=== ring_cadence_gen ===
==> ring_cadence_gen/layer_met3.png <==
(8 px per micron)
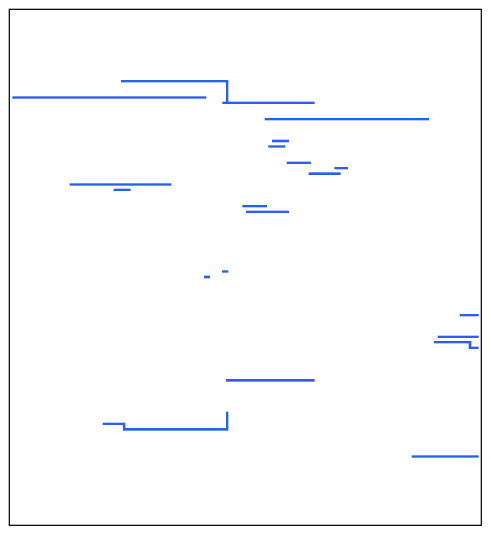

[config.mk]
export PLATFORM = sky130hd
export DESIGN_NAME = ring_cadence_gen
export DESIGN_NICKNAME = d
export VERILOG_FILES = /design/src/rtl/ring_cadence_pkg.sv /design/src/rtl/ring_cadence_gen_cadence_timer.sv /design/src/rtl/ring_cadence_gen.sv
export SDC_FILE = /design/constraint.sdc
export NUM_CORES = 1
export LEC_CHECK = 0
export CAP_MARGIN = 30
export CORE_ASPECT_RATIO = 1.1
export CORE_MARGIN = 2
export CORE_UTILIZATION = 51
export DETAILED_ROUTE_END_ITERATION = 10
export GPL_ROUTABILITY_DRIVEN = 1
export PLACE_DENSITY = 0.75
export SYNTH_ARGS = -nofsm -noshare
export SYNTH_HDL_FRONTEND = slang
export SYNTH_SLANG_ARGS = --single-unit
[constraint.sdc]
create_clock -name clkout -period 1.8 [get_ports clkout]
set_input_delay 0.18 -clock clkout [delete_from_list [all_inputs] [get_ports clkout]]
set_output_delay 0.18 -clock clkout [all_outputs]
set_load 0.01 [all_outputs]
[src/rtl/ring_cadence_pkg.sv]
// Shared cadence definitions: FSM state encodings and the default burst/gap lengths
// that call control also uses.
package ring_cadence_pkg;

    typedef enum logic [1:0] {
        ST_IDLE = 2'd0,
        ST_TONE = 2'd1,
        ST_GAP  = 2'd2
    } state_t;

    localparam int DEF_ON_CYC  = 800;
    localparam int DEF_OFF_CYC = 400;

endpackage

[src/rtl/ring_cadence_gen_cadence_timer.sv]
// Cycle counter for tone bursts and gaps: counts up from 0 and flags when it reaches
// the loaded terminal value, then restarts from 0 on the following edge.
module cadence_timer
    import ring_cadence_pkg::*;
#(
    parameter int CNT_W = 20
) (
    input  logic             clkout,
    input  logic             rst_n,
    input  logic             clear,
    input  logic [CNT_W-1:0] load,
    output logic             term
);

    logic [CNT_W-1:0] cnt;

    assign term = (cnt == load);

    always_ff @(posedge clkout or negedge rst_n) begin
        if (!rst_n) begin
            cnt <= '0;
        end else if (clear || term) begin
            cnt <= '0;
        end else begin
            cnt <= cnt + 1'b1;
        end
    end

endmodule

[src/rtl/ring_cadence_gen.sv]
// Ring cadence sequencer: plays N square-wave bursts separated by silent gaps, then
// pulses done. Optional abort input is enabled by defining RING_ABORT_EN.
module ring_cadence_gen
    import ring_cadence_pkg::*;
#(
    parameter int ON_CYC  = DEF_ON_CYC,
    parameter int OFF_CYC = DEF_OFF_CYC,
    parameter int CNT_W   = 20,
    parameter int RING_W  = 4
) (
    input  logic              clkout,
    input  logic              rst_n,
    input  logic              start,
    input  logic [RING_W-1:0] rings,
    input  logic              abort,
    output logic              busy,
    output logic              done,
    output logic [RING_W-1:0] ring_idx,
    output logic              beep
);

    state_t            state, state_nx;
    logic              beep_nx, done_nx;
    logic [RING_W-1:0] ring_idx_nx, rings_q, rings_q_nx;
    logic              term, clear, abort_go;
    logic [CNT_W-1:0]  load;

`ifdef RING_ABORT_EN
    assign abort_go = abort && (state != ST_IDLE);
`else
    logic unused_abort;
    assign unused_abort = abort;
    assign abort_go     = 1'b0;
`endif

    // One timer serves both phases; its count is held at 0 while idle or aborting.
    assign load  = (state == ST_GAP) ? CNT_W'(OFF_CYC - 1) : CNT_W'(ON_CYC - 1);
    assign clear = (state == ST_IDLE) || abort_go;
    assign busy  = (state == ST_TONE) || (state == ST_GAP);

    cadence_timer #(.CNT_W(CNT_W)) u_timer (
        .clkout (clkout),
        .rst_n  (rst_n),
        .clear  (clear),
        .load   (load),
        .term   (term)
    );

    always_ff @(posedge clkout or negedge rst_n) begin
        if (!rst_n) begin
            state    <= ST_IDLE;
            beep     <= 1'b0;
            done     <= 1'b0;
            ring_idx <= '0;
            rings_q  <= '0;
        end else begin
            state    <= state_nx;
            beep     <= beep_nx;
            done     <= done_nx;
            ring_idx <= ring_idx_nx;
            rings_q  <= rings_q_nx;
        end
    end

    always_comb begin
        state_nx    = state;
        beep_nx     = beep;
        done_nx     = 1'b0;
        ring_idx_nx = ring_idx;
        rings_q_nx  = rings_q;
        case (state)
            ST_IDLE: begin
                beep_nx = 1'b0;
                if (start) begin
                    if (rings != '0) begin
                        rings_q_nx  = rings;
                        ring_idx_nx = '0;
                        state_nx    = ST_TONE;
                    end else begin
                        done_nx = 1'b1;
                    end
                end
            end
            ST_TONE: begin
                if (term) begin
                    beep_nx = 1'b0;
                    // Last ring ends straight into IDLE with no trailing gap.
                    if ((ring_idx + 1'b1) == rings_q) begin
                        state_nx    = ST_IDLE;
                        done_nx     = 1'b1;
                        ring_idx_nx = '0;
                    end else begin
                        state_nx    = ST_GAP;
                        ring_idx_nx = ring_idx + 1'b1;
                    end
                end else begin
                    beep_nx = ~beep;
                end
            end
            ST_GAP: begin
                beep_nx = 1'b0;
                if (term) begin
                    state_nx = ST_TONE;
                end
            end
            default: begin
                state_nx = ST_IDLE;
                beep_nx  = 1'b0;
            end
        endcase
        if (abort_go) begin
            state_nx    = ST_IDLE;
            beep_nx     = 1'b0;
            ring_idx_nx = '0;
            done_nx     = 1'b1;
        end
    end

endmodule
=== gpio_bank ===
--- src/rtl/gpio_bank.sv ---
// rtl/gpio_bank.sv - parametrised memory-mapped GPIO register bank; optional input debounce under GPIO_DEBOUNCE_EN
module gpio_bank #(
  parameter int NUM_IN          = 2,
  parameter int NUM_OUT         = 2,
  parameter int WIDTH           = 32,
  parameter int DEBOUNCE_CYCLES = 16
) (
  input  logic                     clk,
  input  logic                     rst_n,
  input  logic                     we,
  input  logic [3:0]               waddr,
  input  logic [WIDTH-1:0]         wdata,
  input  logic                     re,
  input  logic [3:0]               raddr,
  output logic [WIDTH-1:0]         rdata,
  input  logic [NUM_IN*WIDTH-1:0]  in_pins,
  output logic [NUM_OUT*WIDTH-1:0] out_pins,
  output logic [NUM_IN-1:0]        chg_flag,
  output logic                     irq
);

  localparam logic [3:0] ADDR_MASK = 4'hE;
  localparam logic [3:0] ADDR_FLAG = 4'hF;

  logic [NUM_IN*WIDTH-1:0]  sync1;
  logic [NUM_IN*WIDTH-1:0]  sync2;
  logic [NUM_IN*WIDTH-1:0]  acc_flat;
  logic [NUM_IN-1:0]        set_vec;
  logic [NUM_IN-1:0]        clr_vec;
  logic [NUM_IN-1:0]        wdata_low;
  logic [NUM_IN-1:0]        irq_mask;
  logic [NUM_OUT*WIDTH-1:0] out_regs;
  logic [WIDTH-1:0]         rd_next;

  // Two-flop synchroniser on the raw asynchronous pins
  always_ff @(posedge clk or negedge rst_n) begin
    if (!rst_n) begin
      sync1 <= '0;
      sync2 <= '0;
    end else begin
      sync1 <= in_pins;
      sync2 <= sync1;
    end
  end

  generate
    for (genvar i = 0; i < NUM_IN; i++) begin : g_in
      logic [WIDTH-1:0] s2;
      logic [WIDTH-1:0] nxt;
      logic [WIDTH-1:0] acc;
      logic             load;

      assign s2 = sync2[i*WIDTH +: WIDTH];

`ifdef GPIO_DEBOUNCE_EN
      localparam int CW = $clog2(DEBOUNCE_CYCLES) + 1;
      localparam logic [CW-1:0] CNT_MAX = CW'(DEBOUNCE_CYCLES - 1);

      logic [WIDTH-1:0] cand;
      logic [CW-1:0]    cnt;

      // Candidate tracks sync2; the counter measures how long it has stayed put
      always_ff @(posedge clk or negedge rst_n) begin
        if (!rst_n) begin
          cand <= '0;
          cnt  <= '0;
        end else if (s2 != cand) begin
          cand <= s2;
          cnt  <= '0;
        end else if (cnt != CNT_MAX) begin
          cnt <= cnt + 1'b1;
        end
      end

      assign load = (s2 == cand) && (cnt == CNT_MAX);
      assign nxt  = cand;
`else
      assign load = 1'b1;
      assign nxt  = s2;
`endif

      assign set_vec[i]                 = load && (nxt != acc);
      assign acc_flat[i*WIDTH +: WIDTH] = acc;

      // Accepted value; only a genuine change raises the channel flag
      always_ff @(posedge clk or negedge rst_n) begin
        if (!rst_n)    acc <= '0;
        else if (load) acc <= nxt;
      end
    end
  endgenerate

  assign wdata_low = NUM_IN'(wdata);
  assign clr_vec   = (we && waddr == ADDR_FLAG) ? wdata_low : '0;

  // Sticky change flags: a set in the same cycle as a clear takes priority
  always_ff @(posedge clk or negedge rst_n) begin
    if (!rst_n) chg_flag <= '0;
    else        chg_flag <= (chg_flag & ~clr_vec) | set_vec;
  end

  // Interrupt mask register
  always_ff @(posedge clk or negedge rst_n) begin
    if (!rst_n)                           irq_mask <= '0;
    else if (we && waddr == ADDR_MASK)    irq_mask <= wdata_low;
  end

  // Output registers; 0xE/0xF are never shadowed by an output channel
  always_ff @(posedge clk or negedge rst_n) begin
    if (!rst_n) begin
      out_regs <= '0;
    end else if (we && waddr < ADDR_MASK) begin
      for (int j = 0; j < NUM_OUT; j++) begin
        if (waddr == 4'(NUM_IN + j)) out_regs[j*WIDTH +: WIDTH] <= wdata;
      end
    end
  end

  assign out_pins = out_regs;
  assign irq      = |(chg_flag & irq_mask);

  // Read mux over current state, so a same-cycle write is not yet visible
  always_comb begin
    rd_next = '0;
    for (int i = 0; i < NUM_IN; i++) begin
      if (raddr == 4'(i)) rd_next = acc_flat[i*WIDTH +: WIDTH];
    end
    for (int j = 0; j < NUM_OUT; j++) begin
      if (raddr == 4'(NUM_IN + j)) rd_next = out_regs[j*WIDTH +: WIDTH];
    end
    if (raddr == ADDR_MASK) rd_next = WIDTH'(irq_mask);
    if (raddr == ADDR_FLAG) rd_next = WIDTH'(chg_flag);
  end

  // Registered read data, held while re is low
  always_ff @(posedge clk or negedge rst_n) begin
    if (!rst_n)  rdata <= '0;
    else if (re) rdata <= rd_next;
  end

endmodule

--- config.mk ---
export PLATFORM = sky130hd
export DESIGN_NAME = gpio_bank
export DESIGN_NICKNAME = d
export VERILOG_FILES = /design/src/rtl/gpio_bank.sv
export SDC_FILE = /design/constraint.sdc
export NUM_CORES = 1
export LEC_CHECK = 0
export CAP_MARGIN = 5
export CORE_MARGIN = 2
export CORE_UTILIZATION = 40
export CTS_CLUSTER_SIZE = 24
export DETAILED_ROUTE_END_ITERATION = 8
export PLACE_DENSITY = 0.67
export SETUP_SLACK_MARGIN = 0.1
export SLEW_MARGIN = 10
export SYNTH_ARGS = -nofsm -noshare
export SYNTH_HDL_FRONTEND = slang
export SYNTH_SLANG_ARGS = --single-unit
--- constraint.sdc ---
create_clock -name clk -period 2.32 [get_ports clk]
set_clock_uncertainty 0.15 [all_clocks]
set_input_delay 0.464 -clock clk [delete_from_list [all_inputs] [get_ports clk]]
set_output_delay 0.464 -clock clk [all_outputs]
set_load 0.01 [all_outputs]
=== csi2_hdr_arbiter ===
$ cat src/rtl/csi2_arb_pkg.sv
// csi2_arb_pkg: shared FSM states, channel-width defaults and one-hot helper for the CSI-2 header arbiter
package csi2_arb_pkg;
  typedef enum logic [1:0] {IDLE, GRANT, GAP} arb_state_t;
  localparam int CH_W = 2;
  localparam int NUM_CH_DFLT = 4;
  function automatic logic [3:0] onehot(input logic [1:0] ch);
    return 4'b0001 << ch;
  endfunction
endpackage

$ cat src/rtl/csi2_rr_pick.sv
// csi2_rr_pick: combinational round-robin picker; ports: req (N requests), ptr (search start), valid (any request), idx (first request at or above ptr, wrapping at N)
module csi2_rr_pick #(
  parameter int N = 4,
  parameter int W = 2
) (
  input  logic [N-1:0] req,
  input  logic [W-1:0] ptr,
  output logic         valid,
  output logic [W-1:0] idx
);
  always_comb begin
    logic [W-1:0] c;
    c = '0;
    valid = |req;
    idx = '0;
    // descending offsets so the candidate closest to ptr is assigned last and wins
    for (int i = N - 1; i >= 0; i--) begin
      c = W'((int'(ptr) + i) % N);
      if (req[c]) idx = c;
    end
  end
endmodule

$ cat src/rtl/csi2_hdr_arbiter.sv
// csi2_hdr_arbiter: round-robin grant of the CSI-2 TX header path to NUM_CH buffers, with inter-packet gap; optional watchdog under CSI2_ARB_TIMEOUT_EN
// Ports: tx_clk_i clock; reset_tx_i async active-high reset; c2d_hs_rdy_i HS path ready; hdr_req_i level requests;
//        hdr_xfrdone_i completion pulses; arb_rdy_o idle-and-ready; arb_gnt_o one-hot grant; arb_ch_o granted index;
//        arb_busy_o GRANT/GAP; arb_timeout_o sticky watchdog flag (CSI2_ARB_TIMEOUT_EN only)
module csi2_hdr_arbiter import csi2_arb_pkg::*; #(
  parameter int NUM_CH = NUM_CH_DFLT,
  parameter int CH_W = csi2_arb_pkg::CH_W,
  parameter int GAP_CYC = 2
`ifdef CSI2_ARB_TIMEOUT_EN
  , parameter int TIMEOUT_CYC = 65535
`endif
) (
  input  logic              tx_clk_i,
  input  logic              reset_tx_i,
  input  logic              c2d_hs_rdy_i,
  input  logic [NUM_CH-1:0] hdr_req_i,
  input  logic [NUM_CH-1:0] hdr_xfrdone_i,
  output logic              arb_rdy_o,
  output logic [NUM_CH-1:0] arb_gnt_o,
  output logic [CH_W-1:0]   arb_ch_o,
  output logic              arb_busy_o
`ifdef CSI2_ARB_TIMEOUT_EN
  , output logic            arb_timeout_o
`endif
);
  arb_state_t state, state_n;
  logic [CH_W-1:0] rr_ptr, pick_idx;
  logic [3:0] gap_cnt, pick_oh;
  logic pick_valid, done, tmo;
  csi2_rr_pick #(.N(NUM_CH), .W(CH_W)) u_pick (
    .req(hdr_req_i), .ptr(rr_ptr), .valid(pick_valid), .idx(pick_idx)
  );
  assign pick_oh = onehot(2'(pick_idx));
  assign done = |(hdr_xfrdone_i & arb_gnt_o);
  assign arb_busy_o = state != IDLE;
`ifdef CSI2_ARB_TIMEOUT_EN
  logic [15:0] wd;
  assign tmo = state == GRANT && wd == 16'(TIMEOUT_CYC - 1);
`else
  assign tmo = 1'b0;
`endif
  always_comb begin
    state_n = state;
    case (state)
      IDLE:    state_n = c2d_hs_rdy_i && pick_valid ? GRANT : IDLE;
      GRANT:   state_n = done || tmo ? (GAP_CYC == 0 ? IDLE : GAP) : GRANT;
      GAP:     state_n = gap_cnt <= 4'd1 ? IDLE : GAP;
      default: state_n = IDLE;
    endcase
  end
  always_ff @(posedge tx_clk_i or posedge reset_tx_i) begin
    if (reset_tx_i) begin
      state <= IDLE;
      arb_rdy_o <= 1'b0;
      arb_gnt_o <= '0;
      arb_ch_o <= '0;
      rr_ptr <= '0;
      gap_cnt <= '0;
    end else begin
      state <= state_n;
      arb_rdy_o <= state_n == IDLE && c2d_hs_rdy_i;
      if (state == IDLE && state_n == GRANT) begin
        arb_gnt_o <= pick_oh[NUM_CH-1:0];
        arb_ch_o <= pick_idx;
        rr_ptr <= pick_idx == CH_W'(NUM_CH - 1) ? '0 : pick_idx + 1'b1;
      end
      if (state == GRANT && state_n != GRANT) begin
        arb_gnt_o <= '0;
        gap_cnt <= 4'(GAP_CYC);
      end
      if (state == GAP) gap_cnt <= gap_cnt - 1'b1;
    end
  end
`ifdef CSI2_ARB_TIMEOUT_EN
  always_ff @(posedge tx_clk_i or posedge reset_tx_i) begin
    if (reset_tx_i) begin
      wd <= '0;
      arb_timeout_o <= 1'b0;
    end else begin
      wd <= state == GRANT ? wd + 1'b1 : '0;
      if (tmo) arb_timeout_o <= 1'b1;
    end
  end
`endif
endmodule

$ cat config.mk
export PLATFORM = sky130hd
export DESIGN_NAME = csi2_hdr_arbiter
export DESIGN_NICKNAME = d
export VERILOG_FILES = /design/src/rtl/csi2_arb_pkg.sv /design/src/rtl/csi2_rr_pick.sv /design/src/rtl/csi2_hdr_arbiter.sv
export SDC_FILE = /design/constraint.sdc
export NUM_CORES = 1
export LEC_CHECK = 0
export ABC_AREA = 1
export CORE_ASPECT_RATIO = 0.8
export CORE_MARGIN = 3
export CORE_UTILIZATION = 40
export DETAILED_ROUTE_END_ITERATION = 8
export PLACE_DENSITY = 0.67
export SLEW_MARGIN = 20
export SYNTH_ARGS = -nofsm -noshare
export SYNTH_HDL_FRONTEND = slang
export SYNTH_SLANG_ARGS = --single-unit
$ cat constraint.sdc
create_clock -name tx_clk_i -period 1.67 [get_ports tx_clk_i]
set_input_delay 0.334 -clock tx_clk_i [delete_from_list [all_inputs] [get_ports tx_clk_i]]
set_output_delay 0.334 -clock tx_clk_i [all_outputs]
set_load 0.005 [all_outputs]
==> csi2_hdr_arbiter/sizes.png <==
(6 px per micron)
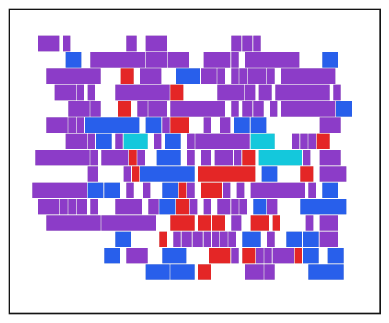
[cyan] _6 and larger | cells: 3 | share: 1.8% | most used: buf_6
[purple] _0 and _1 cells | cells: 112 | share: 66% | most used: nand2_1
[red] _2 cells | cells: 23 | share: 14% | most used: nand2_2
[blue] _3 and _4 cells | cells: 31 | share: 18% | most used: buf_4
bufs w/o clock: 38
Final WS setup: -44.7 ps
area grow syn2layout: 47.7%

==> summary.txt, csi2_hdr_arbiter <==
fresh numbers from the pnr run: outcome complete, but fails checks, failing checks negative setup slack, CTS tree done, Synth top cells by count nand2_1, dfrtp_1, inv_1, nand3_1, nor2_1, Ys Warns 0, Max Cap Viol 0, Setup-failing EPs final 4, Tap Count 25, antenna violations before repair 0, internal cell power 1.51 mW, flop share of the area between 20% and 30%, Latency at later pin between 200 and 300 ps, Fin. Hold Viols 0, Final WS setup -44.7 ps, I/O pin cnt 19, Crit. path cell count 13, syn avg cell area just under 8 sq um, clock sink count 15, flip-flop and latch area roughly 380 sq um, largest power group combinational cells
[csi2_hdr_arbiter: layout by cell type, fill, tap and decap left out, types with 2 or more instances in the layout]
| cell | n |
|---|---|
| dfrtp_1 | 14 |
| nand2_4 | 3 |
| clkbuf_4 | 3 |
| nor2_4 | 2 |
| inv_1 | 11 |
| ha_1 | 4 |
| o21ai_2 | 2 |
| dlygate4sd2_1 | 3 |
| nand2_2 | 10 |
| o21ai_1 | 3 |
| ha_4 | 2 |
| o21ai_0 | 2 |
| nor2_1 | 8 |
| clkdlybuf4s50_1 | 14 |
| buf_4 | 17 |
| inv_2 | 6 |
| buf_6 | 2 |
| nand3_1 | 11 |
| nand3_2 | 2 |
| nand2_1 | 32 |
[csi2_hdr_arbiter: timing repair]
item / CTS / global route
cloned: 0 / 0
pin swaps: 8 / 9
endpoints found under the setup margin: 5 / 6
buffers inserted: 7 / 2
resized: 20 / 11
[csi2_hdr_arbiter: state kept, by name, indices dropped and copies added, names as in the netlist]
register   count
rr_ptr         2
arb_gnt_o      4
gap_cnt        4
state          2
arb_ch_o       2
arb_rdy_o      1
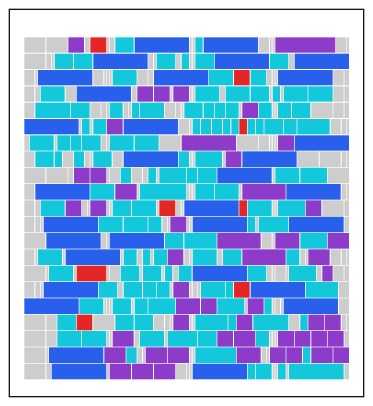
(ring_cadence_gen/placement_by_type.png)
(6 px per micron) Fill, decap, tap and diode cells in gray.
[purple] other buffers and delay cells | cells: 51
[blue] flops | cells: 32
[cyan] combinational and other logic | cells: 125
[red] clock drivers and dummy loads | cells: 8
core area: 0.00310 sq mm
Rows: 21
flop share of the area: 32.2%
Final Instance Area: 0.00249 sq mm
post-layout util: 80.3%

About ring_cadence_gen/layer_met3.png:
nets with wire on the layer: 15
longest straight run: 23.9 microns
main direction: horizontal
routed wire length: 4250 microns
grt met3 use: 6.07%

==> summary.txt, ring_cadence_gen <==
fresh numbers from the pnr run: outcome complete, but fails checks, fin crit share 112%, GR Util met1 about 31%, Setup-failing EPs final 22, Max Clock Skew roughly 14 ps, failing checks design-rule violations, negative setup slack, top cells by area dfrtp_1, xor2_1, nor2_1, xnor2_1, ha_1, Commonest Layout Cell dfrtp_1, slowest CP cell dfrtp_1, DR WL met3 154 microns, Req. time, crit path just over 2000 ps, area grow syn2layout 47.6%, drt drc 1, H-tree levels 2, routed metal-1 wirelength ~1800 microns, YS chip area 0.00169 sq mm, Final WS setup -223 ps, Crit. path cell count 8, Critical Path AT ~2300 ps, RSZ-0062 raised after global routing true, routed via count 1396, sequential cell area fraction in the yosys report 47.5%, met2 Track Usage GR between 30% and 40%, Main logic family simple AND/OR/NAND/NOR gates
-- ring_cadence_gen: report_power, final --
group          internal [mW]  switching [mW]  leakage, nW
Combinational         0.0150          0.0186        0.659
Clock                  0.193           0.245       0.0326
Sequential             0.718               0        0.423
-- ring_cadence_gen: Yosys cell counts (all sizes together) --
library cell / instances
dfrtp: 32
nor2: 27
xor2: 13
nand2: 11
xnor2: 11
nand3: 7
inv: 6
mux2: 6
nand4: 6
ha: 5
and4: 3
nor2b: 3
nor3: 3
a31oi: 2
and3: 2
and4bb: 2
buf: 2
nor4: 2
o21ai: 2
o2bb2ai: 2
or4: 2
a21o: 1
a22oi: 1
and2: 1
nand2b: 1
nor4b: 1
o211ai: 1
o21bai: 1
o22ai: 1
or2: 1
or3: 1
-- ring_cadence_gen: final cells by class --
cell class                 count  area (sq um)
fill                         187           611
tap                           34          42.5
timing repair buffer          51           497
multi-input combinational    119          1070
sequential                    32           801
inverter                       6          22.5
clock buffer                   8          58.8
-- ring_cadence_gen: what timing repair did --
item / CTS / global route
endpoints found under the hold margin: 0 / 0
hold buffers: 0 / 0
setup endpoints to repair: 27 / 28
gates cloned: 2 / 1
setup buffers: 8 / 5
pin swaps: 8 / 23
resized: 15 / 54
==> gpio_bank/layer_met3.png <==
(3 px per micron)
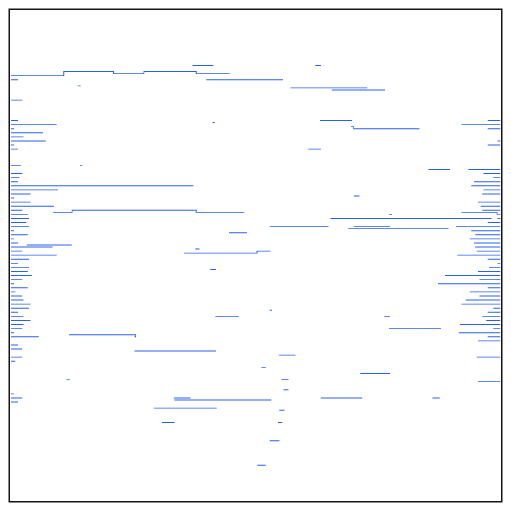
nets with wire on the layer: 126
longest straight run: 60.5 microns
main direction: horizontal
wire length on this layer: 1310 microns
share of all routed wire: 5.6%
grt met3 use: 3.33%
routed via count: 5797
routed wire length: 23600 microns

==> gpio_bank/sizes.png <==
(2 px per micron)
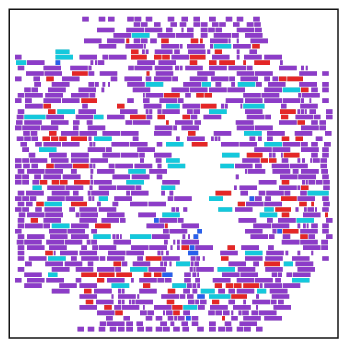
[red] _2 cells | cells: 102 | share: 12% | most used: mux2_2
[purple] _0 and _1 cells | cells: 706 | share: 81% | most used: dfrtp_1
[blue] _3 and _4 cells | cells: 11 | share: 1.3% | most used: buf_4
[cyan] _6 and larger | cells: 54 | share: 6.2% | most used: clkbuf_16
Final WS setup: 139 ps
bufs w/o clock: 224
Final Instance Area: 0.0138 sq mm
area grow syn2layout: 35.7%

==> summary.txt, gpio_bank <==
fresh numbers from the pnr run: outcome completed, fin crit share 94.0%, Syn Nets approximately 730, r2r setup slk roughly 600 ps, die area approximately 0.027 sq mm, antenna violations before repair 0, global route hottest layer met2, CTS tree done, crit-path cells buf_4 > clkdlybuf4s50_1, logic share of the area between 10% and 20%, P_comb 1.83 mW, uppermost layer routed met4, leakage power total 5.78 nW, Critical Path AT between 1500 and 2000 ps, Commonest Layout Cell dfrtp_1, total chip power ~13 mW, Setup-failing EPs final 0, Final Hold Slack 194 ps, Flop pwr share a little under half, largest power group registers, async set-reset flop share out of synthesis 100%, clock sink count around 300, Final Non-Filler Cells about 1200, Non-clock buffering overhead around 17%, Post-Syn Area ~0.010 sq mm, Total GRT Usage between 10% and 20%, GR Util met1 about a quarter, MI comb area 0.00262 sq mm, global route total overflow 0, Adder Share, Synth 0%
[gpio_bank: path summary, 6_finish.rpt]
check | cells past startpoint | to | from
hold / removal | 0 | sync2[5]$_DFF_PN0_ | sync1[5]$_DFF_PN0_
min in group asynchronous | 2 | sync1[18]$_DFF_PN0_ | rst_n
hold reg to reg | 0 | sync2[5]$_DFF_PN0_ | sync1[5]$_DFF_PN0_
max in group asynchronous | 3 | out_pins[51]$_DFFE_PN0P_ | rst_n
setup / recovery | 2 | chg_flag[1] | chg_flag[1]$_DFF_PN0_
setup reg to reg | 4 | chg_flag[1]$_DFF_PN0_ | g_in[1].acc[30]$_DFF_PN0_
[gpio_bank: synth_stat cells (all sizes together) (3+ instances only)]
master    n  area (sq um)
o21ai    36           180
nand4    16           100
dfrtp   292          7310
nand2     3          11.3
inv      34           128
mux2     66           751
clkbuf    6          22.5
xnor2    64           561
buf      19           129
nor4      5          31.3
nand3    33           165
mux4     30           676
[gpio_bank: repair_timing]
| action | in CTS | in global routing |
|---|---|---|
| endpoints found under the setup margin | 1 | 1 |
| gates resized | 1 | 1 |
| hold buffers | 1 | 0 |
| buffers inserted | 2 | 1 |
| endpoints found under the hold margin | 39 | 0 |

=== chrono_lap ===
<file path="src/rtl/chrono_pkg.sv">
// Shared types, segment encodings and helpers for the chrono_lap stopwatch.
package chrono_pkg;

   typedef enum logic [1:0] {IDLE, RUN, PAUSE, DONE} state_t;

   // MM:SS.cc held as six BCD digits, most significant first.
   typedef struct packed {
      logic [3:0] m_t;
      logic [3:0] m_o;
      logic [3:0] s_t;
      logic [3:0] s_o;
      logic [3:0] c_t;
      logic [3:0] c_o;
   } bcd_t;

   // Segment order a..g left to right, active-low.
   localparam logic [0:6] SEG_0 = 7'b0000001;
   localparam logic [0:6] SEG_1 = 7'b1001111;
   localparam logic [0:6] SEG_2 = 7'b0010010;
   localparam logic [0:6] SEG_3 = 7'b0000110;
   localparam logic [0:6] SEG_4 = 7'b1001100;
   localparam logic [0:6] SEG_5 = 7'b0100100;
   localparam logic [0:6] SEG_6 = 7'b0100000;
   localparam logic [0:6] SEG_7 = 7'b0001111;
   localparam logic [0:6] SEG_8 = 7'b0000000;
   localparam logic [0:6] SEG_9 = 7'b0000100;
   localparam logic [0:6] SEG_OFF = 7'b1111111;

   localparam int CLK_HZ_DEF  = 50_000_000;
   localparam int TICK_HZ_DEF = 100;
   localparam int TICK_DIV    = CLK_HZ_DEF / TICK_HZ_DEF;

   function automatic int tick_div(input int clk_hz, input int tick_hz);
      return clk_hz / tick_hz;
   endfunction

   function automatic logic [0:6] bcd_to_seg(input logic [3:0] d);
      logic [0:6] s;
      case (d)
         4'd0:    s = SEG_0;
         4'd1:    s = SEG_1;
         4'd2:    s = SEG_2;
         4'd3:    s = SEG_3;
         4'd4:    s = SEG_4;
         4'd5:    s = SEG_5;
         4'd6:    s = SEG_6;
         4'd7:    s = SEG_7;
         4'd8:    s = SEG_8;
         4'd9:    s = SEG_9;
         default: s = SEG_OFF;
      endcase
      return s;
   endfunction

endpackage

</file>
<file path="src/rtl/chrono_btn.sv">
// Button conditioner: 2-flop synchroniser, debounce counter, 1-cycle press pulse on falling edge.
module chrono_btn
   import chrono_pkg::*;
#(
   parameter int DEB_CYCLES = 1_000_000
) (
   input  logic clk,
   input  logic rst,
   input  logic key,
   output logic press
);

   localparam int CW = $clog2(DEB_CYCLES + 1);

   logic          s1, s2, deb;
   logic [CW-1:0] cnt;
   logic          hit;

   // The new level is accepted after DEB_CYCLES consecutive cycles differing from deb.
   assign hit = (s2 != deb) && (cnt == CW'(DEB_CYCLES - 1));

   always_ff @(posedge clk or posedge rst) begin
      if (rst) begin
         s1    <= 1'b1;
         s2    <= 1'b1;
         deb   <= 1'b1;
         cnt   <= '0;
         press <= 1'b0;
      end else begin
         s1    <= key;
         s2    <= s1;
         press <= hit && !s2;
         if (s2 == deb) begin
            cnt <= '0;
         end else if (hit) begin
            deb <= s2;
            cnt <= '0;
         end else begin
            cnt <= cnt + 1'b1;
         end
      end
   end

endmodule

</file>
<file path="src/rtl/chrono_lap.sv">
// MM:SS.cc stopwatch/count-down timer with lap freeze, driving six seven-segment displays.
module chrono_lap
   import chrono_pkg::*;
#(
   parameter int CLK_HZ     = 50_000_000,
   parameter int TICK_HZ    = 100,
   parameter int DEB_CYCLES = 1_000_000,
   parameter int MAX_MIN    = 59
) (
   input  logic       MAX10_CLK2_50,
   input  logic       SW0,
   input  logic       KEY0,
   input  logic       KEY1,
   input  logic       SW1,
   input  logic [5:0] SW_PRESET,
   output logic [0:6] HEX0,
   output logic [0:6] HEX1,
   output logic [0:6] HEX2,
   output logic [0:6] HEX3,
   output logic [0:6] HEX4,
   output logic [0:6] HEX5,
   output logic       LEDR0,
   output logic       LEDR1,
   output logic       LEDR2
);

   localparam int DIV = tick_div(CLK_HZ, TICK_HZ);
   localparam int PW  = (DIV > 1) ? $clog2(DIV) : 1;
   localparam logic [3:0] MAX_T = 4'(MAX_MIN / 10);
   localparam logic [3:0] MAX_O = 4'(MAX_MIN % 10);

   logic clk, rst;
   assign clk = MAX10_CLK2_50;
   assign rst = SW0;

   logic k0, k1;

   chrono_btn #(.DEB_CYCLES(DEB_CYCLES)) u_btn0 (.clk(clk), .rst(rst), .key(KEY0), .press(k0));
   chrono_btn #(.DEB_CYCLES(DEB_CYCLES)) u_btn1 (.clk(clk), .rst(rst), .key(KEY1), .press(k1));

   state_t        state, nstate;
   logic          lap, lap_n, dir;
   logic [PW-1:0] pre;
   logic          tick;
   bcd_t          cnt, snap, up, dn, preset_cnt, disp;
   logic          down_zero;
   logic [6:0]    preset_sat;

   function automatic logic [4:0] dinc(input logic [3:0] d, input logic [3:0] top, input logic en);
      if (!en)           return {1'b0, d};
      else if (d == top) return {1'b1, 4'd0};
      else               return {1'b0, d + 4'd1};
   endfunction

   function automatic logic [4:0] ddec(input logic [3:0] d, input logic [3:0] top, input logic en);
      if (!en)           return {1'b0, d};
      else if (d == 4'd0) return {1'b1, top};
      else               return {1'b0, d - 4'd1};
   endfunction

   assign preset_sat = (int'(SW_PRESET) > MAX_MIN) ? 7'(MAX_MIN) : {1'b0, SW_PRESET};

   always_comb begin
      preset_cnt     = '0;
      preset_cnt.m_t = 4'(preset_sat / 7'd10);
      preset_cnt.m_o = 4'(preset_sat % 7'd10);
   end

   assign tick = (state == RUN) && (pre == PW'(DIV - 1));

   // Up: ripple carries; MAX_MIN:59.99 wraps to zero.
   always_comb begin
      logic c1, c2, c3, c4, c5;
      up = cnt;
      {c1, up.c_o} = dinc(cnt.c_o, 4'd9, 1'b1);
      {c2, up.c_t} = dinc(cnt.c_t, 4'd9, c1);
      {c3, up.s_o} = dinc(cnt.s_o, 4'd9, c2);
      {c4, up.s_t} = dinc(cnt.s_t, 4'd5, c3);
      c5 = 1'b0;
      if (c4 && cnt.m_t == MAX_T && cnt.m_o == MAX_O) begin
         up.m_t = 4'd0;
         up.m_o = 4'd0;
      end else begin
         {c5, up.m_o} = dinc(cnt.m_o, 4'd9, c4);
         up.m_t = cnt.m_t + {3'd0, c5};
      end
   end

   // Down: ripple borrows; zero is never decremented.
   always_comb begin
      logic b1, b2, b3, b4, b5;
      dn = cnt;
      {b1, dn.c_o} = ddec(cnt.c_o, 4'd9, 1'b1);
      {b2, dn.c_t} = ddec(cnt.c_t, 4'd9, b1);
      {b3, dn.s_o} = ddec(cnt.s_o, 4'd9, b2);
      {b4, dn.s_t} = ddec(cnt.s_t, 4'd5, b3);
      {b5, dn.m_o} = ddec(cnt.m_o, 4'd9, b4);
      dn.m_t = cnt.m_t - {3'd0, b5};
      if (cnt == '0) dn = '0;
   end

   assign down_zero = (dn == '0);

   always_comb begin
      nstate = state;
      lap_n  = lap;
      case (state)
         IDLE: begin
            if (k0) nstate = RUN;
         end
         RUN: begin
            if (tick && dir && down_zero) begin
               nstate = DONE;
               lap_n  = 1'b0;
            end else if (k0) begin
               nstate = PAUSE;
            end else if (k1) begin
               lap_n = !lap;
            end
         end
         PAUSE: begin
            if (k0) begin
               nstate = RUN;
            end else if (k1) begin
               nstate = IDLE;
               lap_n  = 1'b0;
            end
         end
         DONE: begin
            if (k1) nstate = IDLE;
         end
         default: nstate = IDLE;
      endcase
   end

   always_ff @(posedge clk or posedge rst) begin
      if (rst) begin
         state <= IDLE;
         lap   <= 1'b0;
         dir   <= 1'b0;
         pre   <= '0;
         cnt   <= '0;
         snap  <= '0;
      end else begin
         state <= nstate;
         lap   <= lap_n;
         if (state == IDLE) dir <= SW1;
         // Prescaler is cleared in IDLE and simply holds in PAUSE/DONE.
         if (state == IDLE)     pre <= '0;
         else if (state == RUN) pre <= tick ? '0 : pre + 1'b1;
         if (state == IDLE)     cnt <= SW1 ? preset_cnt : '0;
         else if (tick)         cnt <= dir ? dn : up;
         if (lap_n && !lap)     snap <= cnt;
      end
   end

   assign disp = lap ? snap : cnt;

   always_ff @(posedge clk or posedge rst) begin
      if (rst) begin
         HEX0  <= SEG_0;
         HEX1  <= SEG_0;
         HEX2  <= SEG_0;
         HEX3  <= SEG_0;
         HEX4  <= SEG_0;
         HEX5  <= SEG_0;
         LEDR0 <= 1'b0;
         LEDR1 <= 1'b0;
         LEDR2 <= 1'b0;
      end else begin
         HEX0  <= bcd_to_seg(disp.c_o);
         HEX1  <= bcd_to_seg(disp.c_t);
         HEX2  <= bcd_to_seg(disp.s_o);
         HEX3  <= bcd_to_seg(disp.s_t);
         HEX4  <= bcd_to_seg(disp.m_o);
         HEX5  <= bcd_to_seg(disp.m_t);
         LEDR0 <= (state == RUN);
         LEDR1 <= lap;
         LEDR2 <= (state == DONE);
      end
   end

endmodule

</file>
<file path="config.mk">
export PLATFORM = sky130hd
export DESIGN_NAME = chrono_lap
export DESIGN_NICKNAME = d
export VERILOG_FILES = /design/src/rtl/chrono_pkg.sv /design/src/rtl/chrono_btn.sv /design/src/rtl/chrono_lap.sv
export SDC_FILE = /design/constraint.sdc
export NUM_CORES = 1
export LEC_CHECK = 0
export ABC_AREA = 0
export CAP_MARGIN = 20
export CORE_AREA = 2 2 135 137
export CTS_CLUSTER_DIAMETER = 120
export CTS_CLUSTER_SIZE = 12
export DETAILED_ROUTE_END_ITERATION = 16
export DIE_AREA = 0 0 137 139
export GPL_ROUTABILITY_DRIVEN = 0
export GPL_TIMING_DRIVEN = 0
export PLACE_DENSITY = 0.77
export SYNTH_ARGS = -nofsm -noshare
export SYNTH_HDL_FRONTEND = slang
export SYNTH_SLANG_ARGS = --single-unit
</file>
<file path="constraint.sdc">
create_clock -name MAX10_CLK2_50 -period 5.3 [get_ports MAX10_CLK2_50]
set_input_delay 0.795 -clock MAX10_CLK2_50 [delete_from_list [all_inputs] [get_ports MAX10_CLK2_50]]
set_output_delay 0.795 -clock MAX10_CLK2_50 [all_outputs]
set_load 0.005 [all_outputs]
</file>
=== key_ctrl ===
<file path="src/rtl/key_ctrl.sv">
`default_nettype none
// ============================================================================
//  Module      : key_ctrl
//  Description : Push-button front end for the 2048 game controller.
//                Each raw button is synchronized (2 flops), debounced, and
//                rising-edge detected. One press is held in a single-entry
//                pending register. It is released as a one-cycle move pulse
//                only when the controller reports INPUT. The controller state
//                is then tracked so that one press yields exactly one move.
//
//  Ports       : clk                     system clock
//                rst                     asynchronous active-high reset
//                btn_up/down/left/right  raw move buttons (async, active-high)
//                btn_switch              raw AI-mode button
//                state[2:0]              controller state (INPUT=000, END=100)
//                up/down/left/right      one-cycle move pulses
//                switch                  one-cycle AI-search request pulse
//                busy                    request pending or in flight
//                dropped                 one-cycle pulse on a discarded press
//
//  Revision    : 1.0  initial release
// ============================================================================
module key_ctrl #(
    parameter int DEBOUNCE_CYCLES = 16,
    parameter int CNT_W           = 16
) (
    input  logic       clk,
    input  logic       rst,
    input  logic       btn_up,
    input  logic       btn_down,
    input  logic       btn_left,
    input  logic       btn_right,
    input  logic       btn_switch,
    input  logic [2:0] state,
    output logic       up,
    output logic       down,
    output logic       left,
    output logic       right,
    output logic       switch,
    output logic       busy,
    output logic       dropped
);

    localparam logic [2:0] c_ST_IDLE        = 3'd0;
    localparam logic [2:0] c_ST_FIRE        = 3'd1;
    localparam logic [2:0] c_ST_WAIT_LEAVE  = 3'd2;
    localparam logic [2:0] c_ST_WAIT_RETURN = 3'd3;
    localparam logic [2:0] c_ST_LOCKED      = 3'd4;

    localparam logic [2:0] c_CTRL_INPUT = 3'b000;
    localparam logic [2:0] c_CTRL_END   = 3'b100;

    // Counter value on the DEBOUNCE_CYCLES-th consecutive differing sample.
    localparam logic [CNT_W-1:0] c_CNT_LAST = CNT_W'(DEBOUNCE_CYCLES - 1);

    // Bit 0 is the highest priority (UP), bit 4 the lowest (SWITCH).
    logic [4:0] w_btn_raw;
    logic [4:0] w_level;
    logic [4:0] r_level_q;
    logic [4:0] w_rise;
    logic [4:0] w_sel;
    logic [4:0] w_latch;
    logic       w_accept;
    logic [4:0] r_pend;      // one-hot pending request, 0 = empty
    logic [2:0] r_fsm;
    logic [2:0] w_fsm_next;
    logic [1:0] r_wait_cnt;
    logic       w_in_input;
    logic       w_fire;

    assign w_btn_raw = {btn_switch, btn_right, btn_left, btn_down, btn_up};

    // ------------------------------------------------------------------
    // Per-button synchronizer and debouncer
    // ------------------------------------------------------------------
    generate
        for (genvar gi = 0; gi < 5; gi++) begin : g_btn
            logic             r_sync1;
            logic             r_sync2;
            logic             r_lvl;
            logic [CNT_W-1:0] r_cnt;

            always_ff @(posedge clk or posedge rst) begin
                if (rst) begin
                    r_sync1 <= 1'b0;
                    r_sync2 <= 1'b0;
                    r_lvl   <= 1'b0;
                    r_cnt   <= '0;
                end else begin
                    r_sync1 <= w_btn_raw[gi];
                    r_sync2 <= r_sync1;
                    if (r_sync2 != r_lvl) begin
                        if (r_cnt == c_CNT_LAST) begin
                            r_lvl <= r_sync2;
                            r_cnt <= '0;
                        end else begin
                            r_cnt <= r_cnt + CNT_W'(1);
                        end
                    end else begin
                        // Any agreeing sample restarts the stability count.
                        r_cnt <= '0;
                    end
                end
            end

            assign w_level[gi] = r_lvl;
        end
    endgenerate

    // ------------------------------------------------------------------
    // Edge detect, priority select and pending register
    // ------------------------------------------------------------------
    assign w_rise   = w_level & ~r_level_q;
    assign w_sel    = w_rise & (~w_rise + 5'd1);   // isolate lowest set bit
    assign w_accept = (r_pend == 5'd0) && (r_fsm == c_ST_IDLE);
    assign w_latch  = w_accept ? w_sel : 5'd0;

    always_ff @(posedge clk or posedge rst) begin
        if (rst) begin
            r_level_q <= 5'd0;
            r_pend    <= 5'd0;
        end else begin
            r_level_q <= w_level;
            if (r_fsm == c_ST_FIRE) begin
                r_pend <= 5'd0;
            end else if (w_latch != 5'd0) begin
                r_pend <= w_latch;
            end
        end
    end

    // ------------------------------------------------------------------
    // Handshake FSM
    // ------------------------------------------------------------------
    assign w_in_input = (state == c_CTRL_INPUT);

    always_ff @(posedge clk or posedge rst) begin
        if (rst) begin
            r_fsm      <= c_ST_IDLE;
            r_wait_cnt <= 2'd0;
        end else begin
            r_fsm <= w_fsm_next;
            // Counts INPUT cycles spent in WAIT_LEAVE to detect a rejected move.
            if ((r_fsm == c_ST_WAIT_LEAVE) && (w_fsm_next == c_ST_WAIT_LEAVE)) begin
                r_wait_cnt <= r_wait_cnt + 2'd1;
            end else begin
                r_wait_cnt <= 2'd0;
            end
        end
    end

    always_comb begin
        w_fsm_next = r_fsm;
        case (r_fsm)
            c_ST_IDLE: begin
                if ((r_pend != 5'd0) && w_in_input) begin
                    w_fsm_next = c_ST_FIRE;
                end
            end
            c_ST_FIRE: begin
                w_fsm_next = c_ST_WAIT_LEAVE;
            end
            c_ST_WAIT_LEAVE: begin
                if (!w_in_input) begin
                    w_fsm_next = c_ST_WAIT_RETURN;
                end else if (r_wait_cnt == 2'd3) begin
                    w_fsm_next = c_ST_IDLE;
                end
            end
            c_ST_WAIT_RETURN: begin
                if (w_in_input) begin
                    w_fsm_next = c_ST_IDLE;
                end
            end
            c_ST_LOCKED: begin
                w_fsm_next = c_ST_LOCKED;
            end
            default: begin
                w_fsm_next = c_ST_IDLE;
            end
        endcase
        // Game over overrides everything; only rst leaves LOCKED.
        if (state == c_CTRL_END) begin
            w_fsm_next = c_ST_LOCKED;
        end
    end

    // ------------------------------------------------------------------
    // Outputs (pending is still valid during FIRE; it clears on exit)
    // ------------------------------------------------------------------
    assign w_fire  = (r_fsm == c_ST_FIRE);
    assign up      = w_fire & r_pend[0];
    assign down    = w_fire & r_pend[1];
    assign left    = w_fire & r_pend[2];
    assign right   = w_fire & r_pend[3];
    assign switch  = w_fire & r_pend[4];
    assign busy    = (r_pend != 5'd0) || (r_fsm != c_ST_IDLE);
    assign dropped = |(w_rise & ~w_latch);

endmodule
`default_nettype wire

</file>
<file path="config.mk">
export PLATFORM = sky130hd
export DESIGN_NAME = key_ctrl
export DESIGN_NICKNAME = d
export VERILOG_FILES = /design/src/rtl/key_ctrl.sv
export SDC_FILE = /design/constraint.sdc
export NUM_CORES = 1
export LEC_CHECK = 0
export ABC_AREA = 1
export CAP_MARGIN = 10
export CORE_ASPECT_RATIO = 0.6
export CORE_MARGIN = 4
export CORE_UTILIZATION = 40
export DETAILED_ROUTE_END_ITERATION = 10
export GPL_TIMING_DRIVEN = 0
export PLACE_DENSITY = 0.68
export SYNTH_ARGS = -nofsm -noshare
export SYNTH_HDL_FRONTEND = slang
export SYNTH_SLANG_ARGS = --single-unit
</file>
<file path="constraint.sdc">
create_clock -name clk -period 3.8 [get_ports clk]
set_input_delay 0.57 -clock clk [delete_from_list [all_inputs] [get_ports clk]]
set_output_delay 0.57 -clock clk [all_outputs]
set_load 0.01 [all_outputs]
</file>
=== alu_sequencer_flat ===
File: src/rtl/alu_pkg.sv
// Shared ALU opcode constants, sequencer state encoding and opcode helpers.
package alu_pkg;

    localparam logic [3:0] OP_ADD = 4'b0000;
    localparam logic [3:0] OP_SUB = 4'b0001;
    localparam logic [3:0] OP_AND = 4'b0010;
    localparam logic [3:0] OP_OR  = 4'b0011;
    localparam logic [3:0] OP_XOR = 4'b0100;
    localparam logic [3:0] OP_NOT = 4'b0101;
    localparam logic [3:0] OP_SHL = 4'b0110;
    localparam logic [3:0] OP_SHR = 4'b0111;

    typedef enum logic [1:0] {
        IDLE,
        EXEC,
        RESP
    } seq_state_t;

    function automatic logic isShift(input logic [3:0] op);
        return (op == OP_SHL) || (op == OP_SHR);
    endfunction

endpackage

File: src/rtl/alu_sequencer_if.sv
// Command, ALU-side and response signals of the ALU sequencer; slave is the sequencer view.
interface alu_sequencer_if #(
    parameter int WIDTH   = 32,
    parameter int SHAMT_W = 5
);
    logic               cmdValid;
    logic               cmdReady;
    logic [WIDTH-1:0]   cmdOperandA;
    logic [WIDTH-1:0]   cmdOperandB;
    logic [3:0]         cmdAluOp;
    logic [SHAMT_W-1:0] cmdShamt;

    logic [WIDTH-1:0]   aluOperandA;
    logic [WIDTH-1:0]   aluOperandB;
    logic [3:0]         aluOp;
    logic [WIDTH-1:0]   aluResult;
    logic               aluZero;
    logic               aluCarry;

    logic               rspValid;
    logic               rspReady;
    logic [WIDTH-1:0]   rspResult;
    logic               rspZero;
    logic               rspCarry;

    modport slave (
        input  cmdValid, cmdOperandA, cmdOperandB, cmdAluOp, cmdShamt,
        output cmdReady,
        output aluOperandA, aluOperandB, aluOp,
        input  aluResult, aluZero, aluCarry,
        output rspValid, rspResult, rspZero, rspCarry,
        input  rspReady
    );

    modport master (
        output cmdValid, cmdOperandA, cmdOperandB, cmdAluOp, cmdShamt,
        input  cmdReady,
        input  aluOperandA, aluOperandB, aluOp,
        output aluResult, aluZero, aluCarry,
        input  rspValid, rspResult, rspZero, rspCarry,
        output rspReady
    );
endinterface

File: src/rtl/alu_sequencer.sv
// Feeds one command at a time to a sibling ALU, expanding N-bit shifts into N single-bit steps.
// Latency: 2 cycles (non-shift), 1+N (shift by N), 1 (shift by 0); rsp held until rspReady, no cmd overlap.
module alu_sequencer
    import alu_pkg::*;
#(
    parameter int WIDTH   = 32,
    parameter int SHAMT_W = 5
) (
    input  logic            clk,
    input  logic            rstN,
    alu_sequencer_if.slave  bus
);

    seq_state_t         state_q;
    logic [WIDTH-1:0]   opa_q;
    logic [WIDTH-1:0]   opb_q;
    logic [3:0]         op_q;
    logic [SHAMT_W-1:0] count_q;
    logic [WIDTH-1:0]   result_q;
    logic               zero_q;
    logic               carry_q;
    logic               cmd_rdy_q;
    logic               rsp_vld_q;

    assign bus.aluOperandA = opa_q;
    assign bus.aluOperandB = opb_q;
    assign bus.aluOp       = op_q;
    assign bus.cmdReady    = cmd_rdy_q;
    assign bus.rspValid    = rsp_vld_q;
    assign bus.rspResult   = result_q;
    assign bus.rspZero     = zero_q;
    assign bus.rspCarry    = carry_q;

    always_ff @(posedge clk or negedge rstN) begin
        if (!rstN) begin
            state_q   <= IDLE;
            opa_q     <= '0;
            opb_q     <= '0;
            op_q      <= '0;
            count_q   <= '0;
            result_q  <= '0;
            zero_q    <= 1'b0;
            carry_q   <= 1'b0;
            cmd_rdy_q <= 1'b0;
            rsp_vld_q <= 1'b0;
        end else begin
            case (state_q)
                IDLE: begin
                    if (bus.cmdValid && cmd_rdy_q) begin
                        cmd_rdy_q <= 1'b0;
                        // Zero-length shift bypasses the ALU; its inputs stay untouched.
                        if (isShift(bus.cmdAluOp) && (bus.cmdShamt == '0)) begin
                            result_q  <= bus.cmdOperandA;
                            zero_q    <= (bus.cmdOperandA == '0);
                            carry_q   <= 1'b0;
                            rsp_vld_q <= 1'b1;
                            state_q   <= RESP;
                        end else begin
                            opa_q   <= bus.cmdOperandA;
                            opb_q   <= bus.cmdOperandB;
                            op_q    <= bus.cmdAluOp;
                            count_q <= isShift(bus.cmdAluOp) ? bus.cmdShamt : SHAMT_W'(1);
                            state_q <= EXEC;
                        end
                    end else begin
                        cmd_rdy_q <= 1'b1;
                    end
                end
                EXEC: begin
                    // Result feeds back as operand A so each step shifts the previous one.
                    result_q <= bus.aluResult;
                    zero_q   <= bus.aluZero;
                    carry_q  <= bus.aluCarry;
                    opa_q    <= bus.aluResult;
                    count_q  <= count_q - SHAMT_W'(1);
                    if (count_q == SHAMT_W'(1)) begin
                        rsp_vld_q <= 1'b1;
                        state_q   <= RESP;
                    end
                end
                RESP: begin
                    if (bus.rspReady) begin
                        rsp_vld_q <= 1'b0;
                        cmd_rdy_q <= 1'b1;
                        state_q   <= IDLE;
                    end
                end
                default: state_q <= IDLE;
            endcase
        end
    end

endmodule

File: src/flat_wrapper.sv
// flat-port wrapper written by rule: the top's interface ports become plain ports
module alu_sequencer_flat import alu_pkg::*;
#(
    parameter int WIDTH   = 32,
    parameter int SHAMT_W = 5
)
  (clk, rstN, bus_cmdValid, bus_cmdOperandA, bus_cmdOperandB, bus_cmdAluOp, bus_cmdShamt, bus_cmdReady, bus_aluOperandA, bus_aluOperandB, bus_aluOp, bus_aluResult, bus_aluZero, bus_aluCarry, bus_rspValid, bus_rspResult, bus_rspZero, bus_rspCarry, bus_rspReady);
  alu_sequencer_if #(.WIDTH(WIDTH), .SHAMT_W(SHAMT_W)) bus_i ();
  input  logic clk;
  input  logic rstN;
  input wire logic [$bits(bus_i.cmdValid)-1:0] bus_cmdValid;
  input wire logic [$bits(bus_i.cmdOperandA)-1:0] bus_cmdOperandA;
  input wire logic [$bits(bus_i.cmdOperandB)-1:0] bus_cmdOperandB;
  input wire logic [$bits(bus_i.cmdAluOp)-1:0] bus_cmdAluOp;
  input wire logic [$bits(bus_i.cmdShamt)-1:0] bus_cmdShamt;
  output wire logic [$bits(bus_i.cmdReady)-1:0] bus_cmdReady;
  output wire logic [$bits(bus_i.aluOperandA)-1:0] bus_aluOperandA;
  output wire logic [$bits(bus_i.aluOperandB)-1:0] bus_aluOperandB;
  output wire logic [$bits(bus_i.aluOp)-1:0] bus_aluOp;
  input wire logic [$bits(bus_i.aluResult)-1:0] bus_aluResult;
  input wire logic [$bits(bus_i.aluZero)-1:0] bus_aluZero;
  input wire logic [$bits(bus_i.aluCarry)-1:0] bus_aluCarry;
  output wire logic [$bits(bus_i.rspValid)-1:0] bus_rspValid;
  output wire logic [$bits(bus_i.rspResult)-1:0] bus_rspResult;
  output wire logic [$bits(bus_i.rspZero)-1:0] bus_rspZero;
  output wire logic [$bits(bus_i.rspCarry)-1:0] bus_rspCarry;
  input wire logic [$bits(bus_i.rspReady)-1:0] bus_rspReady;
  assign bus_i.cmdValid = bus_cmdValid;
  assign bus_i.cmdOperandA = bus_cmdOperandA;
  assign bus_i.cmdOperandB = bus_cmdOperandB;
  assign bus_i.cmdAluOp = bus_cmdAluOp;
  assign bus_i.cmdShamt = bus_cmdShamt;
  assign bus_cmdReady = bus_i.cmdReady;
  assign bus_aluOperandA = bus_i.aluOperandA;
  assign bus_aluOperandB = bus_i.aluOperandB;
  assign bus_aluOp = bus_i.aluOp;
  assign bus_i.aluResult = bus_aluResult;
  assign bus_i.aluZero = bus_aluZero;
  assign bus_i.aluCarry = bus_aluCarry;
  assign bus_rspValid = bus_i.rspValid;
  assign bus_rspResult = bus_i.rspResult;
  assign bus_rspZero = bus_i.rspZero;
  assign bus_rspCarry = bus_i.rspCarry;
  assign bus_i.rspReady = bus_rspReady;
  alu_sequencer #(.WIDTH(WIDTH), .SHAMT_W(SHAMT_W)) u_core (.clk(clk), .rstN(rstN), .bus(bus_i));
endmodule
File: config.mk
export PLATFORM = sky130hd
export DESIGN_NAME = alu_sequencer_flat
export DESIGN_NICKNAME = d
export VERILOG_FILES = /design/src/rtl/alu_pkg.sv /design/src/rtl/alu_sequencer_if.sv /design/src/rtl/alu_sequencer.sv /design/src/flat_wrapper.sv
export SDC_FILE = /design/constraint.sdc
export NUM_CORES = 1
export LEC_CHECK = 0
export CORE_AREA = 3 3 122 124
export CTS_BUF_LIST = sky130_fd_sc_hd__clkbuf_2 sky130_fd_sc_hd__clkbuf_4 sky130_fd_sc_hd__clkbuf_8
export DETAILED_ROUTE_END_ITERATION = 7
export DIE_AREA = 0 0 125 127
export GPL_TIMING_DRIVEN = 0
export HOLD_SLACK_MARGIN = 0.15
export PLACE_DENSITY = 0.76
export SLEW_MARGIN = 10
export SYNTH_ARGS = -nofsm -noshare
export SYNTH_HDL_FRONTEND = slang
export SYNTH_SLANG_ARGS = --single-unit
File: constraint.sdc
create_clock -name clk -period 1.8 [get_ports clk]
set_clock_uncertainty 0.1 [all_clocks]
set_input_delay 0.18 -clock clk [delete_from_list [all_inputs] [get_ports clk]]
set_output_delay 0.18 -clock clk [all_outputs]
set_load 0.02 [all_outputs]
=== alu_exec_unit ===
File: src/rtl/alu_exec_unit.sv
// alu_exec_unit: execute-stage ALU with valid/ready handshakes and registered result, zero, branch decision.
// Optional feature macro ALU_SERIAL_SHIFT_EN: shifts run one bit per cycle instead of a barrel shifter.
package alu_pkg;
  typedef enum logic [3:0] {
    ALU_ADD  = 4'h0,
    ALU_SUB  = 4'h1,
    ALU_AND  = 4'h2,
    ALU_OR   = 4'h3,
    ALU_XOR  = 4'h4,
    ALU_SLT  = 4'h5,
    ALU_SLTU = 4'h6,
    ALU_SLL  = 4'h7,
    ALU_SRL  = 4'h8,
    ALU_SRA  = 4'h9
  } alu_op_t;
endpackage

module alu_exec_unit
  import alu_pkg::*;
#(
  parameter int unsigned DATA_W = 32
) (
  input  logic              clk,
  input  logic              reset,
  input  logic              in_valid,
  output logic              in_ready,
  input  logic [3:0]        alu_control,
  input  logic              branch_condition,
  input  logic              is_branch,
  input  logic [DATA_W-1:0] op_a,
  input  logic [DATA_W-1:0] op_b,
  output logic              out_valid,
  input  logic              out_ready,
  output logic [DATA_W-1:0] result,
  output logic              zero,
  output logic              branch_taken,
  output logic              illegal_op,
  output logic              busy
);

  localparam int unsigned SH_W = $clog2(DATA_W);

  typedef enum logic {IDLE, SHIFT} state_t;

  state_t            state_q, state_d;
  logic              accept;
  logic [SH_W-1:0]   sh_amt;
  logic [DATA_W-1:0] alu_res;
  logic              alu_illegal;
  logic              alu_lt_s, alu_lt_u;

  logic              wr_en;
  logic [DATA_W-1:0] wr_result;
  logic              wr_illegal;
  logic              wr_is_branch;
  logic              wr_bcond;
  logic              wr_zero;

  assign in_ready = !reset && (state_q == IDLE) && (!out_valid || out_ready);
  assign accept   = in_valid && in_ready;
  assign sh_amt   = op_b[SH_W-1:0];
  assign alu_lt_s = $signed(op_a) < $signed(op_b);
  assign alu_lt_u = op_a < op_b;

  always_comb begin
    alu_res     = '0;
    alu_illegal = 1'b0;
    case (alu_control)
      ALU_ADD:  alu_res = op_a + op_b;
      ALU_SUB:  alu_res = op_a - op_b;
      ALU_AND:  alu_res = op_a & op_b;
      ALU_OR:   alu_res = op_a | op_b;
      ALU_XOR:  alu_res = op_a ^ op_b;
      ALU_SLT:  alu_res = {{(DATA_W-1){1'b0}}, alu_lt_s};
      ALU_SLTU: alu_res = {{(DATA_W-1){1'b0}}, alu_lt_u};
`ifdef ALU_SERIAL_SHIFT_EN
      // Only shift-by-zero completes here; nonzero amounts go through the serial path.
      ALU_SLL, ALU_SRL, ALU_SRA: alu_res = op_a;
`else
      ALU_SLL:  alu_res = op_a << sh_amt;
      ALU_SRL:  alu_res = op_a >> sh_amt;
      ALU_SRA:  alu_res = $unsigned($signed(op_a) >>> sh_amt);
`endif
      default:  alu_illegal = 1'b1;
    endcase
  end

`ifdef ALU_SERIAL_SHIFT_EN
  logic [DATA_W-1:0] sh_val_q;
  logic [DATA_W-1:0] sh_step;
  logic [SH_W-1:0]   sh_cnt_q;
  alu_op_t           sh_kind_q;
  logic              sh_br_q, sh_bc_q;
  logic              is_shift;
  logic              start_shift;
  logic              shift_done;

  assign is_shift    = (alu_control == ALU_SLL) || (alu_control == ALU_SRL) ||
                       (alu_control == ALU_SRA);
  assign start_shift = accept && is_shift && (sh_amt != '0);
  assign shift_done  = (state_q == SHIFT) && (sh_cnt_q == SH_W'(1));
  assign busy        = (state_q == SHIFT);

  always_comb begin
    sh_step = sh_val_q;
    case (sh_kind_q)
      ALU_SLL: sh_step = {sh_val_q[DATA_W-2:0], 1'b0};
      ALU_SRL: sh_step = {1'b0, sh_val_q[DATA_W-1:1]};
      default: sh_step = {sh_val_q[DATA_W-1], sh_val_q[DATA_W-1:1]};
    endcase
  end

  always_comb begin
    state_d = state_q;
    case (state_q)
      IDLE:    if (start_shift) state_d = SHIFT;
      SHIFT:   if (shift_done)  state_d = IDLE;
      default: state_d = IDLE;
    endcase
  end

  always_ff @(posedge clk or posedge reset) begin
    if (reset) begin
      sh_val_q  <= '0;
      sh_cnt_q  <= '0;
      sh_kind_q <= ALU_SLL;
      sh_br_q   <= 1'b0;
      sh_bc_q   <= 1'b0;
    end else if (start_shift) begin
      sh_val_q  <= op_a;
      sh_cnt_q  <= sh_amt;
      sh_kind_q <= alu_op_t'(alu_control);
      sh_br_q   <= is_branch;
      sh_bc_q   <= branch_condition;
    end else if (state_q == SHIFT) begin
      sh_val_q  <= sh_step;
      sh_cnt_q  <= sh_cnt_q - SH_W'(1);
    end
  end

  always_comb begin
    wr_en        = accept && !start_shift;
    wr_result    = alu_illegal ? '0 : alu_res;
    wr_illegal   = alu_illegal;
    wr_is_branch = is_branch;
    wr_bcond     = branch_condition;
    if (shift_done) begin
      wr_en        = 1'b1;
      wr_result    = sh_step;
      wr_illegal   = 1'b0;
      wr_is_branch = sh_br_q;
      wr_bcond     = sh_bc_q;
    end
  end
`else
  assign busy = 1'b0;

  always_comb begin
    state_d = IDLE;
  end

  always_comb begin
    wr_en        = accept;
    wr_result    = alu_illegal ? '0 : alu_res;
    wr_illegal   = alu_illegal;
    wr_is_branch = is_branch;
    wr_bcond     = branch_condition;
  end
`endif

  assign wr_zero = (wr_result == '0);

  always_ff @(posedge clk or posedge reset) begin
    if (reset) begin
      state_q <= IDLE;
    end else begin
      state_q <= state_d;
    end
  end

  always_ff @(posedge clk or posedge reset) begin
    if (reset) begin
      out_valid    <= 1'b0;
      result       <= '0;
      zero         <= 1'b0;
      branch_taken <= 1'b0;
      illegal_op   <= 1'b0;
    end else if (wr_en) begin
      out_valid    <= 1'b1;
      result       <= wr_result;
      zero         <= wr_zero;
      branch_taken <= wr_is_branch && !wr_illegal && (wr_zero == wr_bcond);
      illegal_op   <= wr_illegal;
    end else if (out_ready) begin
      out_valid    <= 1'b0;
    end
  end

endmodule

File: config.mk
export PLATFORM = sky130hd
export DESIGN_NAME = alu_exec_unit
export DESIGN_NICKNAME = d
export VERILOG_FILES = /design/src/rtl/alu_exec_unit.sv
export SDC_FILE = /design/constraint.sdc
export NUM_CORES = 1
export LEC_CHECK = 0
export ABC_AREA = 1
export CAP_MARGIN = 0
export CORE_ASPECT_RATIO = 1.4
export CORE_MARGIN = 2
export CORE_UTILIZATION = 40
export CTS_CLUSTER_SIZE = 28
export DETAILED_ROUTE_END_ITERATION = 8
export GPL_TIMING_DRIVEN = 0
export PLACE_DENSITY_LB_ADDON = 0.1
export SETUP_SLACK_MARGIN = 0.05
export SYNTH_ARGS = -nofsm -noshare
export SYNTH_HDL_FRONTEND = slang
export SYNTH_SLANG_ARGS = --single-unit
File: constraint.sdc
create_clock -name clk -period 1.5 [get_ports clk]
set_clock_uncertainty 0.05 [all_clocks]
set_input_delay 0.3 -clock clk [delete_from_list [all_inputs] [get_ports clk]]
set_output_delay 0.3 -clock clk [all_outputs]
set_load 0.01 [all_outputs]
==> alu_sequencer_flat/layer_met3.png <==
(4 px per micron)
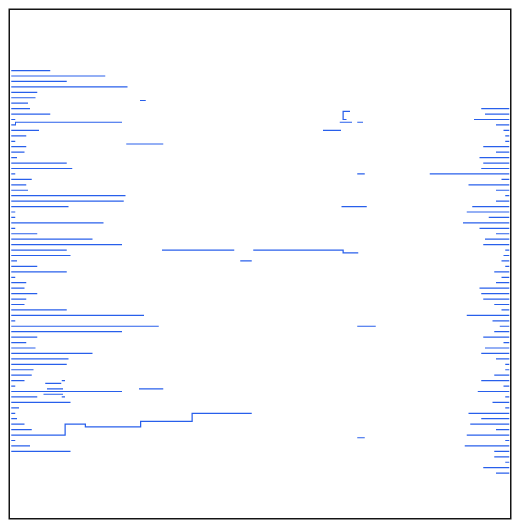
nets with wire on the layer: 147
longest straight run: 36.6 microns
wire length on this layer: 1170 microns
grt met3 use: 5.89%
routed via count: 3979
routed wire length: 14600 microns

==> summary.txt, alu_sequencer_flat <==
fresh numbers from the pnr run: outcome completed, Hold Path Sink u_core.bus.aluOp[2]$_DFFE_PN0P_, Layout Nets roughly 750, Post-DP HPWL about 11000 microns, Ys Warns 0, Clock buf/inv share 2.97%, bufs w/o clock about 240, Main synth FF type dfrtp_1, flip-flops with a built-in enable 0, Routability Congestion 0.815, Post-synth regs 111, most common cell in the netlist dfrtp_1, MI comb cells between 200 and 250, buffers and inverters on the worst path 3, drt first-iter violations 151, sequential cell area fraction in the yosys report between 50% and 60%, CP Launch Type primary input, measured slew at the worst slew-check pin between 500 and 600 ps, invs w/o clock 37, Crit. End Element register, worst min path class in -> reg, area grow syn2layout 59.9%, Slew HR between 60 and 70%, Crit. path cell count 7
-- alu_sequencer_flat: flip-flops by register name, summed over array words and instances, names as in the netlist --
| register | cells |
|---|---|
| u_core.bus.aluOp | 4 |
| u_core.bus.aluOperandB | 32 |
| u_core.bus.aluOperandA | 32 |
| u_core.count_q | 5 |
| u_core.bus.rspCarry | 1 |
| u_core.bus.cmdReady | 1 |
| u_core.state_q | 2 |
| u_core.bus.rspValid | 1 |
| u_core.bus.rspZero | 1 |
| u_core.bus.rspResult | 32 |
-- alu_sequencer_flat: through the flow --
step,power (mW),setup TNS (ps)
after floorplan,9.00,-244
after global placement,12.5,-464130
after detailed placement,12.7,-60190
after CTS,14.7,-321
after global routing,15.7,-47.3
final,14.8,0
-- alu_sequencer_flat: logic make-up after synthesis --
family,count (synthesis),synth area share (%)
AND-OR/OR-AND,65,7.81
adder cells (fa/ha/maj),2,0.514
buffers and inverters,58,5.55
flip-flops,111,57.0
multiplexers,101,21.9
AND/OR/NAND/NOR,67,7.17
-- alu_sequencer_flat: report_power, final --
group          internal (mW)  total [mW]  switching [mW]
Sequential              3.78        4.50           0.723
Combinational           4.31        8.54            4.23
Clock                  0.890        1.70           0.812
Total                   8.98        14.8            5.77
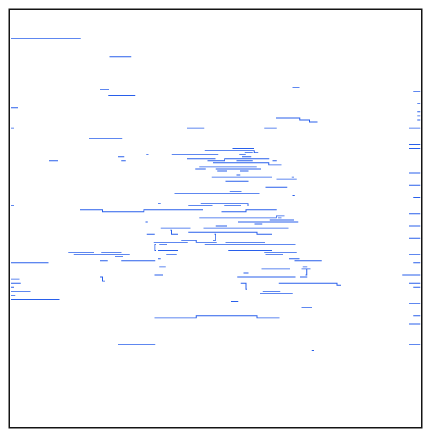
(chrono_lap/layer_met3.png)
(3 px per micron)
longest straight run: 29.9 microns
wire length on this layer: 964 microns
share of all routed wire: 4.7%
main direction: horizontal
nets with wire on the layer: 97
routed wire length: 20300 microns
routed via count: 7557
grt met3 use: 3.80%

==> chrono_lap/placement_by_type.png <==
(3 px per micron) Fill, decap, tap and diode cells in gray.
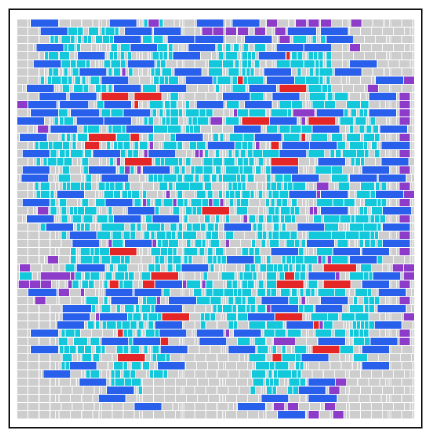
[blue] flops | cells: 164
[cyan] combinational and other logic | cells: 803
[red] clock drivers and dummy loads | cells: 32
[purple] other buffers and delay cells | cells: 96
core area: 0.0177 sq mm
post-layout util: 62.1%
Rows: 49
Final Instance Area: 0.0110 sq mm

==> summary.txt, chrono_lap <==
fresh numbers from the pnr run: combinational power share a little under 8%, GR Util met1 between 30% and 40%, fp util between 50% and 60%, Setup-failing EPs final 0, fraction of layout cells with a size suffix above 1 8.77%, Flop pwr share 48.3%, reg2reg path depth 18, Syn Nets 1079, drt drc 0, slowest CP cell or3_1, vias in the first global route roughly 7300, outcome completed, PwrDens 244 mW/mm^2, CTS Buf Count 17, Hold Path Sink u_btn1.s2$_DFF_PP1_, global route hottest layer met2
-- chrono_lap: area by class of cell --
| type | count | area share, % |
|---|---|---|
| flip-flops and latches | 164 | 37.5 |
| clock buffers | 21 | 4.10 |
| inverters | 52 | 1.85 |
| repair buffers | 56 | 5.22 |
| well taps | 229 | 2.61 |
| clock inverters | 11 | 0.969 |
| multi-input cells | 751 | 45.9 |
| plain buffers | 40 | 1.80 |
-- chrono_lap: sequential cells by signal (all words and copies together), names as in the netlist, 2 cells and up --
name	flops
HEX0	7
HEX1	7
HEX2	7
HEX3	7
HEX4	7
HEX5	7
cnt	24
pre	19
snap	24
state	2
u_btn0.cnt	20
u_btn1.cnt	20
-- chrono_lap: how the worst max path moves through the flow --
stage                             from              endpoint  depth (start not counted)
floorplan                          SW0     HEX0[0]$_DFF_PP0_                          1
CTS                 cnt[5]$_DFFE_PP0P_   snap[2]$_DFFE_PP0P_                         18
finish              cnt[5]$_DFFE_PP0P_   snap[2]$_DFFE_PP0P_                         18
detailed placement  cnt[8]$_DFFE_PP0P_  snap[12]$_DFFE_PP0P_                         18
global placement                   SW0     HEX5[1]$_DFF_PP0_                          2
global route        cnt[8]$_DFFE_PP0P_  snap[10]$_DFFE_PP0P_                         17
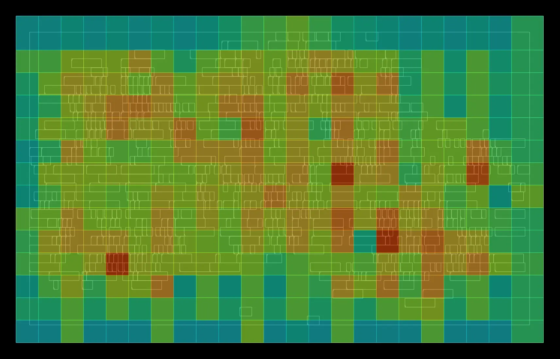
(key_ctrl/congestion.png)
met2 Track Usage GR: 19.6%
DR WL/cell: 11.5 microns
global route hottest layer: met1

==> summary.txt, key_ctrl <==
fresh numbers from the pnr run: mean number of vias per cell 4.65, tally of OpenROAD warnings 26, MI comb area between 0.002 and 0.003 sq mm, combinational power share roughly 6.7%, CP Launch Type register, Setup-failing EPs final 0, internal cell power ~1.8 mW, die width between 150 and 200 microns, Hold Path Sink g_btn[3].r_sync2$_DFF_PP0_, PwrDens between 300 and 400 mW/mm^2, outcome completed, Commonest Layout Cell nor2_1, clk pwr slightly above 1 mW, Slew Limit Fails 0, Post-synth regs 110, ao+oa area frac about 3.3%, r2r setup slk approximately 2200 ps
key_ctrl: synth_stat cells:
cell type	n
nor3_2	8
buf_2	1
nor2_4	6
nand4_2	1
nor3b_1	9
nor2_2	13
nand3_1	54
a31oi_1	3
a21boi_0	1
xor2_2	1
o21ai_2	1
clkinv_1	1
a21oi_2	1
xor2_1	25
nand3b_1	2
o21ai_0	6
o21ai_1	6
nand3_2	7
a21oi_1	15
nor3_1	33
inv_2	6
and3_1	1
nor2_1	127
o21bai_1	1
xnor2_1	1
nand2_1	125
nand4_1	17
or2_2	1
ha_1	6
dfrtp_1	110
inv_1	90
clkbuf_1	2
nand2_2	11
nor3b_2	5
key_ctrl: registers in the layout, indices dropped and copies added, names as in the netlist:
name and count:
r_pend 5, g_btn.r_lvl 5, r_level_q 5, g_btn.r_sync2 5
g_btn.r_sync1 5, r_fsm 3, g_btn.r_cnt 80, r_wait_cnt 2
key_ctrl: metal layers:
metal  global-route usage, %  share of wire, %  up-vias
li1                        -                 -     2269
met1                    22.5                57     1918
met2                    19.6                37       94
met3                    3.69               4.8        9
met4                    3.28              0.89        0
met5                       0                 0        -
==> alu_exec_unit/congestion.png <==
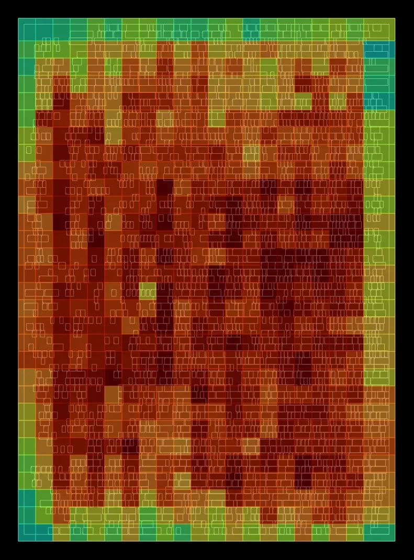
DR WL/cell: 25.3 microns
GR Util met1: 49.5%
global route hottest layer: met2
met2 Track Usage GR: 77.3%

==> summary.txt, alu_exec_unit <==
fresh numbers from the pnr run: sw frac a little over half, ANT cells 0, CP Class in -> reg, buffers and inverters on the worst path 4, outcome complete, but fails checks, Hold Path Stages 2, CP top delay family simple AND/OR/NAND/NOR gates, slowest CP cell nand4_1, Setup-failing EPs final 34, vias in the first global route 17900, Final WS setup -1470 ps, metal2 WL ~36000 microns, clock sink count 36, die width around 150 microns, Power Sequential around 1.2 mW, Routability Congestion between 1 and 1.5, failing checks negative setup slack, First-pass DRT Iterations 7
[alu_exec_unit: how the worst max path moves through the flow]
stage                                     endpoint  cells past startpoint
after floorplan           branch_taken$_DFFE_PP0P_                     25
after global placement    branch_taken$_DFFE_PP0P_                     24
after detailed placement  branch_taken$_DFFE_PP0P_                     24
after CTS                 branch_taken$_DFFE_PP0P_                     27
after global routing      branch_taken$_DFFE_PP0P_                     23
final                     branch_taken$_DFFE_PP0P_                     21
[alu_exec_unit: logic make-up after synthesis]
group	Yosys count	synth area share (%)
flops	36	7.50
fa+ha+maj	99	10.4
xor+xnor	2	0.146
buf+inv	460	15.6
compound gates	184	8.49
simple gates	1622	57.8
other cells	1	0.0312
[alu_exec_unit: flip-flops by register name, summed over array words and instances (netlist names)]
signal        flops
result           32
branch_taken      1
illegal_op        1
out_valid         1
zero              1
[alu_exec_unit: layout make-up]
class / instances / area, sq um / share of cell area, %
clock buffer: 5 / 125 / 0.660
timing repair buffer: 282 / 2540 / 13.4
sequential: 36 / 901 / 4.75
clock inverter: 3 / 42.5 / 0.224
buffer: 97 / 897 / 4.73
multi-input combinational: 1908 / 12500 / 66.0
tap: 385 / 482 / 2.54
inverter: 362 / 1460 / 7.71


## Gallery

Track usage over the die.
panel A
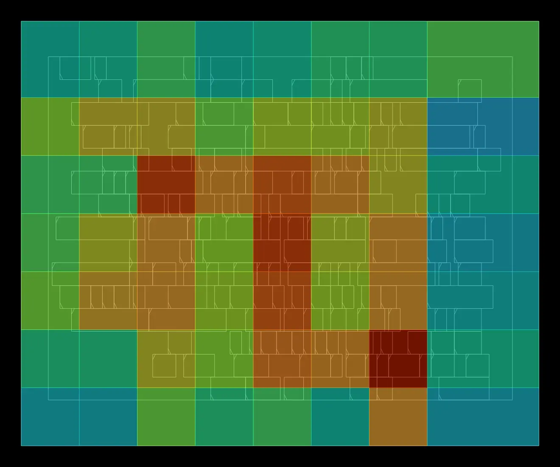
panel B
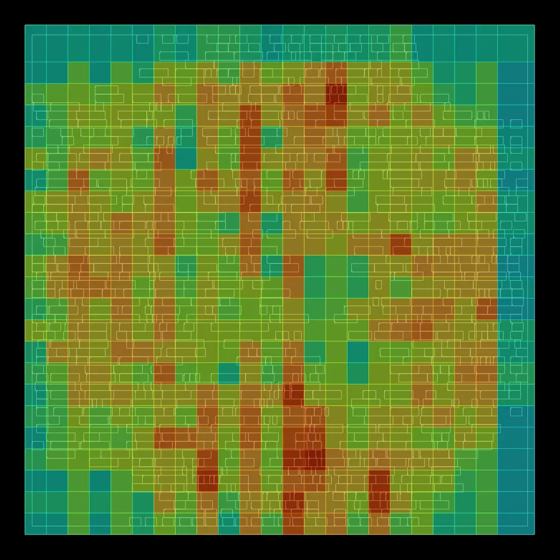
panel C
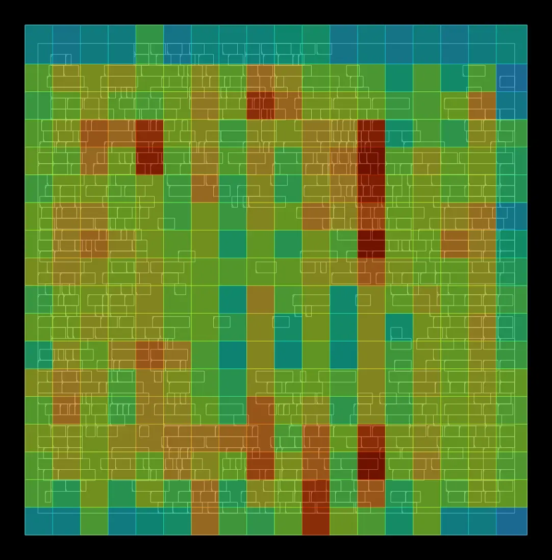
panel D
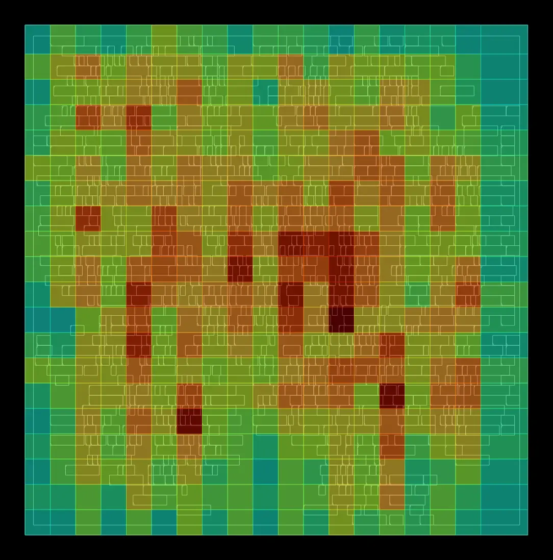
The one with the highest track usage is panel D.
The one with the least wire per cell is panel A.
alu_sequencer_flat is panel C.
gpio_bank is panel B.
csi2_hdr_arbiter is panel A.
chrono_lap is panel D.


==> gallery <==
Cell classes on the final placement.
shot_01.png
(3 px per micron) Fill, decap, tap and diode cells in gray.
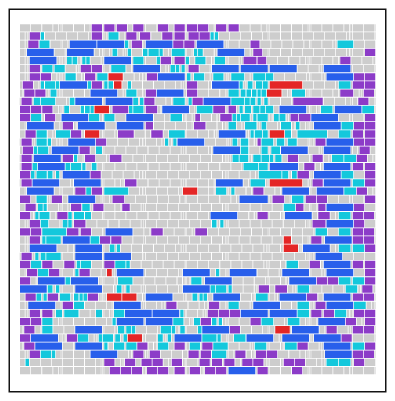
shot_02.png
(2 px per micron) Fill, decap, tap and diode cells in gray.
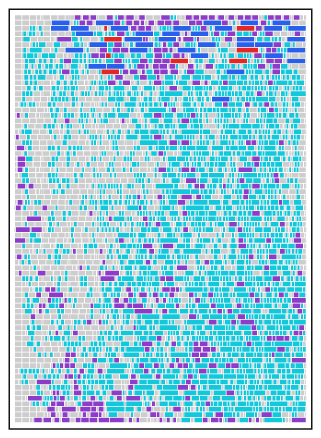
shot_03.png
(2 px per micron) Fill, decap, tap and diode cells in gray.
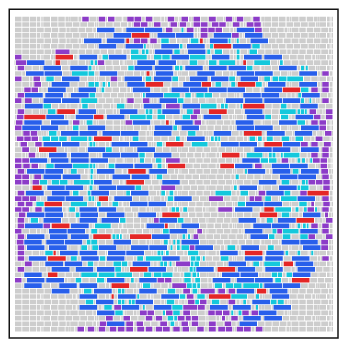
shot_04.png
(3 px per micron) Fill, decap, tap and diode cells in gray.
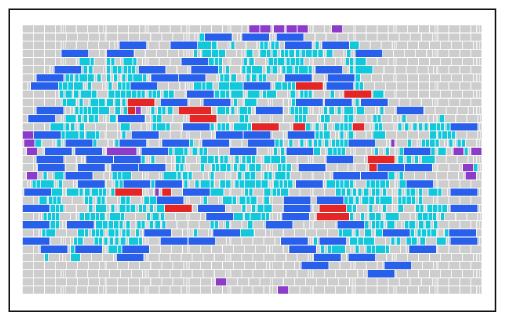
shot_05.png
(6 px per micron) Fill, decap, tap and diode cells in gray.
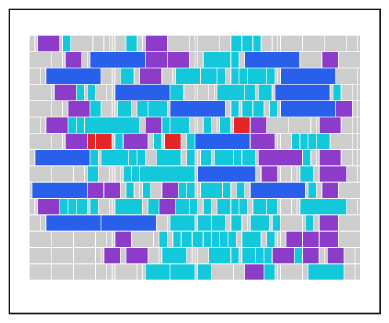
The one with the most cells is shot_02.png.
The one with the smallest die is shot_05.png.
shot_03.png: gpio_bank
shot_01.png: alu_sequencer_flat
shot_05.png: csi2_hdr_arbiter
shot_04.png: key_ctrl
shot_02.png: alu_exec_unit

Key to shot_02.png:
[cyan] combinational and other logic | cells: 2270
[purple] other buffers and delay cells | cells: 379
[red] clock drivers and dummy loads | cells: 8
[blue] flops | cells: 36

Power and IR drop assume default switching activity.
